=== parallel_link_ctrl ===
parallel_link_ctrl/flops_by_reg.png
Scale bar: 20 µm. Other sequential cells in the stronger gray, the rest of the logic in the fainter gray.
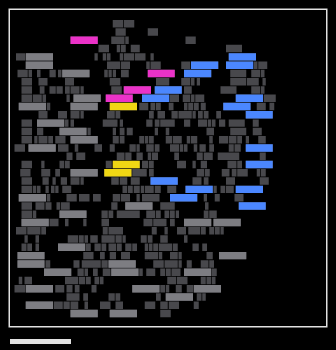

## src/rtl/parallel_link_ctrl.sv

```systemverilog
// Link bring-up sequencer for the parallel TX/RX pair: CLR hold, training,
// lock timeout, error-window monitoring and bounded retrain with back-off.
//
// Ports:
//   CLK, RST          clock, asynchronous active-high reset
//   EN                1 = bring link up and keep it up, 0 = shut down
//   RX_LOCKED         receiver word alignment achieved (synchronous level)
//   RX_ERR            one-cycle pulse per received data word mismatch
//   TX_CLR, RX_CLR    CLR to parallel sender / receiver
//   LINK_UP, FAIL     state flags (UP / FAILED)
//   RETRY_CNT         retrains performed this session
//   ERR_CNT           saturating count of RX_ERR pulses seen while UP
module parallel_link_ctrl #(
    parameter int CLR_CYCLES     = 4,
    parameter int TRAIN_TIMEOUT  = 4096,
    parameter int BACKOFF_CYCLES = 64,
    parameter int WIN_CYCLES     = 1024,
    parameter int ERR_LIMIT      = 16,
    parameter int MAX_RETRY      = 8
) (
    input  logic        CLK,
    input  logic        RST,
    input  logic        EN,
    input  logic        RX_LOCKED,
    input  logic        RX_ERR,
    output logic        TX_CLR,
    output logic        RX_CLR,
    output logic        LINK_UP,
    output logic        FAIL,
    output logic [3:0]  RETRY_CNT,
    output logic [15:0] ERR_CNT
);

    typedef enum logic [2:0] {
        IDLE, CLEAR, TRAIN, UP, BACKOFF, FAILED
    } state_t;

    localparam logic [15:0] CLR_LD   = 16'(CLR_CYCLES - 1);
    localparam logic [15:0] TRAIN_LD = 16'(TRAIN_TIMEOUT - 1);
    localparam logic [15:0] BOFF_LD  = 16'(BACKOFF_CYCLES - 1);
    localparam logic [15:0] WIN_LD   = 16'(WIN_CYCLES - 1);
    localparam logic [16:0] ERR_LIM  = 17'(ERR_LIMIT);
    localparam logic [3:0]  RETRY_MX = 4'(MAX_RETRY);

    state_t      state, state_n;
    logic [15:0] timer, timer_n;
    logic [15:0] win_err, win_err_n;
    logic [15:0] err_cnt_n;
    logic [3:0]  retry_n;
    logic [16:0] win_inc;
    logic        retry_go;
    logic        expired;

    assign expired = (timer == 16'd0);

    always_ff @(posedge CLK or posedge RST) begin
        if (RST) begin
            state     <= IDLE;
            timer     <= 16'd0;
            win_err   <= 16'd0;
            ERR_CNT   <= 16'd0;
            RETRY_CNT <= 4'd0;
        end else begin
            state     <= state_n;
            timer     <= timer_n;
            win_err   <= win_err_n;
            ERR_CNT   <= err_cnt_n;
            RETRY_CNT <= retry_n;
        end
    end

    always_comb begin
        state_n   = state;
        timer_n   = expired ? timer : timer - 16'd1;
        win_err_n = win_err;
        err_cnt_n = ERR_CNT;
        retry_n   = RETRY_CNT;
        win_inc   = {1'b0, win_err};
        retry_go  = 1'b0;

        unique case (state)
            IDLE: begin
                retry_n   = 4'd0;
                err_cnt_n = 16'd0;
                if (EN) begin
                    state_n = CLEAR;
                    timer_n = CLR_LD;
                end
            end
            CLEAR: begin
                if (expired) begin
                    state_n = TRAIN;
                    timer_n = TRAIN_LD;
                end
            end
            TRAIN: begin
                // Lock wins over a coincident timeout.
                if (RX_LOCKED) begin
                    state_n   = UP;
                    timer_n   = WIN_LD;
                    win_err_n = 16'd0;
                end else if (expired) begin
                    retry_go = 1'b1;
                end
            end
            UP: begin
                // An error on the window-expiry cycle opens the new window.
                win_inc   = {1'b0, expired ? 16'd0 : win_err}
                          + 17'(RX_ERR);
                win_err_n = win_inc[15:0];
                if (expired)
                    timer_n = WIN_LD;
                if (RX_ERR && ERR_CNT != 16'hFFFF)
                    err_cnt_n = ERR_CNT + 16'd1;
                if (!RX_LOCKED || (RX_ERR && win_inc >= ERR_LIM))
                    retry_go = 1'b1;
            end
            BACKOFF: begin
                if (expired) begin
                    state_n = TRAIN;
                    timer_n = TRAIN_LD;
                end
            end
            FAILED: begin
                timer_n = 16'd0;
            end
            default: begin
                state_n = IDLE;
                timer_n = 16'd0;
            end
        endcase

        if (retry_go) begin
            if (RETRY_CNT == RETRY_MX) begin
                state_n = FAILED;
                timer_n = 16'd0;
            end else begin
                state_n = BACKOFF;
                timer_n = BOFF_LD;
                retry_n = RETRY_CNT + 4'd1;
            end
        end

        // Shutdown overrides everything and returns to reset values.
        if (!EN) begin
            state_n   = IDLE;
            timer_n   = 16'd0;
            win_err_n = 16'd0;
            err_cnt_n = 16'd0;
            retry_n   = 4'd0;
        end
    end

    assign TX_CLR  = (state != TRAIN) && (state != UP);
    assign RX_CLR  = TX_CLR;
    assign LINK_UP = (state == UP);
    assign FAIL    = (state == FAILED);

endmodule
```

## config.mk

```make
export PLATFORM = sky130hd
export DESIGN_NAME = parallel_link_ctrl
export DESIGN_NICKNAME = d
export VERILOG_FILES = /design/src/rtl/parallel_link_ctrl.sv
export SDC_FILE = /design/constraint.sdc
export NUM_CORES = 1
export LEC_CHECK = 0
export CAP_MARGIN = 0
export CORE_UTILIZATION = 35
export DETAILED_ROUTE_END_ITERATION = 10
export SLEW_MARGIN = 20
export SYNTH_ARGS = -nofsm -noshare
export SYNTH_HDL_FRONTEND = slang
export SYNTH_SLANG_ARGS = --single-unit
```

## constraint.sdc

```tcl
create_clock -name CLK -period 6.53 [get_ports CLK]
set_input_delay 1.306 -clock CLK [delete_from_list [all_inputs] [get_ports CLK]]
set_output_delay 1.306 -clock CLK [all_outputs]
set_load 0.02 [all_outputs]
```

=== bit_serializer_flat ===
--- src/rtl/bit_serializer_pkg.sv ---
// Shared definitions for serial bit sources and the sequence detectors they feed.
package bit_serializer_pkg;

  // Serializer FSM states; binary 1-bit encoding.
  typedef enum logic {
    ST_IDLE  = 1'b0,
    ST_SHIFT = 1'b1
  } state_t;

  // Effective bit count: 0 or anything above the word width means "whole word".
  function automatic int eff_len(input int len, input int width);
    if (len == 0 || len > width) begin
      return width;
    end
    return len;
  endfunction

endpackage

--- src/rtl/bit_serializer_if.sv ---
// Load handshake plus serial output bundle of the bit serializer.
// Handshake: a load transfers on a rising edge where load_valid && load_ready;
// data_in/len must be stable while load_valid is high and are only sampled at
// that edge. j is meaningful only while j_valid is high.
interface bit_serializer_if #(
  parameter int WIDTH = 8,
  parameter int CNTW  = 4
) ();
  logic [WIDTH-1:0] data_in;
  logic [CNTW-1:0]  len;
  logic             load_valid;
  logic             load_ready;
  logic             j;
  logic             j_valid;
  logic             done;

  // Producer of words / consumer of the bit stream.
  modport master (
    output data_in, len, load_valid,
    input  load_ready, j, j_valid, done
  );

  // The serializer itself.
  modport slave (
    input  data_in, len, load_valid,
    output load_ready, j, j_valid, done
  );
endinterface

--- src/rtl/bit_serializer.sv ---
// Parallel-in, serial-out bit source: sends the low len bits MSB-first, one per
// clock, with gapless back-to-back loads and a done pulse after each word.
module bit_serializer
  import bit_serializer_pkg::*;
#(
  parameter int WIDTH = 8,
  parameter int CNTW  = 4
) (
  input  logic   clk,
  input  logic   rst,
  bit_serializer_if.slave bus,
  output state_t state_o
);

  state_t           state_q, state_d;
  logic [WIDTH-1:0] shreg_q, shreg_d;
  logic [CNTW-1:0]  cnt_q, cnt_d;
  logic             done_q, done_d;

  logic             last_bit;
  logic             accept;
  logic [CNTW-1:0]  n_eff;

  // The last-bit cycle is the only SHIFT cycle that may take the next word.
  assign last_bit = (state_q == ST_SHIFT) && (cnt_q == CNTW'(1));
  assign accept   = bus.load_valid && bus.load_ready;
  assign n_eff    = CNTW'(eff_len(int'(bus.len), WIDTH));

  assign bus.load_ready = (state_q == ST_IDLE) || last_bit;
  assign bus.j          = (state_q == ST_SHIFT) && shreg_q[WIDTH-1];
  assign bus.j_valid    = (state_q == ST_SHIFT);
  assign bus.done       = done_q;
  assign state_o        = state_q;

  // Next-state: load aligns bit N-1 to the MSB; otherwise shift and count down.
  always_comb begin
    state_d = state_q;
    shreg_d = shreg_q;
    cnt_d   = cnt_q;
    done_d  = last_bit;
    if (accept) begin
      state_d = ST_SHIFT;
      shreg_d = bus.data_in << (WIDTH - int'(n_eff));
      cnt_d   = n_eff;
    end else if (state_q == ST_SHIFT) begin
      shreg_d = shreg_q << 1;
      if (cnt_q >= CNTW'(1)) begin
        cnt_d = cnt_q - CNTW'(1);
      end
      if (cnt_q <= CNTW'(1)) begin
        state_d = ST_IDLE;
      end
    end
  end

  // State registers; reset drops any word in flight without a done pulse.
  always_ff @(posedge clk or posedge rst) begin
    if (rst) begin
      state_q <= ST_IDLE;
      shreg_q <= '0;
      cnt_q   <= '0;
      done_q  <= 1'b0;
    end else begin
      state_q <= state_d;
      shreg_q <= shreg_d;
      cnt_q   <= cnt_d;
      done_q  <= done_d;
    end
  end

endmodule

--- src/flat_wrapper.sv ---
// flat-port wrapper written by rule: the top's interface ports become plain ports
module bit_serializer_flat import bit_serializer_pkg::*;
#(
  parameter int WIDTH = 8,
  parameter int CNTW  = 4
)
  (clk, rst, state_o, bus_data_in, bus_len, bus_load_valid, bus_load_ready, bus_j, bus_j_valid, bus_done);
  bit_serializer_if #(.WIDTH(WIDTH), .CNTW(CNTW)) bus_i ();
  input  logic clk;
  input  logic rst;
  output state_t state_o;
  input wire logic [$bits(bus_i.data_in)-1:0] bus_data_in;
  input wire logic [$bits(bus_i.len)-1:0] bus_len;
  input wire logic [$bits(bus_i.load_valid)-1:0] bus_load_valid;
  output wire logic [$bits(bus_i.load_ready)-1:0] bus_load_ready;
  output wire logic [$bits(bus_i.j)-1:0] bus_j;
  output wire logic [$bits(bus_i.j_valid)-1:0] bus_j_valid;
  output wire logic [$bits(bus_i.done)-1:0] bus_done;
  assign bus_i.data_in = bus_data_in;
  assign bus_i.len = bus_len;
  assign bus_i.load_valid = bus_load_valid;
  assign bus_load_ready = bus_i.load_ready;
  assign bus_j = bus_i.j;
  assign bus_j_valid = bus_i.j_valid;
  assign bus_done = bus_i.done;
  bit_serializer #(.WIDTH(WIDTH), .CNTW(CNTW)) u_core (.clk(clk), .rst(rst), .bus(bus_i), .state_o(state_o));
endmodule
--- config.mk ---
export PLATFORM = sky130hd
export DESIGN_NAME = bit_serializer_flat
export DESIGN_NICKNAME = d
export VERILOG_FILES = /design/src/rtl/bit_serializer_pkg.sv /design/src/rtl/bit_serializer_if.sv /design/src/rtl/bit_serializer.sv /design/src/flat_wrapper.sv
export SDC_FILE = /design/constraint.sdc
export NUM_CORES = 1
export LEC_CHECK = 0
export CORE_ASPECT_RATIO = 0.6
export CORE_UTILIZATION = 26
export DETAILED_ROUTE_END_ITERATION = 8
export MAX_ROUTING_LAYER = met4
export SETUP_SLACK_MARGIN = 0.1
export SKIP_LAST_GASP = 1
export SLEW_MARGIN = 10
export SYNTH_ARGS = -nofsm -noshare
export SYNTH_HDL_FRONTEND = slang
export SYNTH_SLANG_ARGS = --single-unit
--- constraint.sdc ---
create_clock -name clk -period 1.75 [get_ports clk]
set_input_delay 0.35 -clock clk [delete_from_list [all_inputs] [get_ports clk]]
set_output_delay 0.35 -clock clk [all_outputs]
set_load 0.02 [all_outputs]
=== fp_int_acc ===
### config.mk
export PLATFORM = sky130hd
export DESIGN_NAME = fp_int_acc
export DESIGN_NICKNAME = d
export VERILOG_FILES = /design/src/rtl/fp_int_acc.sv
export SDC_FILE = /design/constraint.sdc
export NUM_CORES = 1
export LEC_CHECK = 0
export CAP_MARGIN = 10
export CORE_ASPECT_RATIO = 0.7
export CORE_MARGIN = 1.5
export CORE_UTILIZATION = 35
export CTS_CLUSTER_DIAMETER = 30
export DETAILED_ROUTE_END_ITERATION = 12
export PLACE_DENSITY = 0.49
export SLEW_MARGIN = 20
export SYNTH_ARGS = -nofsm -noshare
export SYNTH_HDL_FRONTEND = slang
export SYNTH_SLANG_ARGS = --single-unit
export TNS_END_PERCENT = 1
### constraint.sdc
create_clock -name clk -period 7.23 [get_ports clk]
set_input_delay 1.0845 -clock clk [delete_from_list [all_inputs] [get_ports clk]]
set_output_delay 1.0845 -clock clk [all_outputs]
set_load 0.02 [all_outputs]
### src/rtl/fp_int_acc.sv
// rtl/fp_int_acc.sv - FP16xINT partial-product aligner and group accumulator
//
// Purpose: samples each finished partial product from the bit-serial
// multiplier, aligns it onto a signed fixed-point grid and sums `len`
// products per group. One result per group, one product per cycle sustained.
//
// Ports:
//   clk          clock
//   rst          synchronous active-low reset
//   set          load len, abort any group in progress
//   len          products per group (0 behaves as 1)
//   start_acc    product strobe qualifying sign_in/exp_in/mantissa_in
//   sign_in      product sign (1 = negative)
//   exp_in       FP16 biased exponent of the product (0 = zero product)
//   mantissa_in  unsigned 4.10 magnitude
//   result       signed group sum, held until the next group completes
//   result_valid one-cycle pulse when result updates
//   busy         group partially accumulated or a term in flight
//   sat          completed group saturated (qualified by result_valid)
//
// Build option: FP_INT_ACC_SAT_EN selects clamping accumulation with a
// sticky per-group sat flag; otherwise the sum wraps and sat stays 0.

module fp_int_acc #(
  parameter int ACC_WIDTH = 48,
  parameter int FRAC_BITS = 24,
  parameter int LEN_WIDTH = 8
) (
  input  logic                 clk,
  input  logic                 rst,
  input  logic                 set,
  input  logic [LEN_WIDTH-1:0] len,
  input  logic                 start_acc,
  input  logic                 sign_in,
  input  logic [4:0]           exp_in,
  input  logic [13:0]          mantissa_in,
  output logic [ACC_WIDTH-1:0] result,
  output logic                 result_valid,
  output logic                 busy,
  output logic                 sat
);

  typedef enum logic {IDLE, ACCUM} state_t;

  state_t               state;
  logic [ACC_WIDTH-1:0] t;
  logic                 t_vld;
  logic [ACC_WIDTH-1:0] acc;
  logic [LEN_WIDTH-1:0] cnt;
  logic [LEN_WIDTH-1:0] len_q;
  logic                 sat_grp;

  logic [ACC_WIDTH-1:0] term;
  logic [ACC_WIDTH-1:0] mag;
  logic [ACC_WIDTH-1:0] mant_ext;
  int                   shift_amt;
  logic [ACC_WIDTH-1:0] sum;
  logic                 sum_ovf;
  logic [LEN_WIDTH-1:0] cnt_next;

  // Stage A alignment: value = m * 2^(e-25), placed on a 2^-FRAC_BITS grid.
  always_comb begin
    mant_ext  = {{(ACC_WIDTH-14){1'b0}}, mantissa_in};
    shift_amt = int'(exp_in) + FRAC_BITS - 25;
    mag       = '0;
    if (exp_in != 5'd0) begin
      if (shift_amt >= 0) mag = mant_ext << shift_amt;
      else                mag = mant_ext >> (-shift_amt);
    end
    term = sign_in ? (~mag + 1'b1) : mag;
  end

`ifdef FP_INT_ACC_SAT_EN
  logic [ACC_WIDTH-1:0] raw_sum;
  logic                 ovf;

  // Signed overflow: operands agree in sign but the sum does not.
  always_comb begin
    raw_sum = acc + t;
    ovf     = (acc[ACC_WIDTH-1] == t[ACC_WIDTH-1]) &&
              (raw_sum[ACC_WIDTH-1] != acc[ACC_WIDTH-1]);
    sum     = raw_sum;
    if (ovf) sum = acc[ACC_WIDTH-1] ? {1'b1, {(ACC_WIDTH-1){1'b0}}}
                                    : {1'b0, {(ACC_WIDTH-1){1'b1}}};
    sum_ovf = ovf;
  end
`else
  always_comb begin
    sum     = acc + t;
    sum_ovf = 1'b0;
  end
`endif

  assign cnt_next = cnt + LEN_WIDTH'(1);
  assign busy     = (state == ACCUM) | t_vld;

  always_ff @(posedge clk) begin
    if (!rst) begin
      state        <= IDLE;
      t            <= '0;
      t_vld        <= 1'b0;
      acc          <= '0;
      cnt          <= '0;
      len_q        <= LEN_WIDTH'(1);
      sat_grp      <= 1'b0;
      result       <= '0;
      result_valid <= 1'b0;
      sat          <= 1'b0;
    end else begin
      result_valid <= 1'b0;
      if (set) begin
        // Abort: the in-flight term and any same-cycle strobe are dropped.
        len_q   <= (len == '0) ? LEN_WIDTH'(1) : len;
        t_vld   <= 1'b0;
        state   <= IDLE;
        acc     <= '0;
        cnt     <= '0;
        sat_grp <= 1'b0;
      end else begin
        t_vld <= start_acc;
        if (start_acc) t <= term;
        if (t_vld) begin
          case (state)
            IDLE: begin
              // First term of a group seeds acc, so back-to-back groups lose no cycle.
              sat_grp <= 1'b0;
              if (len_q == LEN_WIDTH'(1)) begin
                result       <= t;
                result_valid <= 1'b1;
                sat          <= 1'b0;
                acc          <= '0;
                cnt          <= '0;
              end else begin
                acc   <= t;
                cnt   <= LEN_WIDTH'(1);
                state <= ACCUM;
              end
            end
            ACCUM: begin
              if (cnt_next == len_q) begin
                result       <= sum;
                result_valid <= 1'b1;
                sat          <= sat_grp | sum_ovf;
                acc          <= '0;
                cnt          <= '0;
                state        <= IDLE;
              end else begin
                acc     <= sum;
                cnt     <= cnt_next;
                sat_grp <= sat_grp | sum_ovf;
              end
            end
            default: state <= IDLE;
          endcase
        end
      end
    end
  end

endmodule

=== regfile_readout_flat ===
### config.mk
export PLATFORM = sky130hd
export DESIGN_NAME = regfile_readout_flat
export DESIGN_NICKNAME = d
export VERILOG_FILES = /design/src/rtl/regfile_pkg.sv /design/src/rtl/regfile_readout_if.sv /design/src/rtl/regfile_readout_buf.sv /design/src/rtl/regfile_readout.sv /design/src/flat_wrapper.sv
export SDC_FILE = /design/constraint.sdc
export NUM_CORES = 1
export LEC_CHECK = 0
export CORE_AREA = 2 2 98 100
export DETAILED_ROUTE_END_ITERATION = 6
export DIE_AREA = 0 0 100 102
export PLACE_DENSITY_LB_ADDON = 0.2
export REMOVE_ABC_BUFFERS = 1
export SETUP_SLACK_MARGIN = 0.4
export SLEW_MARGIN = 20
export SYNTH_ARGS = -nofsm -noshare
export SYNTH_HDL_FRONTEND = slang
export SYNTH_SLANG_ARGS = --single-unit
### constraint.sdc
create_clock -name clk -period 2.4 [get_ports clk]
set_input_delay 0.6 -clock clk [delete_from_list [all_inputs] [get_ports clk]]
set_output_delay 0.6 -clock clk [all_outputs]
set_load 0.01 [all_outputs]
### src/rtl/regfile_pkg.sv
// Shared types, default sizes and address-wrap helper for the register-file readout block.
package regfile_pkg;

    localparam int NUM_REGS = 8;
    localparam int ADDR_W   = 5;
    localparam int DATA_W   = 32;
    localparam int CNT_W    = $clog2(NUM_REGS) + 1;

    typedef enum logic [1:0] {
        IDLE  = 2'd0,
        FETCH = 2'd1,
        SEND  = 2'd2,
        DONE  = 2'd3
    } state_e;

    // Register index arithmetic wraps modulo NUM_REGS (a power of two).
    function automatic logic [ADDR_W-1:0] addr_inc(input logic [ADDR_W-1:0] addr,
                                                   input logic [ADDR_W-1:0] step);
        logic [ADDR_W-1:0] mask;
        mask = ADDR_W'(NUM_REGS - 1);
        return (addr + step) & mask;
    endfunction

endpackage

### src/rtl/regfile_readout_if.sv
// Control, register-file read port and output stream bundle of the readout block.
interface regfile_readout_if #(
    parameter int ADDR_W = regfile_pkg::ADDR_W,
    parameter int DATA_W = regfile_pkg::DATA_W,
    parameter int CNT_W  = regfile_pkg::CNT_W
);
    logic              start;
    logic [ADDR_W-1:0] base_addr;
    logic [CNT_W-1:0]  count;
    logic              abort;
    logic [ADDR_W-1:0] rf_rs;
    logic [ADDR_W-1:0] rf_rt;
    logic [DATA_W-1:0] rf_a;
    logic [DATA_W-1:0] rf_b;
    logic              out_valid;
    logic              out_ready;
    logic [DATA_W-1:0] out_data;
    logic [ADDR_W-1:0] out_addr;
    logic              busy;
    logic              done;

    modport master (
        input  start, base_addr, count, abort, rf_a, rf_b, out_ready,
        output rf_rs, rf_rt, out_valid, out_data, out_addr, busy, done
    );

    modport slave (
        output start, base_addr, count, abort, rf_a, rf_b, out_ready,
        input  rf_rs, rf_rt, out_valid, out_data, out_addr, busy, done
    );
endinterface

### src/rtl/regfile_readout_buf.sv
// Two-entry capture buffer: snapshots both read ports, then presents entry 0 or 1
// on a registered output that only moves on capture or advance.
module regfile_readout_buf #(
    parameter int DATA_W = regfile_pkg::DATA_W
) (
    input  logic              clk,
    input  logic              rst_n,
    input  logic              capture,
    input  logic              advance,
    input  logic [DATA_W-1:0] rd_a,
    input  logic [DATA_W-1:0] rd_b,
    output logic              idx,
    output logic [DATA_W-1:0] data
);
    import regfile_pkg::*;

    logic [DATA_W-1:0] buf0_q, buf0_d;
    logic [DATA_W-1:0] buf1_q, buf1_d;
    logic [DATA_W-1:0] data_q, data_d;
    logic              idx_q, idx_d;

    // Next buffer contents and selected word.
    always_comb begin
        buf0_d = buf0_q;
        buf1_d = buf1_q;
        idx_d  = idx_q;
        data_d = data_q;
        if (capture) begin
            buf0_d = rd_a;
            buf1_d = rd_b;
            idx_d  = 1'b0;
            data_d = rd_a;
        end else if (advance) begin
            idx_d  = 1'b1;
            data_d = buf1_q;
        end else begin
            data_d = data_q;
        end
    end

    // Buffer state registers.
    always_ff @(posedge clk or negedge rst_n) begin
        if (!rst_n) begin
            buf0_q <= {DATA_W{1'b0}};
            buf1_q <= {DATA_W{1'b0}};
            idx_q  <= 1'b0;
            data_q <= {DATA_W{1'b0}};
        end else begin
            buf0_q <= buf0_d;
            buf1_q <= buf1_d;
            idx_q  <= idx_d;
            data_q <= data_d;
        end
    end

    assign idx  = idx_q;
    assign data = data_q;

endmodule

### src/rtl/regfile_readout.sv
// Bulk register-file reader: fetches two registers per FETCH cycle through the rs/rt
// read ports and streams them out one word per valid/ready handshake.
module regfile_readout #(
    parameter int NUM_REGS = regfile_pkg::NUM_REGS,
    parameter int ADDR_W   = regfile_pkg::ADDR_W,
    parameter int DATA_W   = regfile_pkg::DATA_W,
    parameter int CNT_W    = regfile_pkg::CNT_W
) (
    input  logic              clk,
    input  logic              rst_n,
    regfile_readout_if.master bus
);
    import regfile_pkg::*;

    state_e            state_q, state_d;
    logic [ADDR_W-1:0] cur_q, cur_d;
    logic [CNT_W-1:0]  rem_q, rem_d;
    logic [ADDR_W-1:0] rf_rs_q, rf_rs_d;
    logic [ADDR_W-1:0] rf_rt_q, rf_rt_d;
    logic [ADDR_W-1:0] out_addr_q, out_addr_d;
    logic              out_valid_q, out_valid_d;
    logic              busy_q, busy_d;
    logic              done_q, done_d;

    logic              capture_s;
    logic              advance_s;
    logic              handshake_s;
    logic              idx_s;
    logic [DATA_W-1:0] out_data_s;
    logic [CNT_W-1:0]  count_clamped_s;
    logic [ADDR_W-1:0] base_wrapped_s;

    regfile_readout_buf #(
        .DATA_W (DATA_W)
    ) u_buf (
        .clk     (clk),
        .rst_n   (rst_n),
        .capture (capture_s),
        .advance (advance_s),
        .rd_a    (bus.rf_a),
        .rd_b    (bus.rf_b),
        .idx     (idx_s),
        .data    (out_data_s)
    );

    // Clamp the requested length and fold the base into the register range.
    always_comb begin
        if (bus.count > CNT_W'(NUM_REGS)) begin
            count_clamped_s = CNT_W'(NUM_REGS);
        end else begin
            count_clamped_s = bus.count;
        end
        base_wrapped_s = addr_inc(bus.base_addr, {ADDR_W{1'b0}});
        handshake_s    = out_valid_q & bus.out_ready;
    end

    // Next-state and registered-output logic of the dump sequencer.
    always_comb begin
        state_d     = state_q;
        cur_d       = cur_q;
        rem_d       = rem_q;
        rf_rs_d     = rf_rs_q;
        rf_rt_d     = rf_rt_q;
        out_addr_d  = out_addr_q;
        out_valid_d = out_valid_q;
        capture_s   = 1'b0;
        advance_s   = 1'b0;

        case (state_q)
            IDLE: begin
                out_valid_d = 1'b0;
                if (bus.start) begin
                    cur_d = base_wrapped_s;
                    rem_d = count_clamped_s;
                    if (count_clamped_s == {CNT_W{1'b0}}) begin
                        state_d = DONE;
                    end else begin
                        state_d = FETCH;
                        rf_rs_d = base_wrapped_s;
                        rf_rt_d = addr_inc(base_wrapped_s, ADDR_W'(1));
                    end
                end else begin
                    state_d = IDLE;
                end
            end
            FETCH: begin
                if (bus.abort) begin
                    state_d     = IDLE;
                    out_valid_d = 1'b0;
                end else begin
                    capture_s   = 1'b1;
                    state_d     = SEND;
                    out_valid_d = 1'b1;
                    out_addr_d  = cur_q;
                end
            end
            SEND: begin
                // abort wins over a same-cycle handshake
                if (bus.abort) begin
                    state_d     = IDLE;
                    out_valid_d = 1'b0;
                end else if (handshake_s) begin
                    rem_d = rem_q - CNT_W'(1);
                    if (rem_q == CNT_W'(1)) begin
                        state_d     = DONE;
                        out_valid_d = 1'b0;
                    end else if (!idx_s) begin
                        advance_s  = 1'b1;
                        out_addr_d = addr_inc(cur_q, ADDR_W'(1));
                    end else begin
                        cur_d       = addr_inc(cur_q, ADDR_W'(2));
                        state_d     = FETCH;
                        out_valid_d = 1'b0;
                        rf_rs_d     = addr_inc(cur_q, ADDR_W'(2));
                        rf_rt_d     = addr_inc(cur_q, ADDR_W'(3));
                    end
                end else begin
                    state_d = SEND;
                end
            end
            DONE: begin
                state_d     = IDLE;
                out_valid_d = 1'b0;
            end
            default: begin
                state_d     = IDLE;
                out_valid_d = 1'b0;
            end
        endcase

        busy_d = (state_d != IDLE);
        done_d = (state_d == DONE);
    end

    // Sequencer state and output registers.
    always_ff @(posedge clk or negedge rst_n) begin
        if (!rst_n) begin
            state_q     <= IDLE;
            cur_q       <= {ADDR_W{1'b0}};
            rem_q       <= {CNT_W{1'b0}};
            rf_rs_q     <= {ADDR_W{1'b0}};
            rf_rt_q     <= {ADDR_W{1'b0}};
            out_addr_q  <= {ADDR_W{1'b0}};
            out_valid_q <= 1'b0;
            busy_q      <= 1'b0;
            done_q      <= 1'b0;
        end else begin
            state_q     <= state_d;
            cur_q       <= cur_d;
            rem_q       <= rem_d;
            rf_rs_q     <= rf_rs_d;
            rf_rt_q     <= rf_rt_d;
            out_addr_q  <= out_addr_d;
            out_valid_q <= out_valid_d;
            busy_q      <= busy_d;
            done_q      <= done_d;
        end
    end

    assign bus.rf_rs     = rf_rs_q;
    assign bus.rf_rt     = rf_rt_q;
    assign bus.out_valid = out_valid_q;
    assign bus.out_data  = out_data_s;
    assign bus.out_addr  = out_addr_q;
    assign bus.busy      = busy_q;
    assign bus.done      = done_q;

endmodule

### src/flat_wrapper.sv
// flat-port wrapper written by rule: the top's interface ports become plain ports
module regfile_readout_flat import regfile_pkg::*;
#(
    parameter int NUM_REGS = regfile_pkg::NUM_REGS,
    parameter int ADDR_W   = regfile_pkg::ADDR_W,
    parameter int DATA_W   = regfile_pkg::DATA_W,
    parameter int CNT_W    = regfile_pkg::CNT_W
)
  (clk, rst_n, bus_start, bus_base_addr, bus_count, bus_abort, bus_rf_a, bus_rf_b, bus_out_ready, bus_rf_rs, bus_rf_rt, bus_out_valid, bus_out_data, bus_out_addr, bus_busy, bus_done);
  regfile_readout_if #(.ADDR_W(ADDR_W), .DATA_W(DATA_W), .CNT_W(CNT_W)) bus_i ();
  input  logic clk;
  input  logic rst_n;
  input wire logic [$bits(bus_i.start)-1:0] bus_start;
  input wire logic [$bits(bus_i.base_addr)-1:0] bus_base_addr;
  input wire logic [$bits(bus_i.count)-1:0] bus_count;
  input wire logic [$bits(bus_i.abort)-1:0] bus_abort;
  input wire logic [$bits(bus_i.rf_a)-1:0] bus_rf_a;
  input wire logic [$bits(bus_i.rf_b)-1:0] bus_rf_b;
  input wire logic [$bits(bus_i.out_ready)-1:0] bus_out_ready;
  output wire logic [$bits(bus_i.rf_rs)-1:0] bus_rf_rs;
  output wire logic [$bits(bus_i.rf_rt)-1:0] bus_rf_rt;
  output wire logic [$bits(bus_i.out_valid)-1:0] bus_out_valid;
  output wire logic [$bits(bus_i.out_data)-1:0] bus_out_data;
  output wire logic [$bits(bus_i.out_addr)-1:0] bus_out_addr;
  output wire logic [$bits(bus_i.busy)-1:0] bus_busy;
  output wire logic [$bits(bus_i.done)-1:0] bus_done;
  assign bus_i.start = bus_start;
  assign bus_i.base_addr = bus_base_addr;
  assign bus_i.count = bus_count;
  assign bus_i.abort = bus_abort;
  assign bus_i.rf_a = bus_rf_a;
  assign bus_i.rf_b = bus_rf_b;
  assign bus_i.out_ready = bus_out_ready;
  assign bus_rf_rs = bus_i.rf_rs;
  assign bus_rf_rt = bus_i.rf_rt;
  assign bus_out_valid = bus_i.out_valid;
  assign bus_out_data = bus_i.out_data;
  assign bus_out_addr = bus_i.out_addr;
  assign bus_busy = bus_i.busy;
  assign bus_done = bus_i.done;
  regfile_readout #(.NUM_REGS(NUM_REGS), .ADDR_W(ADDR_W), .DATA_W(DATA_W), .CNT_W(CNT_W)) u_core (.clk(clk), .rst_n(rst_n), .bus(bus_i));
endmodule
bit_serializer_flat/congestion.png
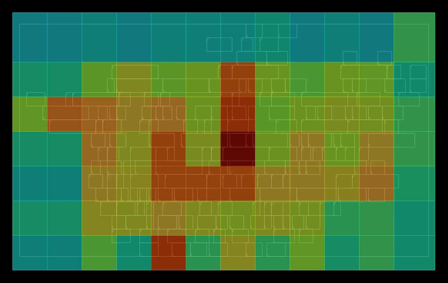
Routed WL per cell: 14.01 µm
final core occ: 45.80%
GRT met2 Usage: 25.41%
GR Util met3: 4.362%

==> flow_summary.toml, bit_serializer_flat <==
# flow metrics
[outcome]
outcome = "finished with violations"
violations = "negative setup slack"

[die]
die_x_um = 84.08
ios = 20
taps = 47
dieArea_um2 = 4309

[sta]
max_clock_freq_mhz = 519.2
setup_slack_ns = -0.1762
finalClockPeriodUsage_pct = 110.1
setup_viol = 12
whs_ns = 0.4558

[grt]
busiest_layer = "met2"
grt_pass1_vias = 1116

[cts]
path_clk_slew_ns = 0.06
cts_num_sinks = 14
cts_tree = "done"

[yosys]
ys_sh_xor_pct = 0.8333
synth_cells = 127
ys_warn_count = 0
aoi_share_pct = 25.24
synth-async-reset-ratio_pct = 100.0
yosys_cells = 127

[layout]
num_antenna_cells = 0
final_cell_mix = "buf_4 (32), nor2_1 (14), dfrtp_1 (14)"
seq_cells = 14
final_nets = 199
seq_area_share_pct = 20.32
comb_cells = 99
sh_comb_area_pct = 43.69
nFillCells = 363
bufAreaShareNonClock_pct = 28.74

[detailed_routing]
met2WireLength_um = 1454
first_pass_iters = 4
drc_errors = 0

[power]
leakage_nw = 0.7698
p_sw_w = 0.0009524

[place]
place.gp.congestion = 0.8382
placed_area_um2 = 1528
post-place-ws_ns = -0.6016

[setup_path]
cp-endpoint = "u_core.cnt_q[3]"
cp_top_family = "AND-OR/OR-AND gates"
worst-path-buf-inv = 2
reg2reg_setup_slack_ns = -0.18

[min_path]
min_path_type = "in -> async"
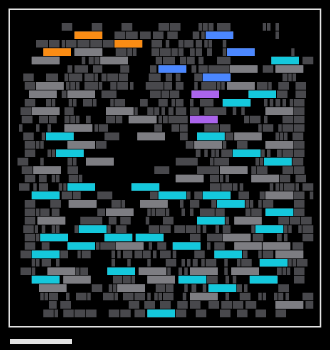
regfile_readout_flat/flops_by_reg.png
Scale bar: 20 µm. Other sequential cells in the stronger gray, the rest of the logic in the fainter gray.
Blue is u_core.rem_q, placed flops 4. Cyan is u_core.u_buf.buf1_q, placed flops 32. Purple is u_core.state_q, placed flops 2. Orange is u_core.bus.rf_rs, placed flops 3.
final core occ: 60.47%
fraction of area in registers: 39.07%
register area: 2152 µm²
P_seq: 0.00247 W

==> flow_summary.toml, regfile_readout_flat <==
# flow metrics
[layout]
num_antenna_cells = 0
clock_buffers = 11
final_nets = 613
n_all_buffers = 135
final_cell_mix = "nand2_1 (139), clkdlybuf4s50_1 (117), dfrtp_1 (86)"
stdcell_area_um2 = 5508
seq_cells = 86

[detailed_routing]
drc_errors = 0
wl_met1_um = 4129

[yosys]
top_area_share_pct = 54.11
largest_area_cell = "dfrtp_1"
aoi_share_pct = 13.68
mappedNetlistArea_um2 = 3978
adder_share_pct = 1.573
synthSimpleGateAreaFrac_pct = 17.74

[place]
port_buffers = 119

[cts]
cts_setup_buffers = 0
numCtsBuffers = 9

[power]
internal_power_w = 0.003817
pwr.group.clock_w = 0.000907
power_top_consumer = "combinational cells"

[setup_path]
worst_r2r_endpoint = "u_core.u_buf.data[27]"
cp-start-kind = "input port"
cp.required_ns = 2.63

[grt]
grt_usage_pct = 18.56

[sta]
finalClockPeriodUsage_pct = 83.16

[die]
fp.coreArea_um2 = 9109
ios = 128

[outcome]
outcome = "finished clean"
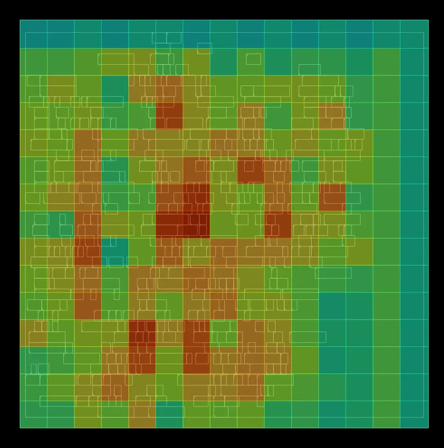
parallel_link_ctrl/congestion.png
Top Usage Layer GRT: met2
met1 usage: 23.47%
gr usage total: 16.97%
GR Util met3: 2.706%
final core occ: 41.38%

## Picture notes: parallel_link_ctrl/flops_by_reg.png
Blue is timer, placed flops 16. Yellow is state, placed flops 3. Magenta is RETRY_CNT, placed flops 4.
Another 32 sequential cells are not colored.
fraction of area in registers: 33.57%
P_seq: 0.000425 W
register area: 1376 µm²

==> flow_summary.toml, parallel_link_ctrl <==
# flow metrics
[die]
fp.dieH_um = 103.8
fp.coreArea_um2 = 9910
dieArea_um2 = 10770

[setup_path]
startpoint = "timer[0]"
cpMostUsedCell = "ha_1"

[yosys]
topCellsByArea = "dfrtp_1 (38%), o21ai_0 (4.6%), nand2_1 (4.4%), xor2_1 (4.1%), nor2_1 (3.7%)"
adder_share_pct = 2.415

[place]
placed_area_um2 = 4011
post-place-ws_ns = 1.926
post-dp-hpwl_um = 5947

[power]
switching_share_pct = 44.16
irDropWorstVdd_mv = 0.1482
internal_power_w = 0.0006648

[cts]
path_clk_slew_ns = 0.11
clockBufferDepth = 2

[detailed_routing]
met2WireLength_um = 4103

[sta]
slew_headroom_pct = 49.32

[outcome]
outcome = "finished clean"
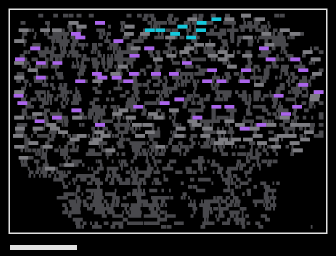
fp_int_acc/flops_by_reg.png
Scale bar: 50 µm. Other sequential cells in the stronger gray, the rest of the logic in the fainter gray.
Cyan is len_q, placed flops 8, where top center. Purple is acc, placed flops 48.
register area: 3266 µm²
final core occ: 40.71%

==> flow_summary.toml, fp_int_acc <==
# flow metrics
[die]
taps = 488
fp-utilization_pct = 35.65

[cts]
clkLatencyLatePin_ns = 0.46

[detailed_routing]
routed_wirelength_um = 48670
post_drt_wl_per_cell_um = 21.81
drt-initial-drc-count = 1378

[job]
warnings = 30

[yosys]
mappedNetlistArea_um2 = 13290
yosysMostFrequentCell = "dfxtp_1"
avgSynthCellArea_um2 = 7.768
synthSimpleGateAreaFrac_pct = 20.52
common_cells = "dfxtp_1 (163), nor2_1 (162), nand2_1 (157)"
ys_warn_count = 0

[power]
finalPower_w = 0.002744
powerSeq_w = 0.000973
p_clk_share_pct = 35.1
pwr.group.clock_w = 0.000962
power_top_consumer = "registers"
p_per_area_nw_per_um2 = 180.8

[layout]
comb_cells = 1397
areaGrowthSynthToFinish_pct = 14.19
bufAreaShareNonClock_pct = 7.387
seq_cells = 163
nFillCells = 3790
seq_area_share_pct = 21.52
logic_area_um2 = 9460
reg_top3 = "acc: 48 flops, result: 48 flops, t: 48 flops"
stdcell_area_um2 = 15180
drive_gt1_share_pct = 9.404

[setup_path]
critPathCaptureType = "register"
worst_r2r_endpoint = "result[44]"
r2r.worst_path.cells = 11
critPathSlowestCell = "nor3b_2"
cp.required_ns = 7.59
cp-start-kind = "input port"

[place]
dp_cells = 2201
port_buffers = 81
place.gp.congestion = 0.9663

[sta]
finalClockPeriodUsage_pct = 91.26
rsz0062_at_grt = "no"
whs_ns = 0.4809

[grt]
busiest_layer = "met1"
grt-ovfl-total = 0

[outcome]
outcome = "finished clean"

==> gallery <==
Clock wires, drivers and flops.
image #1
Scale bar: 20 µm.
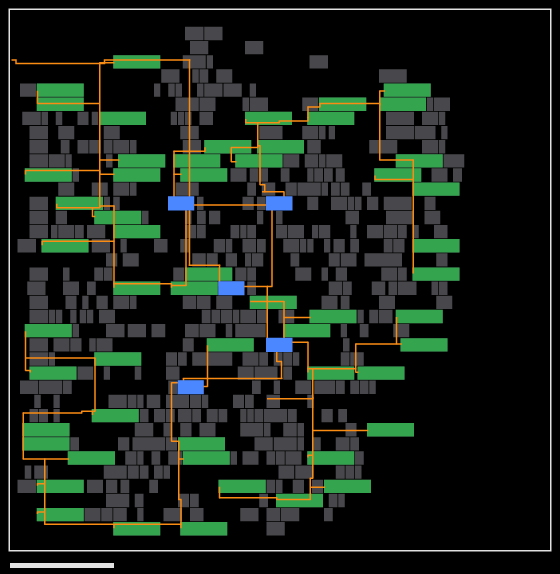
image #2
Scale bar: 20 µm.
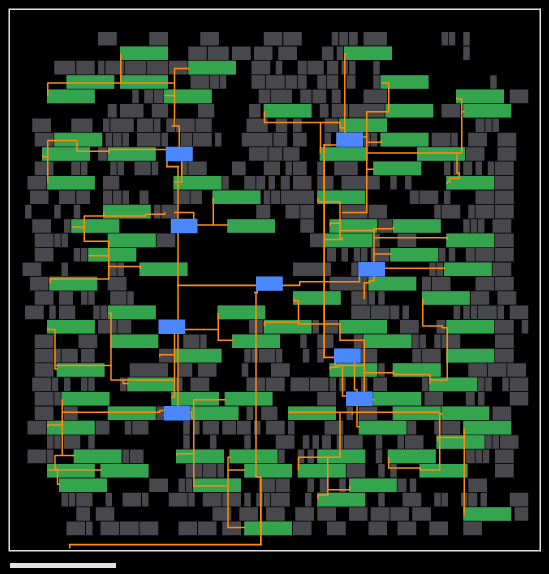
image #3
Scale bar: 50 µm.
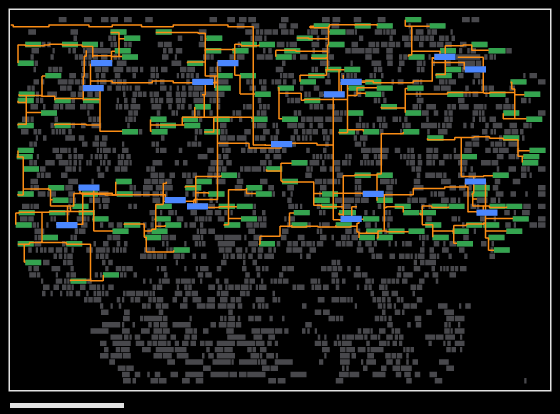
image #4
Scale bar: 20 µm.
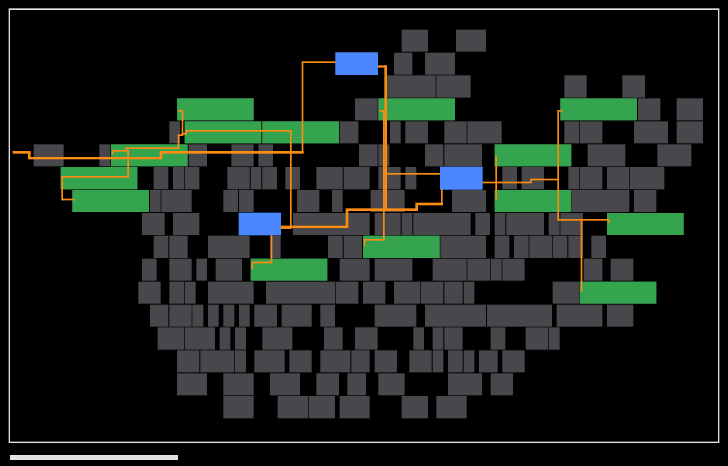
Image #4 is bit_serializer_flat.
Image #2 is regfile_readout_flat.
Image #3 is fp_int_acc.
Image #1 is parallel_link_ctrl.

Key to image #4:
Blue is clock drivers, count 3. Orange is clock wires, length 235 µm. Green is flip-flops, count 14.
There are 4 routed clock nets.


=== debounce_array ===
debounce_array/placement_by_type.png
Scale bar: 20 µm.
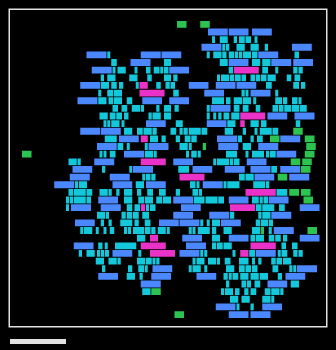

File: config.mk
export PLATFORM = sky130hd
export DESIGN_NAME = debounce_array
export DESIGN_NICKNAME = d
export VERILOG_FILES = /design/src/rtl/debounce_array.sv
export SDC_FILE = /design/constraint.sdc
export NUM_CORES = 1
export LEC_CHECK = 0
export CAP_MARGIN = 15
export CORE_MARGIN = 2
export CORE_UTILIZATION = 35
export CTS_CLUSTER_SIZE = 12
export DETAILED_ROUTE_END_ITERATION = 8
export RECOVER_POWER = 100
export SLEW_MARGIN = 20
export SYNTH_ARGS = -nofsm -noshare
export SYNTH_HDL_FRONTEND = slang
export SYNTH_SLANG_ARGS = --single-unit
File: constraint.sdc
create_clock -name clk -period 3.6 [get_ports clk]
set_clock_uncertainty 0.2 [all_clocks]
set_input_delay 0.36 -clock clk [delete_from_list [all_inputs] [get_ports clk]]
set_output_delay 0.36 -clock clk [all_outputs]
set_load 0.03 [all_outputs]
File: src/rtl/debounce_array.sv
// Per-channel input debouncer: optional synchroniser, then either a stable-count
// filter (MODE 0) or a change-then-lockout filter (MODE 1), with edge pulses.
module debounce_array #(
  parameter int unsigned N_CH              = 4,
  parameter int unsigned DEBOUNCE_INTERVAL = 250000,
  parameter int unsigned SYNC_STAGES       = 2,
  parameter int unsigned MODE              = 0
) (
  input  logic            clk,
  input  logic            rst,
  input  logic [N_CH-1:0] in,
  output logic [N_CH-1:0] out,
  output logic [N_CH-1:0] rise,
  output logic [N_CH-1:0] fall,
  output logic            changed
);

  localparam int unsigned CNT_W = $clog2(DEBOUNCE_INTERVAL + 1);

  logic [N_CH-1:0] s;
  logic [N_CH-1:0] out_q;
  logic [N_CH-1:0] out_d;
  logic [N_CH-1:0] rise_q;
  logic [N_CH-1:0] fall_q;
  logic            changed_q;

  // Synchroniser stages preload the raw input in reset so release reports no edge.
  if (SYNC_STAGES == 0) begin : g_nosync
    assign s = in;
  end else begin : g_sync
    logic [N_CH-1:0] sync_q [SYNC_STAGES];

    always_ff @(posedge clk) begin
      if (rst) begin
        for (int unsigned k = 0; k < SYNC_STAGES; k++) sync_q[k] <= in;
      end else begin
        sync_q[0] <= in;
        for (int unsigned k = 1; k < SYNC_STAGES; k++) sync_q[k] <= sync_q[k-1];
      end
    end

    assign s = sync_q[SYNC_STAGES-1];
  end

  for (genvar i = 0; i < N_CH; i++) begin : g_ch
    logic [CNT_W-1:0] cnt_q;
    logic [CNT_W-1:0] cnt_d;
    logic             out_nxt;

    assign out_d[i] = out_nxt;

    if (MODE == 0) begin : g_stable
      localparam logic [CNT_W-1:0] CNT_LAST = CNT_W'(DEBOUNCE_INTERVAL - 1);

      // Any cycle where the input matches the output restarts qualification.
      always_comb begin
        cnt_d   = '0;
        out_nxt = out_q[i];
        if (s[i] != out_q[i]) begin
          if (cnt_q == CNT_LAST) out_nxt = s[i];
          else                   cnt_d   = cnt_q + CNT_W'(1);
        end
      end

      always_ff @(posedge clk) begin
        if (rst) cnt_q <= '0;
        else     cnt_q <= cnt_d;
      end
    end else begin : g_lock
      localparam logic [CNT_W-1:0] CNT_LOCK = CNT_W'(DEBOUNCE_INTERVAL);

      typedef enum logic {IDLE, LOCK} state_e;
      state_e state_q;
      state_e state_d;

      always_ff @(posedge clk) begin
        if (rst) begin
          state_q <= IDLE;
          cnt_q   <= '0;
        end else begin
          state_q <= state_d;
          cnt_q   <= cnt_d;
        end
      end

      // Follow a change immediately, then ignore the input for the lockout window.
      always_comb begin
        state_d = state_q;
        cnt_d   = '0;
        out_nxt = out_q[i];
        case (state_q)
          IDLE: begin
            if (s[i] != out_q[i]) begin
              out_nxt = s[i];
              state_d = LOCK;
              cnt_d   = CNT_W'(1);
            end
          end
          LOCK: begin
            if (cnt_q == CNT_LOCK) state_d = IDLE;
            else                   cnt_d   = cnt_q + CNT_W'(1);
          end
          default: state_d = IDLE;
        endcase
      end
    end
  end

  always_ff @(posedge clk) begin
    if (rst) begin
      out_q     <= in;
      rise_q    <= '0;
      fall_q    <= '0;
      changed_q <= 1'b0;
    end else begin
      out_q     <= out_d;
      rise_q    <= out_d & ~out_q;
      fall_q    <= ~out_d & out_q;
      changed_q <= |(out_d ^ out_q);
    end
  end

  assign out     = out_q;
  assign rise    = rise_q;
  assign fall    = fall_q;
  assign changed = changed_q;

endmodule

=== bexkat1_regfile ===
[src/rtl/bexkat1_regfile.sv]
// bexkat1 architectural register file: r0-r14, banked USP/SSP as r15, sticky halt, retired-write counter.
// Optional same-cycle write-to-read bypass is enabled by defining BEXKAT1_REGFILE_BYPASS_EN.
module bexkat1_regfile #(
    parameter int NREGS = 16,
    parameter int CNT_W = 32
) (
    input  logic             clk_i,
    input  logic             rst_i,
    input  logic [1:0]       reg_write_i,
    input  logic [3:0]       reg_write_addr_i,
    input  logic [31:0]      wb_data_i,
    input  logic [31:0]      sp_data_i,
    input  logic [3:0]       bank_i,
    input  logic             halt_i,
    input  logic [3:0]       ra_addr_i,
    input  logic [3:0]       rb_addr_i,
    input  logic             rd_bank_i,
    output logic [31:0]      ra_data_o,
    output logic [31:0]      rb_data_o,
    output logic             halted_o,
    output logic [CNT_W-1:0] retired_o
);

    localparam int NGPR = NREGS - 1;
    localparam logic [3:0] SP_ADDR = 4'd15;

    logic [31:0]      gpr_r [0:NGPR-1];
    logic [31:0]      usp_r;
    logic [31:0]      ssp_r;
    logic             halted_r;
    logic [CNT_W-1:0] retired_r;

    logic             commit_en_s;
    logic             wb_is_sp_s;
    logic             gpr_we_s;
    logic             sp_we_s;
    logic [31:0]      sp_wdata_s;
    logic             sp_sel_sup_s;
    logic             any_commit_s;
    logic             unused_bank_s;

    assign unused_bank_s = ^bank_i[3:1];

    // Decode the write-back command into the physical write strobes for this edge.
    always_comb begin
        commit_en_s  = ~halted_r;
        wb_is_sp_s   = (reg_write_addr_i == SP_ADDR);
        gpr_we_s     = commit_en_s & reg_write_i[0] & ~wb_is_sp_s;
        sp_we_s      = commit_en_s & (reg_write_i[1] | (reg_write_i[0] & wb_is_sp_s));
        sp_sel_sup_s = bank_i[0];
        any_commit_s = commit_en_s & (reg_write_i != 2'b00);
        // A result targeting r15 outranks the implicit SP update in the same cycle.
        if (reg_write_i[0] && wb_is_sp_s) begin
            sp_wdata_s = wb_data_i;
        end else begin
            sp_wdata_s = sp_data_i;
        end
    end

    function automatic logic [31:0] stored_read(input logic [3:0] addr, input logic sup);
        logic [31:0] val;
        if (addr == SP_ADDR) begin
            if (sup) begin
                val = ssp_r;
            end else begin
                val = usp_r;
            end
        end else begin
            val = gpr_r[addr];
        end
        return val;
    endfunction

    function automatic logic [31:0] port_read(input logic [3:0] addr, input logic sup);
        logic [31:0] val;
`ifdef BEXKAT1_REGFILE_BYPASS_EN
        if (gpr_we_s && (addr == reg_write_addr_i)) begin
            val = wb_data_i;
        end else if (sp_we_s && (addr == SP_ADDR) && (sup == sp_sel_sup_s)) begin
            val = sp_wdata_s;
        end else begin
            val = stored_read(addr, sup);
        end
`else
        val = stored_read(addr, sup);
`endif
        return val;
    endfunction

    // Read ports: combinational from address, stored state and (optionally) the committing write.
    always_comb begin
        ra_data_o = port_read(ra_addr_i, rd_bank_i);
        rb_data_o = port_read(rb_addr_i, rd_bank_i);
    end

    // General register storage r0-r14.
    always_ff @(posedge clk_i) begin
        if (rst_i) begin
            for (int i = 0; i < NGPR; i++) begin
                gpr_r[i] <= 32'h0;
            end
        end else if (gpr_we_s) begin
            gpr_r[reg_write_addr_i] <= wb_data_i;
        end else begin
            gpr_r[reg_write_addr_i] <= gpr_r[reg_write_addr_i];
        end
    end

    // Banked stack pointers: bank bit0 selects supervisor (SSP) over user (USP).
    always_ff @(posedge clk_i) begin
        if (rst_i) begin
            usp_r <= 32'h0;
            ssp_r <= 32'h0;
        end else if (sp_we_s) begin
            if (sp_sel_sup_s) begin
                ssp_r <= sp_wdata_s;
            end else begin
                usp_r <= sp_wdata_s;
            end
        end else begin
            usp_r <= usp_r;
            ssp_r <= ssp_r;
        end
    end

    // Sticky halt and retired-write counter; both freeze once halted.
    always_ff @(posedge clk_i) begin
        if (rst_i) begin
            halted_r  <= 1'b0;
            retired_r <= {CNT_W{1'b0}};
        end else begin
            if (any_commit_s) begin
                retired_r <= retired_r + {{(CNT_W-1){1'b0}}, 1'b1};
            end else begin
                retired_r <= retired_r;
            end
            if (commit_en_s && halt_i) begin
                halted_r <= 1'b1;
            end else begin
                halted_r <= halted_r;
            end
        end
    end

    assign halted_o  = halted_r;
    assign retired_o = retired_r;

endmodule
[config.mk]
export PLATFORM = sky130hd
export DESIGN_NAME = bexkat1_regfile
export DESIGN_NICKNAME = d
export VERILOG_FILES = /design/src/rtl/bexkat1_regfile.sv
export SDC_FILE = /design/constraint.sdc
export NUM_CORES = 1
export LEC_CHECK = 0
export CORE_ASPECT_RATIO = 1.25
export CORE_MARGIN = 3
export CORE_UTILIZATION = 47
export CTS_CLUSTER_SIZE = 8
export DETAILED_ROUTE_END_ITERATION = 6
export PLACE_DENSITY = 0.65
export SLEW_MARGIN = 20
export SYNTH_ARGS = -nofsm -noshare
export SYNTH_HDL_FRONTEND = slang
export SYNTH_SLANG_ARGS = --single-unit
[constraint.sdc]
create_clock -name clk_i -period 3.8 [get_ports clk_i]
set_clock_uncertainty 0.1 [all_clocks]
set_input_delay 0.95 -clock clk_i [delete_from_list [all_inputs] [get_ports clk_i]]
set_output_delay 0.95 -clock clk_i [all_outputs]
set_load 0.1 [all_outputs]
=== eth_header_inserter_flat ===
===== src/rtl/eth_pkg.sv =====
// Shared Ethernet TX definitions: header geometry, header type and the inserter FSM states.
package eth_pkg;

  localparam int ETH_HDR_BYTES       = 14;
  localparam int ETH_MIN_FRAME_BYTES = 60;

  typedef logic [ETH_HDR_BYTES-1:0][7:0] eth_hdr_t;

  typedef enum logic [1:0] {
    IDLE = 2'd0,
    HDR  = 2'd1,
    PAY  = 2'd2,
    PAD  = 2'd3
  } ins_state_e;

endpackage


===== src/rtl/eth_header_inserter_if.sv =====
// Byte-wide AXI-Stream bundle; master drives data/valid/last, slave drives ready.
interface eth_header_inserter_if #(
  parameter int DATA_WIDTH = 8
) ();

  logic [DATA_WIDTH-1:0] tdata;
  logic                  tvalid;
  logic                  tlast;
  logic                  tready;

  modport master (output tdata, output tvalid, output tlast, input tready);
  modport slave  (input tdata, input tvalid, input tlast, output tready);

endinterface


===== src/rtl/axis_byte_out_reg.sv =====
// Registered AXI-Stream byte output stage; a new byte enters only when the slot is free or draining.
module axis_byte_out_reg (
  input  logic                         clk,
  input  logic                         rst_n,
  input  logic                         in_valid,
  input  logic [7:0]                   in_data,
  input  logic                         in_last,
  output logic                         load,
  eth_header_inserter_if.master        m_axis
);

  assign load = !m_axis.tvalid || m_axis.tready;

  // Output register: refill on load, otherwise hold the stalled byte.
  always_ff @(posedge clk or negedge rst_n) begin
    if (!rst_n) begin
      m_axis.tvalid <= 1'b0;
      m_axis.tdata  <= 8'h00;
      m_axis.tlast  <= 1'b0;
    end else if (load) begin
      m_axis.tvalid <= in_valid;
      if (in_valid) begin
        m_axis.tdata <= in_data;
        m_axis.tlast <= in_last;
      end
    end
  end

endmodule


===== src/rtl/eth_header_inserter.sv =====
// Serialises a parallel Ethernet header ahead of a byte-wide payload stream, zero-padding short frames.
module eth_header_inserter
  import eth_pkg::*;
#(
  parameter int DATA_WIDTH      = 8,
  parameter int HEADER_BYTES    = ETH_HDR_BYTES,
  parameter int MIN_FRAME_BYTES = ETH_MIN_FRAME_BYTES,
  parameter int PAD_ENABLE      = 1
) (
  input  logic                         clk,
  input  logic                         rst_n,
  input  logic [HEADER_BYTES-1:0][7:0] hdr_bytes,
  input  logic                         hdr_valid,
  output logic                         hdr_ready,
  eth_header_inserter_if.slave         s_axis,
  eth_header_inserter_if.master        m_axis,
  output logic                         busy
);

  if (DATA_WIDTH != 8) begin : g_width_check
    $error("eth_header_inserter: DATA_WIDTH must be 8");
  end

  localparam int CNT_W = $clog2(MIN_FRAME_BYTES + 1);
  localparam int IDX_W = $clog2(HEADER_BYTES);
  localparam logic [CNT_W-1:0] MIN_CNT  = CNT_W'(MIN_FRAME_BYTES);
  localparam logic [IDX_W-1:0] LAST_IDX = IDX_W'(HEADER_BYTES - 1);

  ins_state_e                   state_r;
  logic [HEADER_BYTES-1:0][7:0] hdr_r;
  logic [IDX_W-1:0]             hdr_idx_r;
  logic [CNT_W-1:0]             byte_cnt_r;

  logic             load_s;
  logic             pay_hs_s;
  logic             pad_short_s;
  logic [CNT_W-1:0] cnt_inc_s;
  logic             out_valid_s;
  logic [7:0]       out_data_s;
  logic             out_last_s;

  assign hdr_ready     = (state_r == IDLE);
  assign s_axis.tready = (state_r == PAY) && load_s;
  assign busy          = (state_r != IDLE) || m_axis.tvalid;
  assign pay_hs_s      = s_axis.tvalid && s_axis.tready;
  // Saturating so oversized payloads never wrap back into the padding range.
  assign cnt_inc_s     = (byte_cnt_r >= MIN_CNT) ? MIN_CNT : byte_cnt_r + CNT_W'(1);
  assign pad_short_s   = (PAD_ENABLE != 0) && (cnt_inc_s < MIN_CNT);

  // Next byte offered to the output register for the current state.
  always_comb begin
    out_valid_s = 1'b0;
    out_data_s  = 8'h00;
    out_last_s  = 1'b0;
    case (state_r)
      IDLE: begin
        // Byte 0 goes straight from the port so it appears the cycle after acceptance.
        out_valid_s = hdr_valid;
        out_data_s  = hdr_bytes[0];
      end
      HDR: begin
        out_valid_s = 1'b1;
        out_data_s  = hdr_r[hdr_idx_r];
      end
      PAY: begin
        out_valid_s = pay_hs_s;
        out_data_s  = s_axis.tdata;
        out_last_s  = s_axis.tlast && !pad_short_s;
      end
      PAD: begin
        out_valid_s = 1'b1;
        out_data_s  = 8'h00;
        out_last_s  = (cnt_inc_s >= MIN_CNT);
      end
      default: begin
        out_valid_s = 1'b0;
        out_data_s  = 8'h00;
        out_last_s  = 1'b0;
      end
    endcase
  end

  // Frame sequencing FSM with header latch, header index and frame byte counter.
  always_ff @(posedge clk or negedge rst_n) begin
    if (!rst_n) begin
      state_r    <= IDLE;
      hdr_r      <= '0;
      hdr_idx_r  <= '0;
      byte_cnt_r <= '0;
    end else begin
      case (state_r)
        IDLE: begin
          if (hdr_valid) begin
            hdr_r   <= hdr_bytes;
            state_r <= HDR;
            if (load_s) begin
              hdr_idx_r  <= IDX_W'(1);
              byte_cnt_r <= CNT_W'(1);
            end else begin
              hdr_idx_r  <= '0;
              byte_cnt_r <= '0;
            end
          end
        end
        HDR: begin
          if (load_s) begin
            hdr_idx_r  <= hdr_idx_r + IDX_W'(1);
            byte_cnt_r <= cnt_inc_s;
            if (hdr_idx_r == LAST_IDX) begin
              state_r <= PAY;
            end
          end
        end
        PAY: begin
          if (pay_hs_s) begin
            byte_cnt_r <= cnt_inc_s;
            if (s_axis.tlast) begin
              state_r <= pad_short_s ? PAD : IDLE;
            end
          end
        end
        PAD: begin
          if (load_s) begin
            byte_cnt_r <= cnt_inc_s;
            if (cnt_inc_s >= MIN_CNT) begin
              state_r <= IDLE;
            end
          end
        end
        default: state_r <= IDLE;
      endcase
    end
  end

  axis_byte_out_reg u_out_reg (
    .clk      (clk),
    .rst_n    (rst_n),
    .in_valid (out_valid_s),
    .in_data  (out_data_s),
    .in_last  (out_last_s),
    .load     (load_s),
    .m_axis   (m_axis)
  );

endmodule


===== src/flat_wrapper.sv =====
// flat-port wrapper written by rule: the top's interface ports become plain ports
module eth_header_inserter_flat import eth_pkg::*;
#(
  parameter int DATA_WIDTH      = 8,
  parameter int HEADER_BYTES    = ETH_HDR_BYTES,
  parameter int MIN_FRAME_BYTES = ETH_MIN_FRAME_BYTES,
  parameter int PAD_ENABLE      = 1
)
  (clk, rst_n, hdr_bytes, hdr_valid, hdr_ready, busy, s_axis_tdata, s_axis_tvalid, s_axis_tlast, s_axis_tready, m_axis_tdata, m_axis_tvalid, m_axis_tlast, m_axis_tready);
  eth_header_inserter_if #(.DATA_WIDTH(DATA_WIDTH)) s_axis_i ();
  eth_header_inserter_if #(.DATA_WIDTH(DATA_WIDTH)) m_axis_i ();
  input  logic clk;
  input  logic rst_n;
  input  logic [HEADER_BYTES-1:0][7:0] hdr_bytes;
  input  logic hdr_valid;
  output logic hdr_ready;
  output logic busy;
  input wire logic [$bits(s_axis_i.tdata)-1:0] s_axis_tdata;
  input wire logic [$bits(s_axis_i.tvalid)-1:0] s_axis_tvalid;
  input wire logic [$bits(s_axis_i.tlast)-1:0] s_axis_tlast;
  output wire logic [$bits(s_axis_i.tready)-1:0] s_axis_tready;
  output wire logic [$bits(m_axis_i.tdata)-1:0] m_axis_tdata;
  output wire logic [$bits(m_axis_i.tvalid)-1:0] m_axis_tvalid;
  output wire logic [$bits(m_axis_i.tlast)-1:0] m_axis_tlast;
  input wire logic [$bits(m_axis_i.tready)-1:0] m_axis_tready;
  assign s_axis_i.tdata = s_axis_tdata;
  assign s_axis_i.tvalid = s_axis_tvalid;
  assign s_axis_i.tlast = s_axis_tlast;
  assign s_axis_tready = s_axis_i.tready;
  assign m_axis_tdata = m_axis_i.tdata;
  assign m_axis_tvalid = m_axis_i.tvalid;
  assign m_axis_tlast = m_axis_i.tlast;
  assign m_axis_i.tready = m_axis_tready;
  eth_header_inserter #(.DATA_WIDTH(DATA_WIDTH), .HEADER_BYTES(HEADER_BYTES), .MIN_FRAME_BYTES(MIN_FRAME_BYTES), .PAD_ENABLE(PAD_ENABLE)) u_core (.clk(clk), .rst_n(rst_n), .hdr_bytes(hdr_bytes), .hdr_valid(hdr_valid), .hdr_ready(hdr_ready), .s_axis(s_axis_i), .m_axis(m_axis_i), .busy(busy));
endmodule

===== config.mk =====
export PLATFORM = sky130hd
export DESIGN_NAME = eth_header_inserter_flat
export DESIGN_NICKNAME = d
export VERILOG_FILES = /design/src/rtl/eth_pkg.sv /design/src/rtl/eth_header_inserter_if.sv /design/src/rtl/axis_byte_out_reg.sv /design/src/rtl/eth_header_inserter.sv /design/src/flat_wrapper.sv
export SDC_FILE = /design/constraint.sdc
export NUM_CORES = 1
export LEC_CHECK = 0
export ABC_AREA = 1
export CELL_PAD_IN_SITES_DETAIL_PLACEMENT = 0
export CELL_PAD_IN_SITES_GLOBAL_PLACEMENT = 1
export CORE_ASPECT_RATIO = 0.6
export CORE_MARGIN = 5
export CORE_UTILIZATION = 37
export CTS_CLUSTER_SIZE = 20
export DETAILED_ROUTE_END_ITERATION = 7
export HOLD_SLACK_MARGIN = 0.03
export PLACE_DENSITY_LB_ADDON = 0.1
export SYNTH_ARGS = -nofsm -noshare
export SYNTH_HDL_FRONTEND = slang
export SYNTH_SLANG_ARGS = --single-unit

===== constraint.sdc =====
create_clock -name clk -period 1.9 [get_ports clk]
set_clock_uncertainty 0.2 [all_clocks]
set_input_delay 0.285 -clock clk [delete_from_list [all_inputs] [get_ports clk]]
set_output_delay 0.285 -clock clk [all_outputs]
set_load 0.005 [all_outputs]

=== uart_buffered ===
--- config.mk ---
export PLATFORM = sky130hd
export DESIGN_NAME = uart_buffered
export DESIGN_NICKNAME = d
export VERILOG_FILES = /design/src/rtl/uart_pkg.sv /design/src/rtl/uart_sync_fifo.sv /design/src/rtl/uart_buffered.sv
export SDC_FILE = /design/constraint.sdc
export NUM_CORES = 1
export LEC_CHECK = 0
export ABC_AREA = 1
export CORE_AREA = 2 2 140 142
export CTS_CLUSTER_SIZE = 24
export DETAILED_ROUTE_END_ITERATION = 8
export DIE_AREA = 0 0 142 144
export PLACE_DENSITY = 0.82
export RECOVER_POWER = 25
export SETUP_SLACK_MARGIN = 0.05
export SLEW_MARGIN = 40
export SYNTH_ARGS = -nofsm -noshare
export SYNTH_HDL_FRONTEND = slang
export SYNTH_SLANG_ARGS = --single-unit
export TNS_END_PERCENT = 30
--- constraint.sdc ---
create_clock -name clk -period 2.3 [get_ports clk]
set_clock_uncertainty 0.05 [all_clocks]
set_input_delay 0.345 -clock clk [delete_from_list [all_inputs] [get_ports clk]]
set_output_delay 0.345 -clock clk [all_outputs]
set_load 0.03 [all_outputs]
--- src/rtl/uart_pkg.sv ---
// Shared constants and state encodings for the buffered UART.
package uart_pkg;

  localparam logic [31:0] OFF_STATUS  = 32'h00;
  localparam logic [31:0] OFF_RX_DATA = 32'h04;
  localparam logic [31:0] OFF_TX_DATA = 32'h08;
  localparam logic [31:0] OFF_DIVISOR = 32'h0C;
  localparam logic [31:0] OFF_INT_EN  = 32'h10;

  localparam int unsigned ST_TX_NOT_FULL  = 0;
  localparam int unsigned ST_RX_NOT_EMPTY = 1;
  localparam int unsigned ST_RX_OVERFLOW  = 2;
  localparam int unsigned ST_FRAME_ERROR  = 3;
  localparam int unsigned ST_TX_IDLE      = 4;
  localparam int unsigned ST_TX_OVERFLOW  = 5;

  localparam int unsigned TICKS_PER_BIT = 8;

  typedef logic [1:0] tx_state_t;
  localparam tx_state_t TX_IDLE  = 2'd0;
  localparam tx_state_t TX_START = 2'd1;
  localparam tx_state_t TX_DATA  = 2'd2;
  localparam tx_state_t TX_STOP  = 2'd3;

  // RX_WAIT holds off re-arming after a framing error until the line returns high.
  typedef logic [2:0] rx_state_t;
  localparam rx_state_t RX_IDLE  = 3'd0;
  localparam rx_state_t RX_START = 3'd1;
  localparam rx_state_t RX_DATA  = 3'd2;
  localparam rx_state_t RX_STOP  = 3'd3;
  localparam rx_state_t RX_WAIT  = 3'd4;

endpackage

--- src/rtl/uart_sync_fifo.sv ---
// Synchronous FIFO with extra-MSB pointers; accepts a push while full if it pops in the same cycle.
module uart_sync_fifo #(
  parameter int unsigned WIDTH = 8,
  parameter int unsigned DEPTH = 8
) (
  input  logic             clk,
  input  logic             reset_n,
  input  logic             push,
  input  logic [WIDTH-1:0] push_data,
  input  logic             pop,
  output logic [WIDTH-1:0] head_c,
  output logic             full_c,
  output logic             empty_c
);

  localparam int unsigned AW = $clog2(DEPTH);
  localparam logic [AW:0] PTR_ONE = (AW+1)'(1);

  logic [AW:0]      wptr;
  logic [AW:0]      rptr;
  logic [WIDTH-1:0] mem [DEPTH];
  logic             do_pop;
  logic             do_push;

  assign empty_c = (wptr == rptr);
  assign full_c  = (wptr[AW] != rptr[AW]) && (wptr[AW-1:0] == rptr[AW-1:0]);
  assign do_pop  = pop & ~empty_c;
  assign do_push = push & (~full_c | do_pop);
  assign head_c  = mem[rptr[AW-1:0]];

  // Pointer update
  always_ff @(posedge clk or negedge reset_n) begin
    if (!reset_n) begin
      wptr <= '0;
      rptr <= '0;
    end else begin
      if (do_push) wptr <= wptr + PTR_ONE;
      if (do_pop)  rptr <= rptr + PTR_ONE;
    end
  end

  // Storage array, no reset needed
  always_ff @(posedge clk) begin
    if (do_push) mem[wptr[AW-1:0]] <= push_data;
  end

endmodule

--- src/rtl/uart_buffered.sv ---
// Memory-mapped UART with programmable baud divisor, TX/RX FIFOs, sticky error flags and irq.
module uart_buffered
  import uart_pkg::*;
#(
  parameter int unsigned BASE_ADDRESS    = 0,
  parameter int unsigned DEFAULT_DIVISOR = 1,
  parameter int unsigned TX_FIFO_DEPTH   = 8,
  parameter int unsigned RX_FIFO_DEPTH   = 8,
  parameter int unsigned DATA_BITS       = 8,
  parameter int unsigned STOP_BITS       = 1
) (
  input  logic        clk,
  input  logic        reset_n,
  input  logic [31:0] io_address,
  input  logic        io_read_en,
  input  logic        io_write_en,
  input  logic [31:0] io_write_data,
  output logic [31:0] io_read_data,
  output logic        uart_tx,
  input  logic        uart_rx,
  output logic        irq
);

  localparam logic [31:0] BASE      = 32'(BASE_ADDRESS);
  localparam logic [2:0]  LAST_TICK = 3'(TICKS_PER_BIT - 1);
  localparam logic [2:0]  MID_TICK  = 3'(TICKS_PER_BIT / 2 - 1);
  localparam logic [2:0]  LAST_DATA = 3'(DATA_BITS - 1);
  localparam logic [2:0]  LAST_STOP = 3'(STOP_BITS - 1);

  logic [15:0] divisor, baud_cnt;
  logic [1:0]  int_en;
  logic        tick_c;
  logic        rx_overflow, frame_error, tx_overflow;
  logic        sel_status, sel_rx, sel_tx, sel_div, sel_int;
  logic        status_wr_c, tx_wr_c, tx_push_c, tx_pop_c, rx_pop_c;
  logic        tx_full_c, tx_empty_c, rx_full_c, rx_empty_c, tx_idle_c;
  logic [DATA_BITS-1:0] tx_head_c, rx_head_c;

  tx_state_t            tx_state, tx_state_n;
  logic [2:0]           tx_tcnt, tx_tcnt_n, tx_bcnt, tx_bcnt_n;
  logic [DATA_BITS-1:0] tx_shift, tx_shift_n;

  rx_state_t            rx_state, rx_state_n;
  logic [2:0]           rx_tcnt, rx_tcnt_n, rx_bcnt, rx_bcnt_n;
  logic [DATA_BITS-1:0] rx_shift, rx_shift_n;
  logic                 rx_meta, rx_sync, rx_done_c, rx_bad_c;

  logic unused_wdata;
  assign unused_wdata = ^io_write_data[31:16];

  assign sel_status  = (io_address == BASE + OFF_STATUS);
  assign sel_rx      = (io_address == BASE + OFF_RX_DATA);
  assign sel_tx      = (io_address == BASE + OFF_TX_DATA);
  assign sel_div     = (io_address == BASE + OFF_DIVISOR);
  assign sel_int     = (io_address == BASE + OFF_INT_EN);
  assign status_wr_c = io_write_en & sel_status;
  assign tx_wr_c     = io_write_en & sel_tx;
  assign tx_push_c   = tx_wr_c & ~tx_full_c;
  assign rx_pop_c    = io_read_en & sel_rx & ~rx_empty_c;
  assign tx_idle_c   = tx_empty_c & (tx_state == TX_IDLE);
  assign tick_c      = (baud_cnt == 16'd0);

  uart_sync_fifo #(.WIDTH(DATA_BITS), .DEPTH(TX_FIFO_DEPTH)) u_tx_fifo (
    .clk(clk), .reset_n(reset_n), .push(tx_push_c), .push_data(io_write_data[DATA_BITS-1:0]),
    .pop(tx_pop_c), .head_c(tx_head_c), .full_c(tx_full_c), .empty_c(tx_empty_c)
  );

  uart_sync_fifo #(.WIDTH(DATA_BITS), .DEPTH(RX_FIFO_DEPTH)) u_rx_fifo (
    .clk(clk), .reset_n(reset_n), .push(rx_done_c), .push_data(rx_shift),
    .pop(rx_pop_c), .head_c(rx_head_c), .full_c(rx_full_c), .empty_c(rx_empty_c)
  );

  // Baud tick: reloads from DIVISOR only on expiry so a running tick is never cut short
  always_ff @(posedge clk or negedge reset_n) begin
    if (!reset_n)    baud_cnt <= 16'd0;
    else if (tick_c) baud_cnt <= divisor - 16'd1;
    else             baud_cnt <= baud_cnt - 16'd1;
  end

  // TX next-state: bit boundaries fall on every 8th tick; STOP chains straight into START
  always_comb begin
    tx_state_n = tx_state;
    tx_tcnt_n  = tx_tcnt;
    tx_bcnt_n  = tx_bcnt;
    tx_shift_n = tx_shift;
    tx_pop_c   = 1'b0;
    if (tick_c) begin
      tx_tcnt_n = tx_tcnt + 3'd1;
      case (tx_state)
        TX_IDLE: begin
          tx_tcnt_n = 3'd0;
          if (!tx_empty_c) begin
            tx_pop_c   = 1'b1;
            tx_shift_n = tx_head_c;
            tx_state_n = TX_START;
          end
        end
        TX_START: if (tx_tcnt == LAST_TICK) begin
          tx_state_n = TX_DATA;
          tx_bcnt_n  = 3'd0;
        end
        TX_DATA: if (tx_tcnt == LAST_TICK) begin
          if (tx_bcnt == LAST_DATA) begin
            tx_state_n = TX_STOP;
            tx_bcnt_n  = 3'd0;
          end else begin
            tx_bcnt_n  = tx_bcnt + 3'd1;
            tx_shift_n = tx_shift >> 1;
          end
        end
        TX_STOP: if (tx_tcnt == LAST_TICK) begin
          if (tx_bcnt != LAST_STOP) begin
            tx_bcnt_n = tx_bcnt + 3'd1;
          end else if (!tx_empty_c) begin
            tx_pop_c   = 1'b1;
            tx_shift_n = tx_head_c;
            tx_state_n = TX_START;
          end else begin
            tx_state_n = TX_IDLE;
          end
        end
        default: tx_state_n = TX_IDLE;
      endcase
    end
  end

  // TX state and registered serial line
  always_ff @(posedge clk or negedge reset_n) begin
    if (!reset_n) begin
      tx_state <= TX_IDLE;
      tx_tcnt  <= 3'd0;
      tx_bcnt  <= 3'd0;
      tx_shift <= '0;
      uart_tx  <= 1'b1;
    end else begin
      tx_state <= tx_state_n;
      tx_tcnt  <= tx_tcnt_n;
      tx_bcnt  <= tx_bcnt_n;
      tx_shift <= tx_shift_n;
      uart_tx  <= (tx_state_n == TX_DATA) ? tx_shift_n[0] : (tx_state_n != TX_START);
    end
  end

  // RX next-state: mid-bit sampling, glitch rejection on the start bit, one stop bit checked
  always_comb begin
    rx_state_n = rx_state;
    rx_tcnt_n  = rx_tcnt;
    rx_bcnt_n  = rx_bcnt;
    rx_shift_n = rx_shift;
    rx_done_c  = 1'b0;
    rx_bad_c   = 1'b0;
    case (rx_state)
      RX_IDLE: if (!rx_sync) begin
        rx_state_n = RX_START;
        rx_tcnt_n  = 3'd0;
      end
      RX_START: if (tick_c) begin
        rx_tcnt_n = rx_tcnt + 3'd1;
        if (rx_tcnt == MID_TICK) begin
          rx_tcnt_n  = 3'd0;
          rx_bcnt_n  = 3'd0;
          rx_state_n = rx_sync ? RX_IDLE : RX_DATA;
        end
      end
      RX_DATA: if (tick_c) begin
        rx_tcnt_n = rx_tcnt + 3'd1;
        if (rx_tcnt == LAST_TICK) begin
          rx_shift_n = {rx_sync, rx_shift[DATA_BITS-1:1]};
          if (rx_bcnt == LAST_DATA) rx_state_n = RX_STOP;
          else                      rx_bcnt_n  = rx_bcnt + 3'd1;
        end
      end
      RX_STOP: if (tick_c) begin
        rx_tcnt_n = rx_tcnt + 3'd1;
        if (rx_tcnt == LAST_TICK) begin
          if (rx_sync) begin
            rx_done_c  = 1'b1;
            rx_state_n = RX_IDLE;
          end else begin
            rx_bad_c   = 1'b1;
            rx_state_n = RX_WAIT;
          end
        end
      end
      RX_WAIT: if (rx_sync) rx_state_n = RX_IDLE;
      default: rx_state_n = RX_IDLE;
    endcase
  end

  // RX synchronizer and state
  always_ff @(posedge clk or negedge reset_n) begin
    if (!reset_n) begin
      rx_meta  <= 1'b1;
      rx_sync  <= 1'b1;
      rx_state <= RX_IDLE;
      rx_tcnt  <= 3'd0;
      rx_bcnt  <= 3'd0;
      rx_shift <= '0;
    end else begin
      rx_meta  <= uart_rx;
      rx_sync  <= rx_meta;
      rx_state <= rx_state_n;
      rx_tcnt  <= rx_tcnt_n;
      rx_bcnt  <= rx_bcnt_n;
      rx_shift <= rx_shift_n;
    end
  end

  // Control registers, sticky flags (hardware set beats W1C) and registered irq
  always_ff @(posedge clk or negedge reset_n) begin
    if (!reset_n) begin
      divisor     <= 16'(DEFAULT_DIVISOR);
      int_en      <= 2'b00;
      rx_overflow <= 1'b0;
      frame_error <= 1'b0;
      tx_overflow <= 1'b0;
      irq         <= 1'b0;
    end else begin
      if (io_write_en && sel_div)
        divisor <= (io_write_data[15:0] == 16'd0) ? 16'd1 : io_write_data[15:0];
      if (io_write_en && sel_int)
        int_en <= io_write_data[1:0];
      rx_overflow <= (rx_done_c & rx_full_c & ~rx_pop_c) |
                     (rx_overflow & ~(status_wr_c & io_write_data[ST_RX_OVERFLOW]));
      frame_error <= rx_bad_c | (frame_error & ~(status_wr_c & io_write_data[ST_FRAME_ERROR]));
      tx_overflow <= (tx_wr_c & tx_full_c) |
                     (tx_overflow & ~(status_wr_c & io_write_data[ST_TX_OVERFLOW]));
      irq <= (~rx_empty_c & int_en[0]) | (tx_idle_c & int_en[1]) |
             (int_en[0] & (rx_overflow | frame_error));
    end
  end

  // Combinational read mux
  always_comb begin
    io_read_data = 32'd0;
    if (sel_status) begin
      io_read_data[ST_TX_NOT_FULL]  = ~tx_full_c;
      io_read_data[ST_RX_NOT_EMPTY] = ~rx_empty_c;
      io_read_data[ST_RX_OVERFLOW]  = rx_overflow;
      io_read_data[ST_FRAME_ERROR]  = frame_error;
      io_read_data[ST_TX_IDLE]      = tx_idle_c;
      io_read_data[ST_TX_OVERFLOW]  = tx_overflow;
    end else if (sel_rx) begin
      io_read_data[DATA_BITS-1:0] = rx_empty_c ? '0 : rx_head_c;
    end else if (sel_div) begin
      io_read_data[15:0] = divisor;
    end else if (sel_int) begin
      io_read_data[1:0] = int_en;
    end
  end

endmodule

debounce_array/by_instance.png
Scale bar: 20 µm. Other sequential cells in the stronger gray, the rest of the logic in the fainter gray.
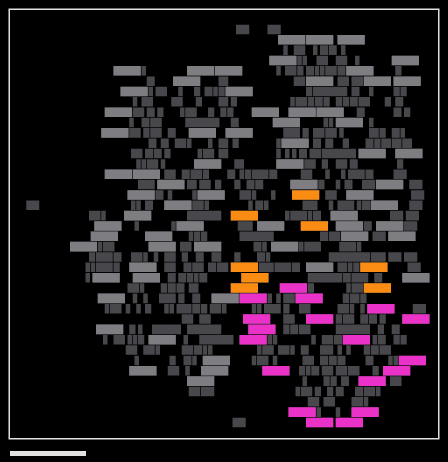
Orange is g_sync, placed flops 8. Magenta is g_ch[1], placed flops 18.
Another 67 sequential cells are not colored.
total die area: 12670 µm²
final core occ: 41.15%
Non-Filler Instances: 626

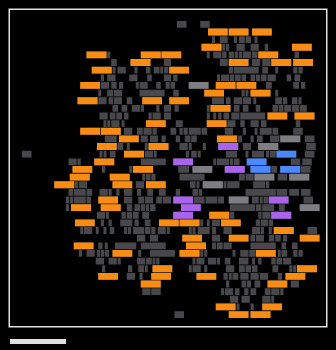
debounce_array/flops_by_reg.png
Scale bar: 20 µm. Other sequential cells in the stronger gray, the rest of the logic in the fainter gray.
Blue is rise, placed flops 4, where middle right. Orange is g_ch.cnt_q, placed flops 72, where all over the die. Purple is g_sync.sync_q, placed flops 8.
Another 9 sequential cells are not colored.
fraction of area in registers: 39.46%
P_seq: 0.00107 W
register area: 1862 µm²

About debounce_array/placement_by_type.png:
Green is other buffers and delay cells, cells 20, share of their area 4.1%. Cyan is combinational and other logic, cells 354, share of their area 48%. Magenta is clock drivers and dummy loads, cells 16, share of their area 6.6%. Blue is flops, cells 93, share of their area 41%.
Core Rows: 39
Design Area, Final: 4718 µm²
CORE AREA: 11470 µm²

==> flow_summary.toml, debounce_array <==
# flow metrics
[outcome]
outcome = "finished clean"

[layout]
bufAreaShareNonClock_pct = 3.978
num_antenna_cells = 0

[min_path]
min-delay-start = "g_ch[3].cnt_q[0]"

[detailed_routing]
post_drt_wl_per_cell_um = 12.43
drtAntennaViolNets = 0

[yosys]
synth-async-reset-ratio_pct = 0
ys_warn_count = 0
synth_top_flop_cell = "dfxtp_1"
synth_cells = 462
ys_seq_share_pct = 45.15

[power]
internal_power_w = 0.001644

[setup_path]
critPathSlowestCell = "o21ai_1"
startpoint = "g_ch[3].cnt_q[0]"

[cts]
cts_num_sinks = 93
cts_tree = "done"

[grt]
grt_pass1_wl_um = 13690
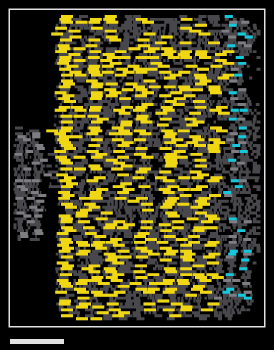
bexkat1_regfile/flops_by_reg.png
Scale bar: 50 µm. Other sequential cells in the stronger gray, the rest of the logic in the fainter gray.
Cyan is ssp_r, placed flops 32, where a vertical strip on the right. Yellow is gpr_r, placed flops 480.
fraction of area in registers: 42.63%
P_seq: 0.00724 W

==> flow_summary.toml, bexkat1_regfile <==
# flow metrics
[yosys]
ys_seq_share_pct = 52.83
mappedNetlistArea_um2 = 30960
synthMuxAreaShare_pct = 21.50

[power]
p_per_area_nw_per_um2 = 445.9
irDropWorstVdd_mv = 0.3460
internal_power_w = 0.01245

[setup_path]
worst_r2r_endpoint = "retired_o[31]"
cp_top_family = "buffers and inverters"

[layout]
stdcell_area_um2 = 38370
final_nets = 2656
logic_area_um2 = 14500
comb_cells = 1556
final_cell_mix = "and2_1 (482), edfxtp_1 (480), mux4_2 (192)"

[cts]
clkLatencyLatePin_ns = 0.61
cts_tree = "done"
clockBufferDepth = 3

[outcome]
outcome = "finished clean"

[die]
fp.dieH_um = 292.9
taps = 848

[detailed_routing]
met3_length_um = 8115

[min_path]
hold_depth = 2
min_path_type = "reg -> reg"

[job]
max-cap-violations = 0

[grt]
busiest_layer = "met2"
met3_usage_pct = 4.994
grt_usage_pct = 27.14

[place]
post-dp-hpwl_um = 59620
place.gp.congestion = 0.8348

[sta]
worst_slew_pin_slew_ns = 1.103
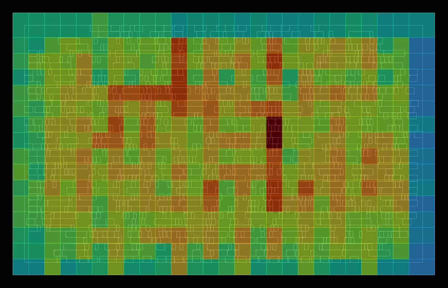
eth_header_inserter_flat/congestion.png
met1 usage: 31.01%
final core occ: 51.81%

==> flow_summary.toml, eth_header_inserter_flat <==
# flow metrics
[outcome]
outcome = "finished clean"

[layout]
num_antenna_cells = 1
final-seq-area_um2 = 3357
final_nets = 1202
final_cell_mix = "nand2_1 (384), clkdlybuf4s50_1 (134), dfrtp_1 (131)"
comb_cells = 631

[setup_path]
critPathKind = "reg -> out"
cp_max_fo = 3

[power]
leakage_nw = 4.532

[sta]
finalClockPeriodUsage_pct = 97.50

[grt]
grt_max_degree = 52

[yosys]
edf_count = 0
ys_ff = 134
synthMuxAreaShare_pct = 0

[cts]
cts_tree = "done"
cts_num_sinks = 134
numCtsBuffers = 17

[die]
dieArea_um2 = 20980
ios = 139

[detailed_routing]
wl_met1_um = 10540
met3_length_um = 1294
vias_per_cell = 4.571
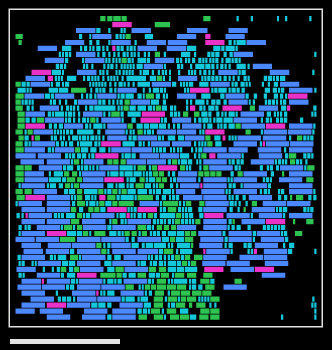
uart_buffered/placement_by_type.png
Scale bar: 50 µm.
Cyan is combinational and other logic, cells 887, share of their area 36%. Blue is flops, cells 218, share of their area 46%. Magenta is clock drivers and dummy loads, cells 42, share of their area 5.4%. Green is other buffers and delay cells, cells 189, share of their area 13%.
final core occ: 71.72%
fraction of area in registers: 44.60%
CORE AREA: 19080 µm²
Core Rows: 51

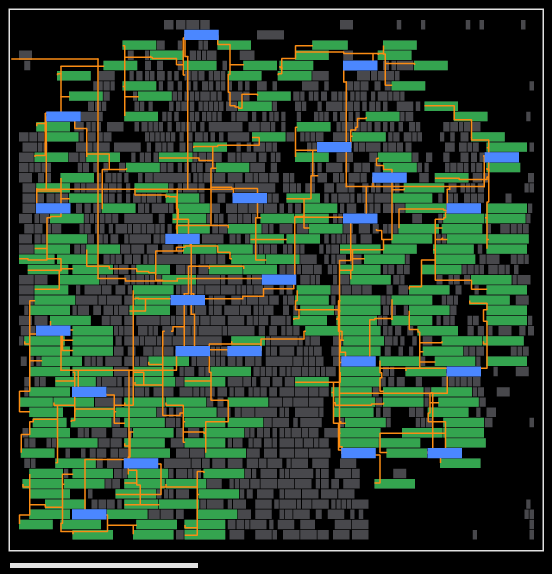
uart_buffered/clk_routes.png
Scale bar: 50 µm.
Blue is clock drivers, count 23. Green is flip-flops, count 218. Orange is clock wires, length 2440 µm.
Position of the flops: all over the die. There are 24 routed clock nets.
Clock Power Share: 45.1%
P_clk: 0.00359 W
clk latency late pin: 0.52 ns

==> flow_summary.toml, uart_buffered <==
# flow metrics
[sta]
setup_slack_ns = -0.4132
worst_slew_pin_slew_ns = 0.8588
whs_ns = 0.3073
setup_viol = 8

[detailed_routing]
drt-initial-drc-count = 917

[layout]
lay_top_count = "nand2_1"
logic_area_um2 = 4314
clkCellAreaFrac_pct = 5.312
inverters = 115

[die]
fp-utilization_pct = 56.23

[setup_path]
cp-endpoint = "io_read_data[2]"
worst-path-buf-inv = 3
reg2reg_setup_slack_ns = 0.08
cp_top_family = "AND-OR/OR-AND gates"

[cts]
cts_num_sinks = 218

[power]
p_sw_w = 0.001664
finalPower_w = 0.007963
internal_power_w = 0.006299

[job]
warnings = 50

[outcome]
violations = "negative setup slack"
outcome = "finished with violations"


==> gallery <==
Congestion heat map.
Plate I
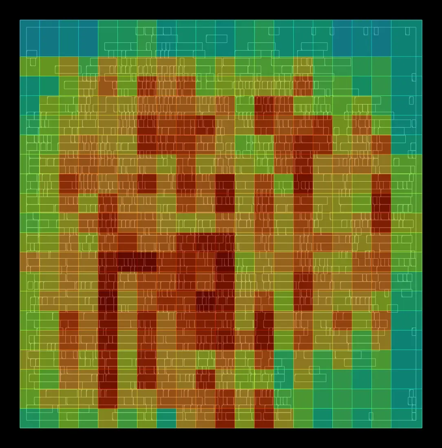
Plate II
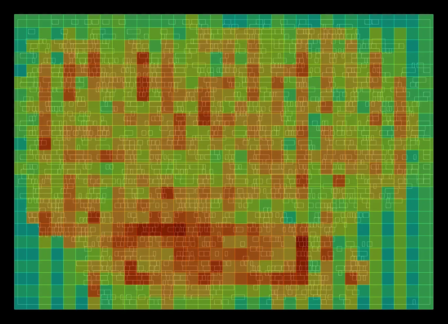
Plate III
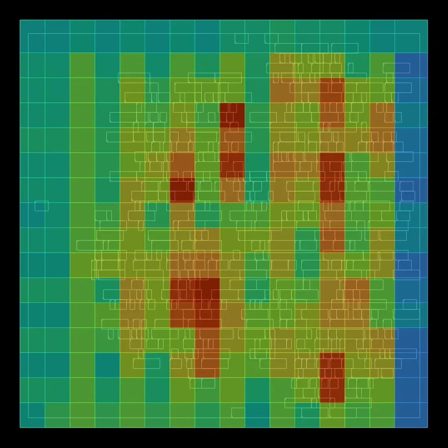
Plate IV
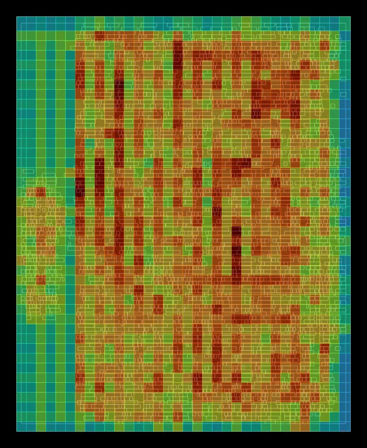
Plate V
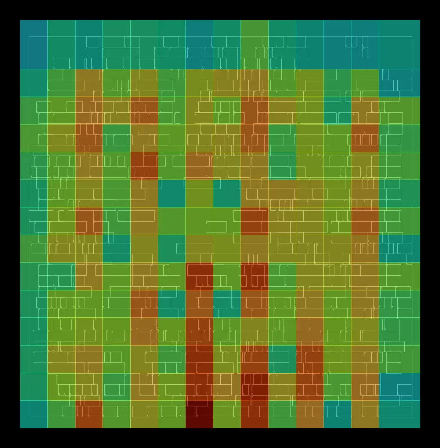
Of these, highest utilization: Plate I
Of these, most wire per cell: Plate IV
Plate III -> debounce_array
Plate I -> uart_buffered
Plate IV -> bexkat1_regfile
Plate V -> regfile_readout_flat
Plate II -> fp_int_acc


==> notes/layouts.md <==
Pictures saved along the way, in no particular order.

Cell classes on the final placement.
panel A
Scale bar: 20 µm.
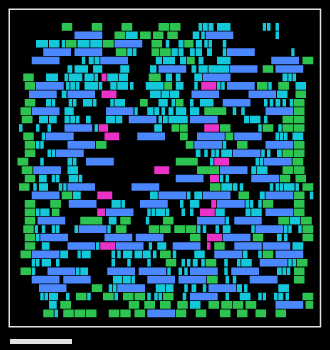
panel B
Scale bar: 20 µm.
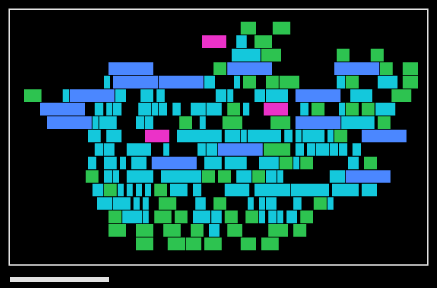
panel C
Scale bar: 50 µm.
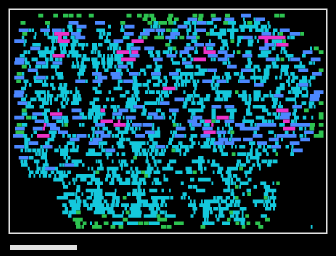
panel D
Scale bar: 20 µm.
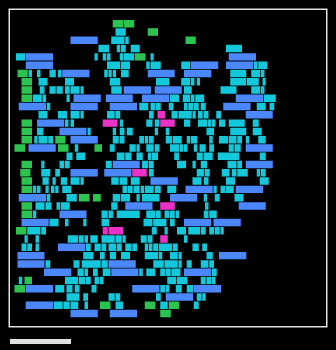
panel E
Scale bar: 50 µm.
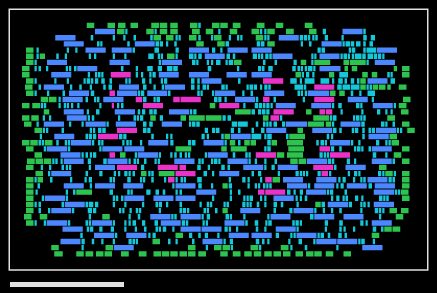
panel F
Scale bar: 50 µm.
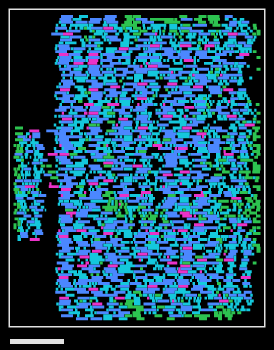
For regfile_readout_flat, see panel A.
For eth_header_inserter_flat, see panel E.
For bit_serializer_flat, see panel B.
For parallel_link_ctrl, see panel D.
For fp_int_acc, see panel C.
For bexkat1_regfile, see panel F.
Of these, largest die: panel F

Key to panel D:
Cyan is combinational and other logic, cells 335, share of their area 55%. Green is other buffers and delay cells, cells 31, share of their area 7.7%. Blue is flops, cells 55, share of their area 35%. Magenta is clock drivers and dummy loads, cells 8, share of their area 2.3%.

Power is estimated from default activity; no workload was simulated.
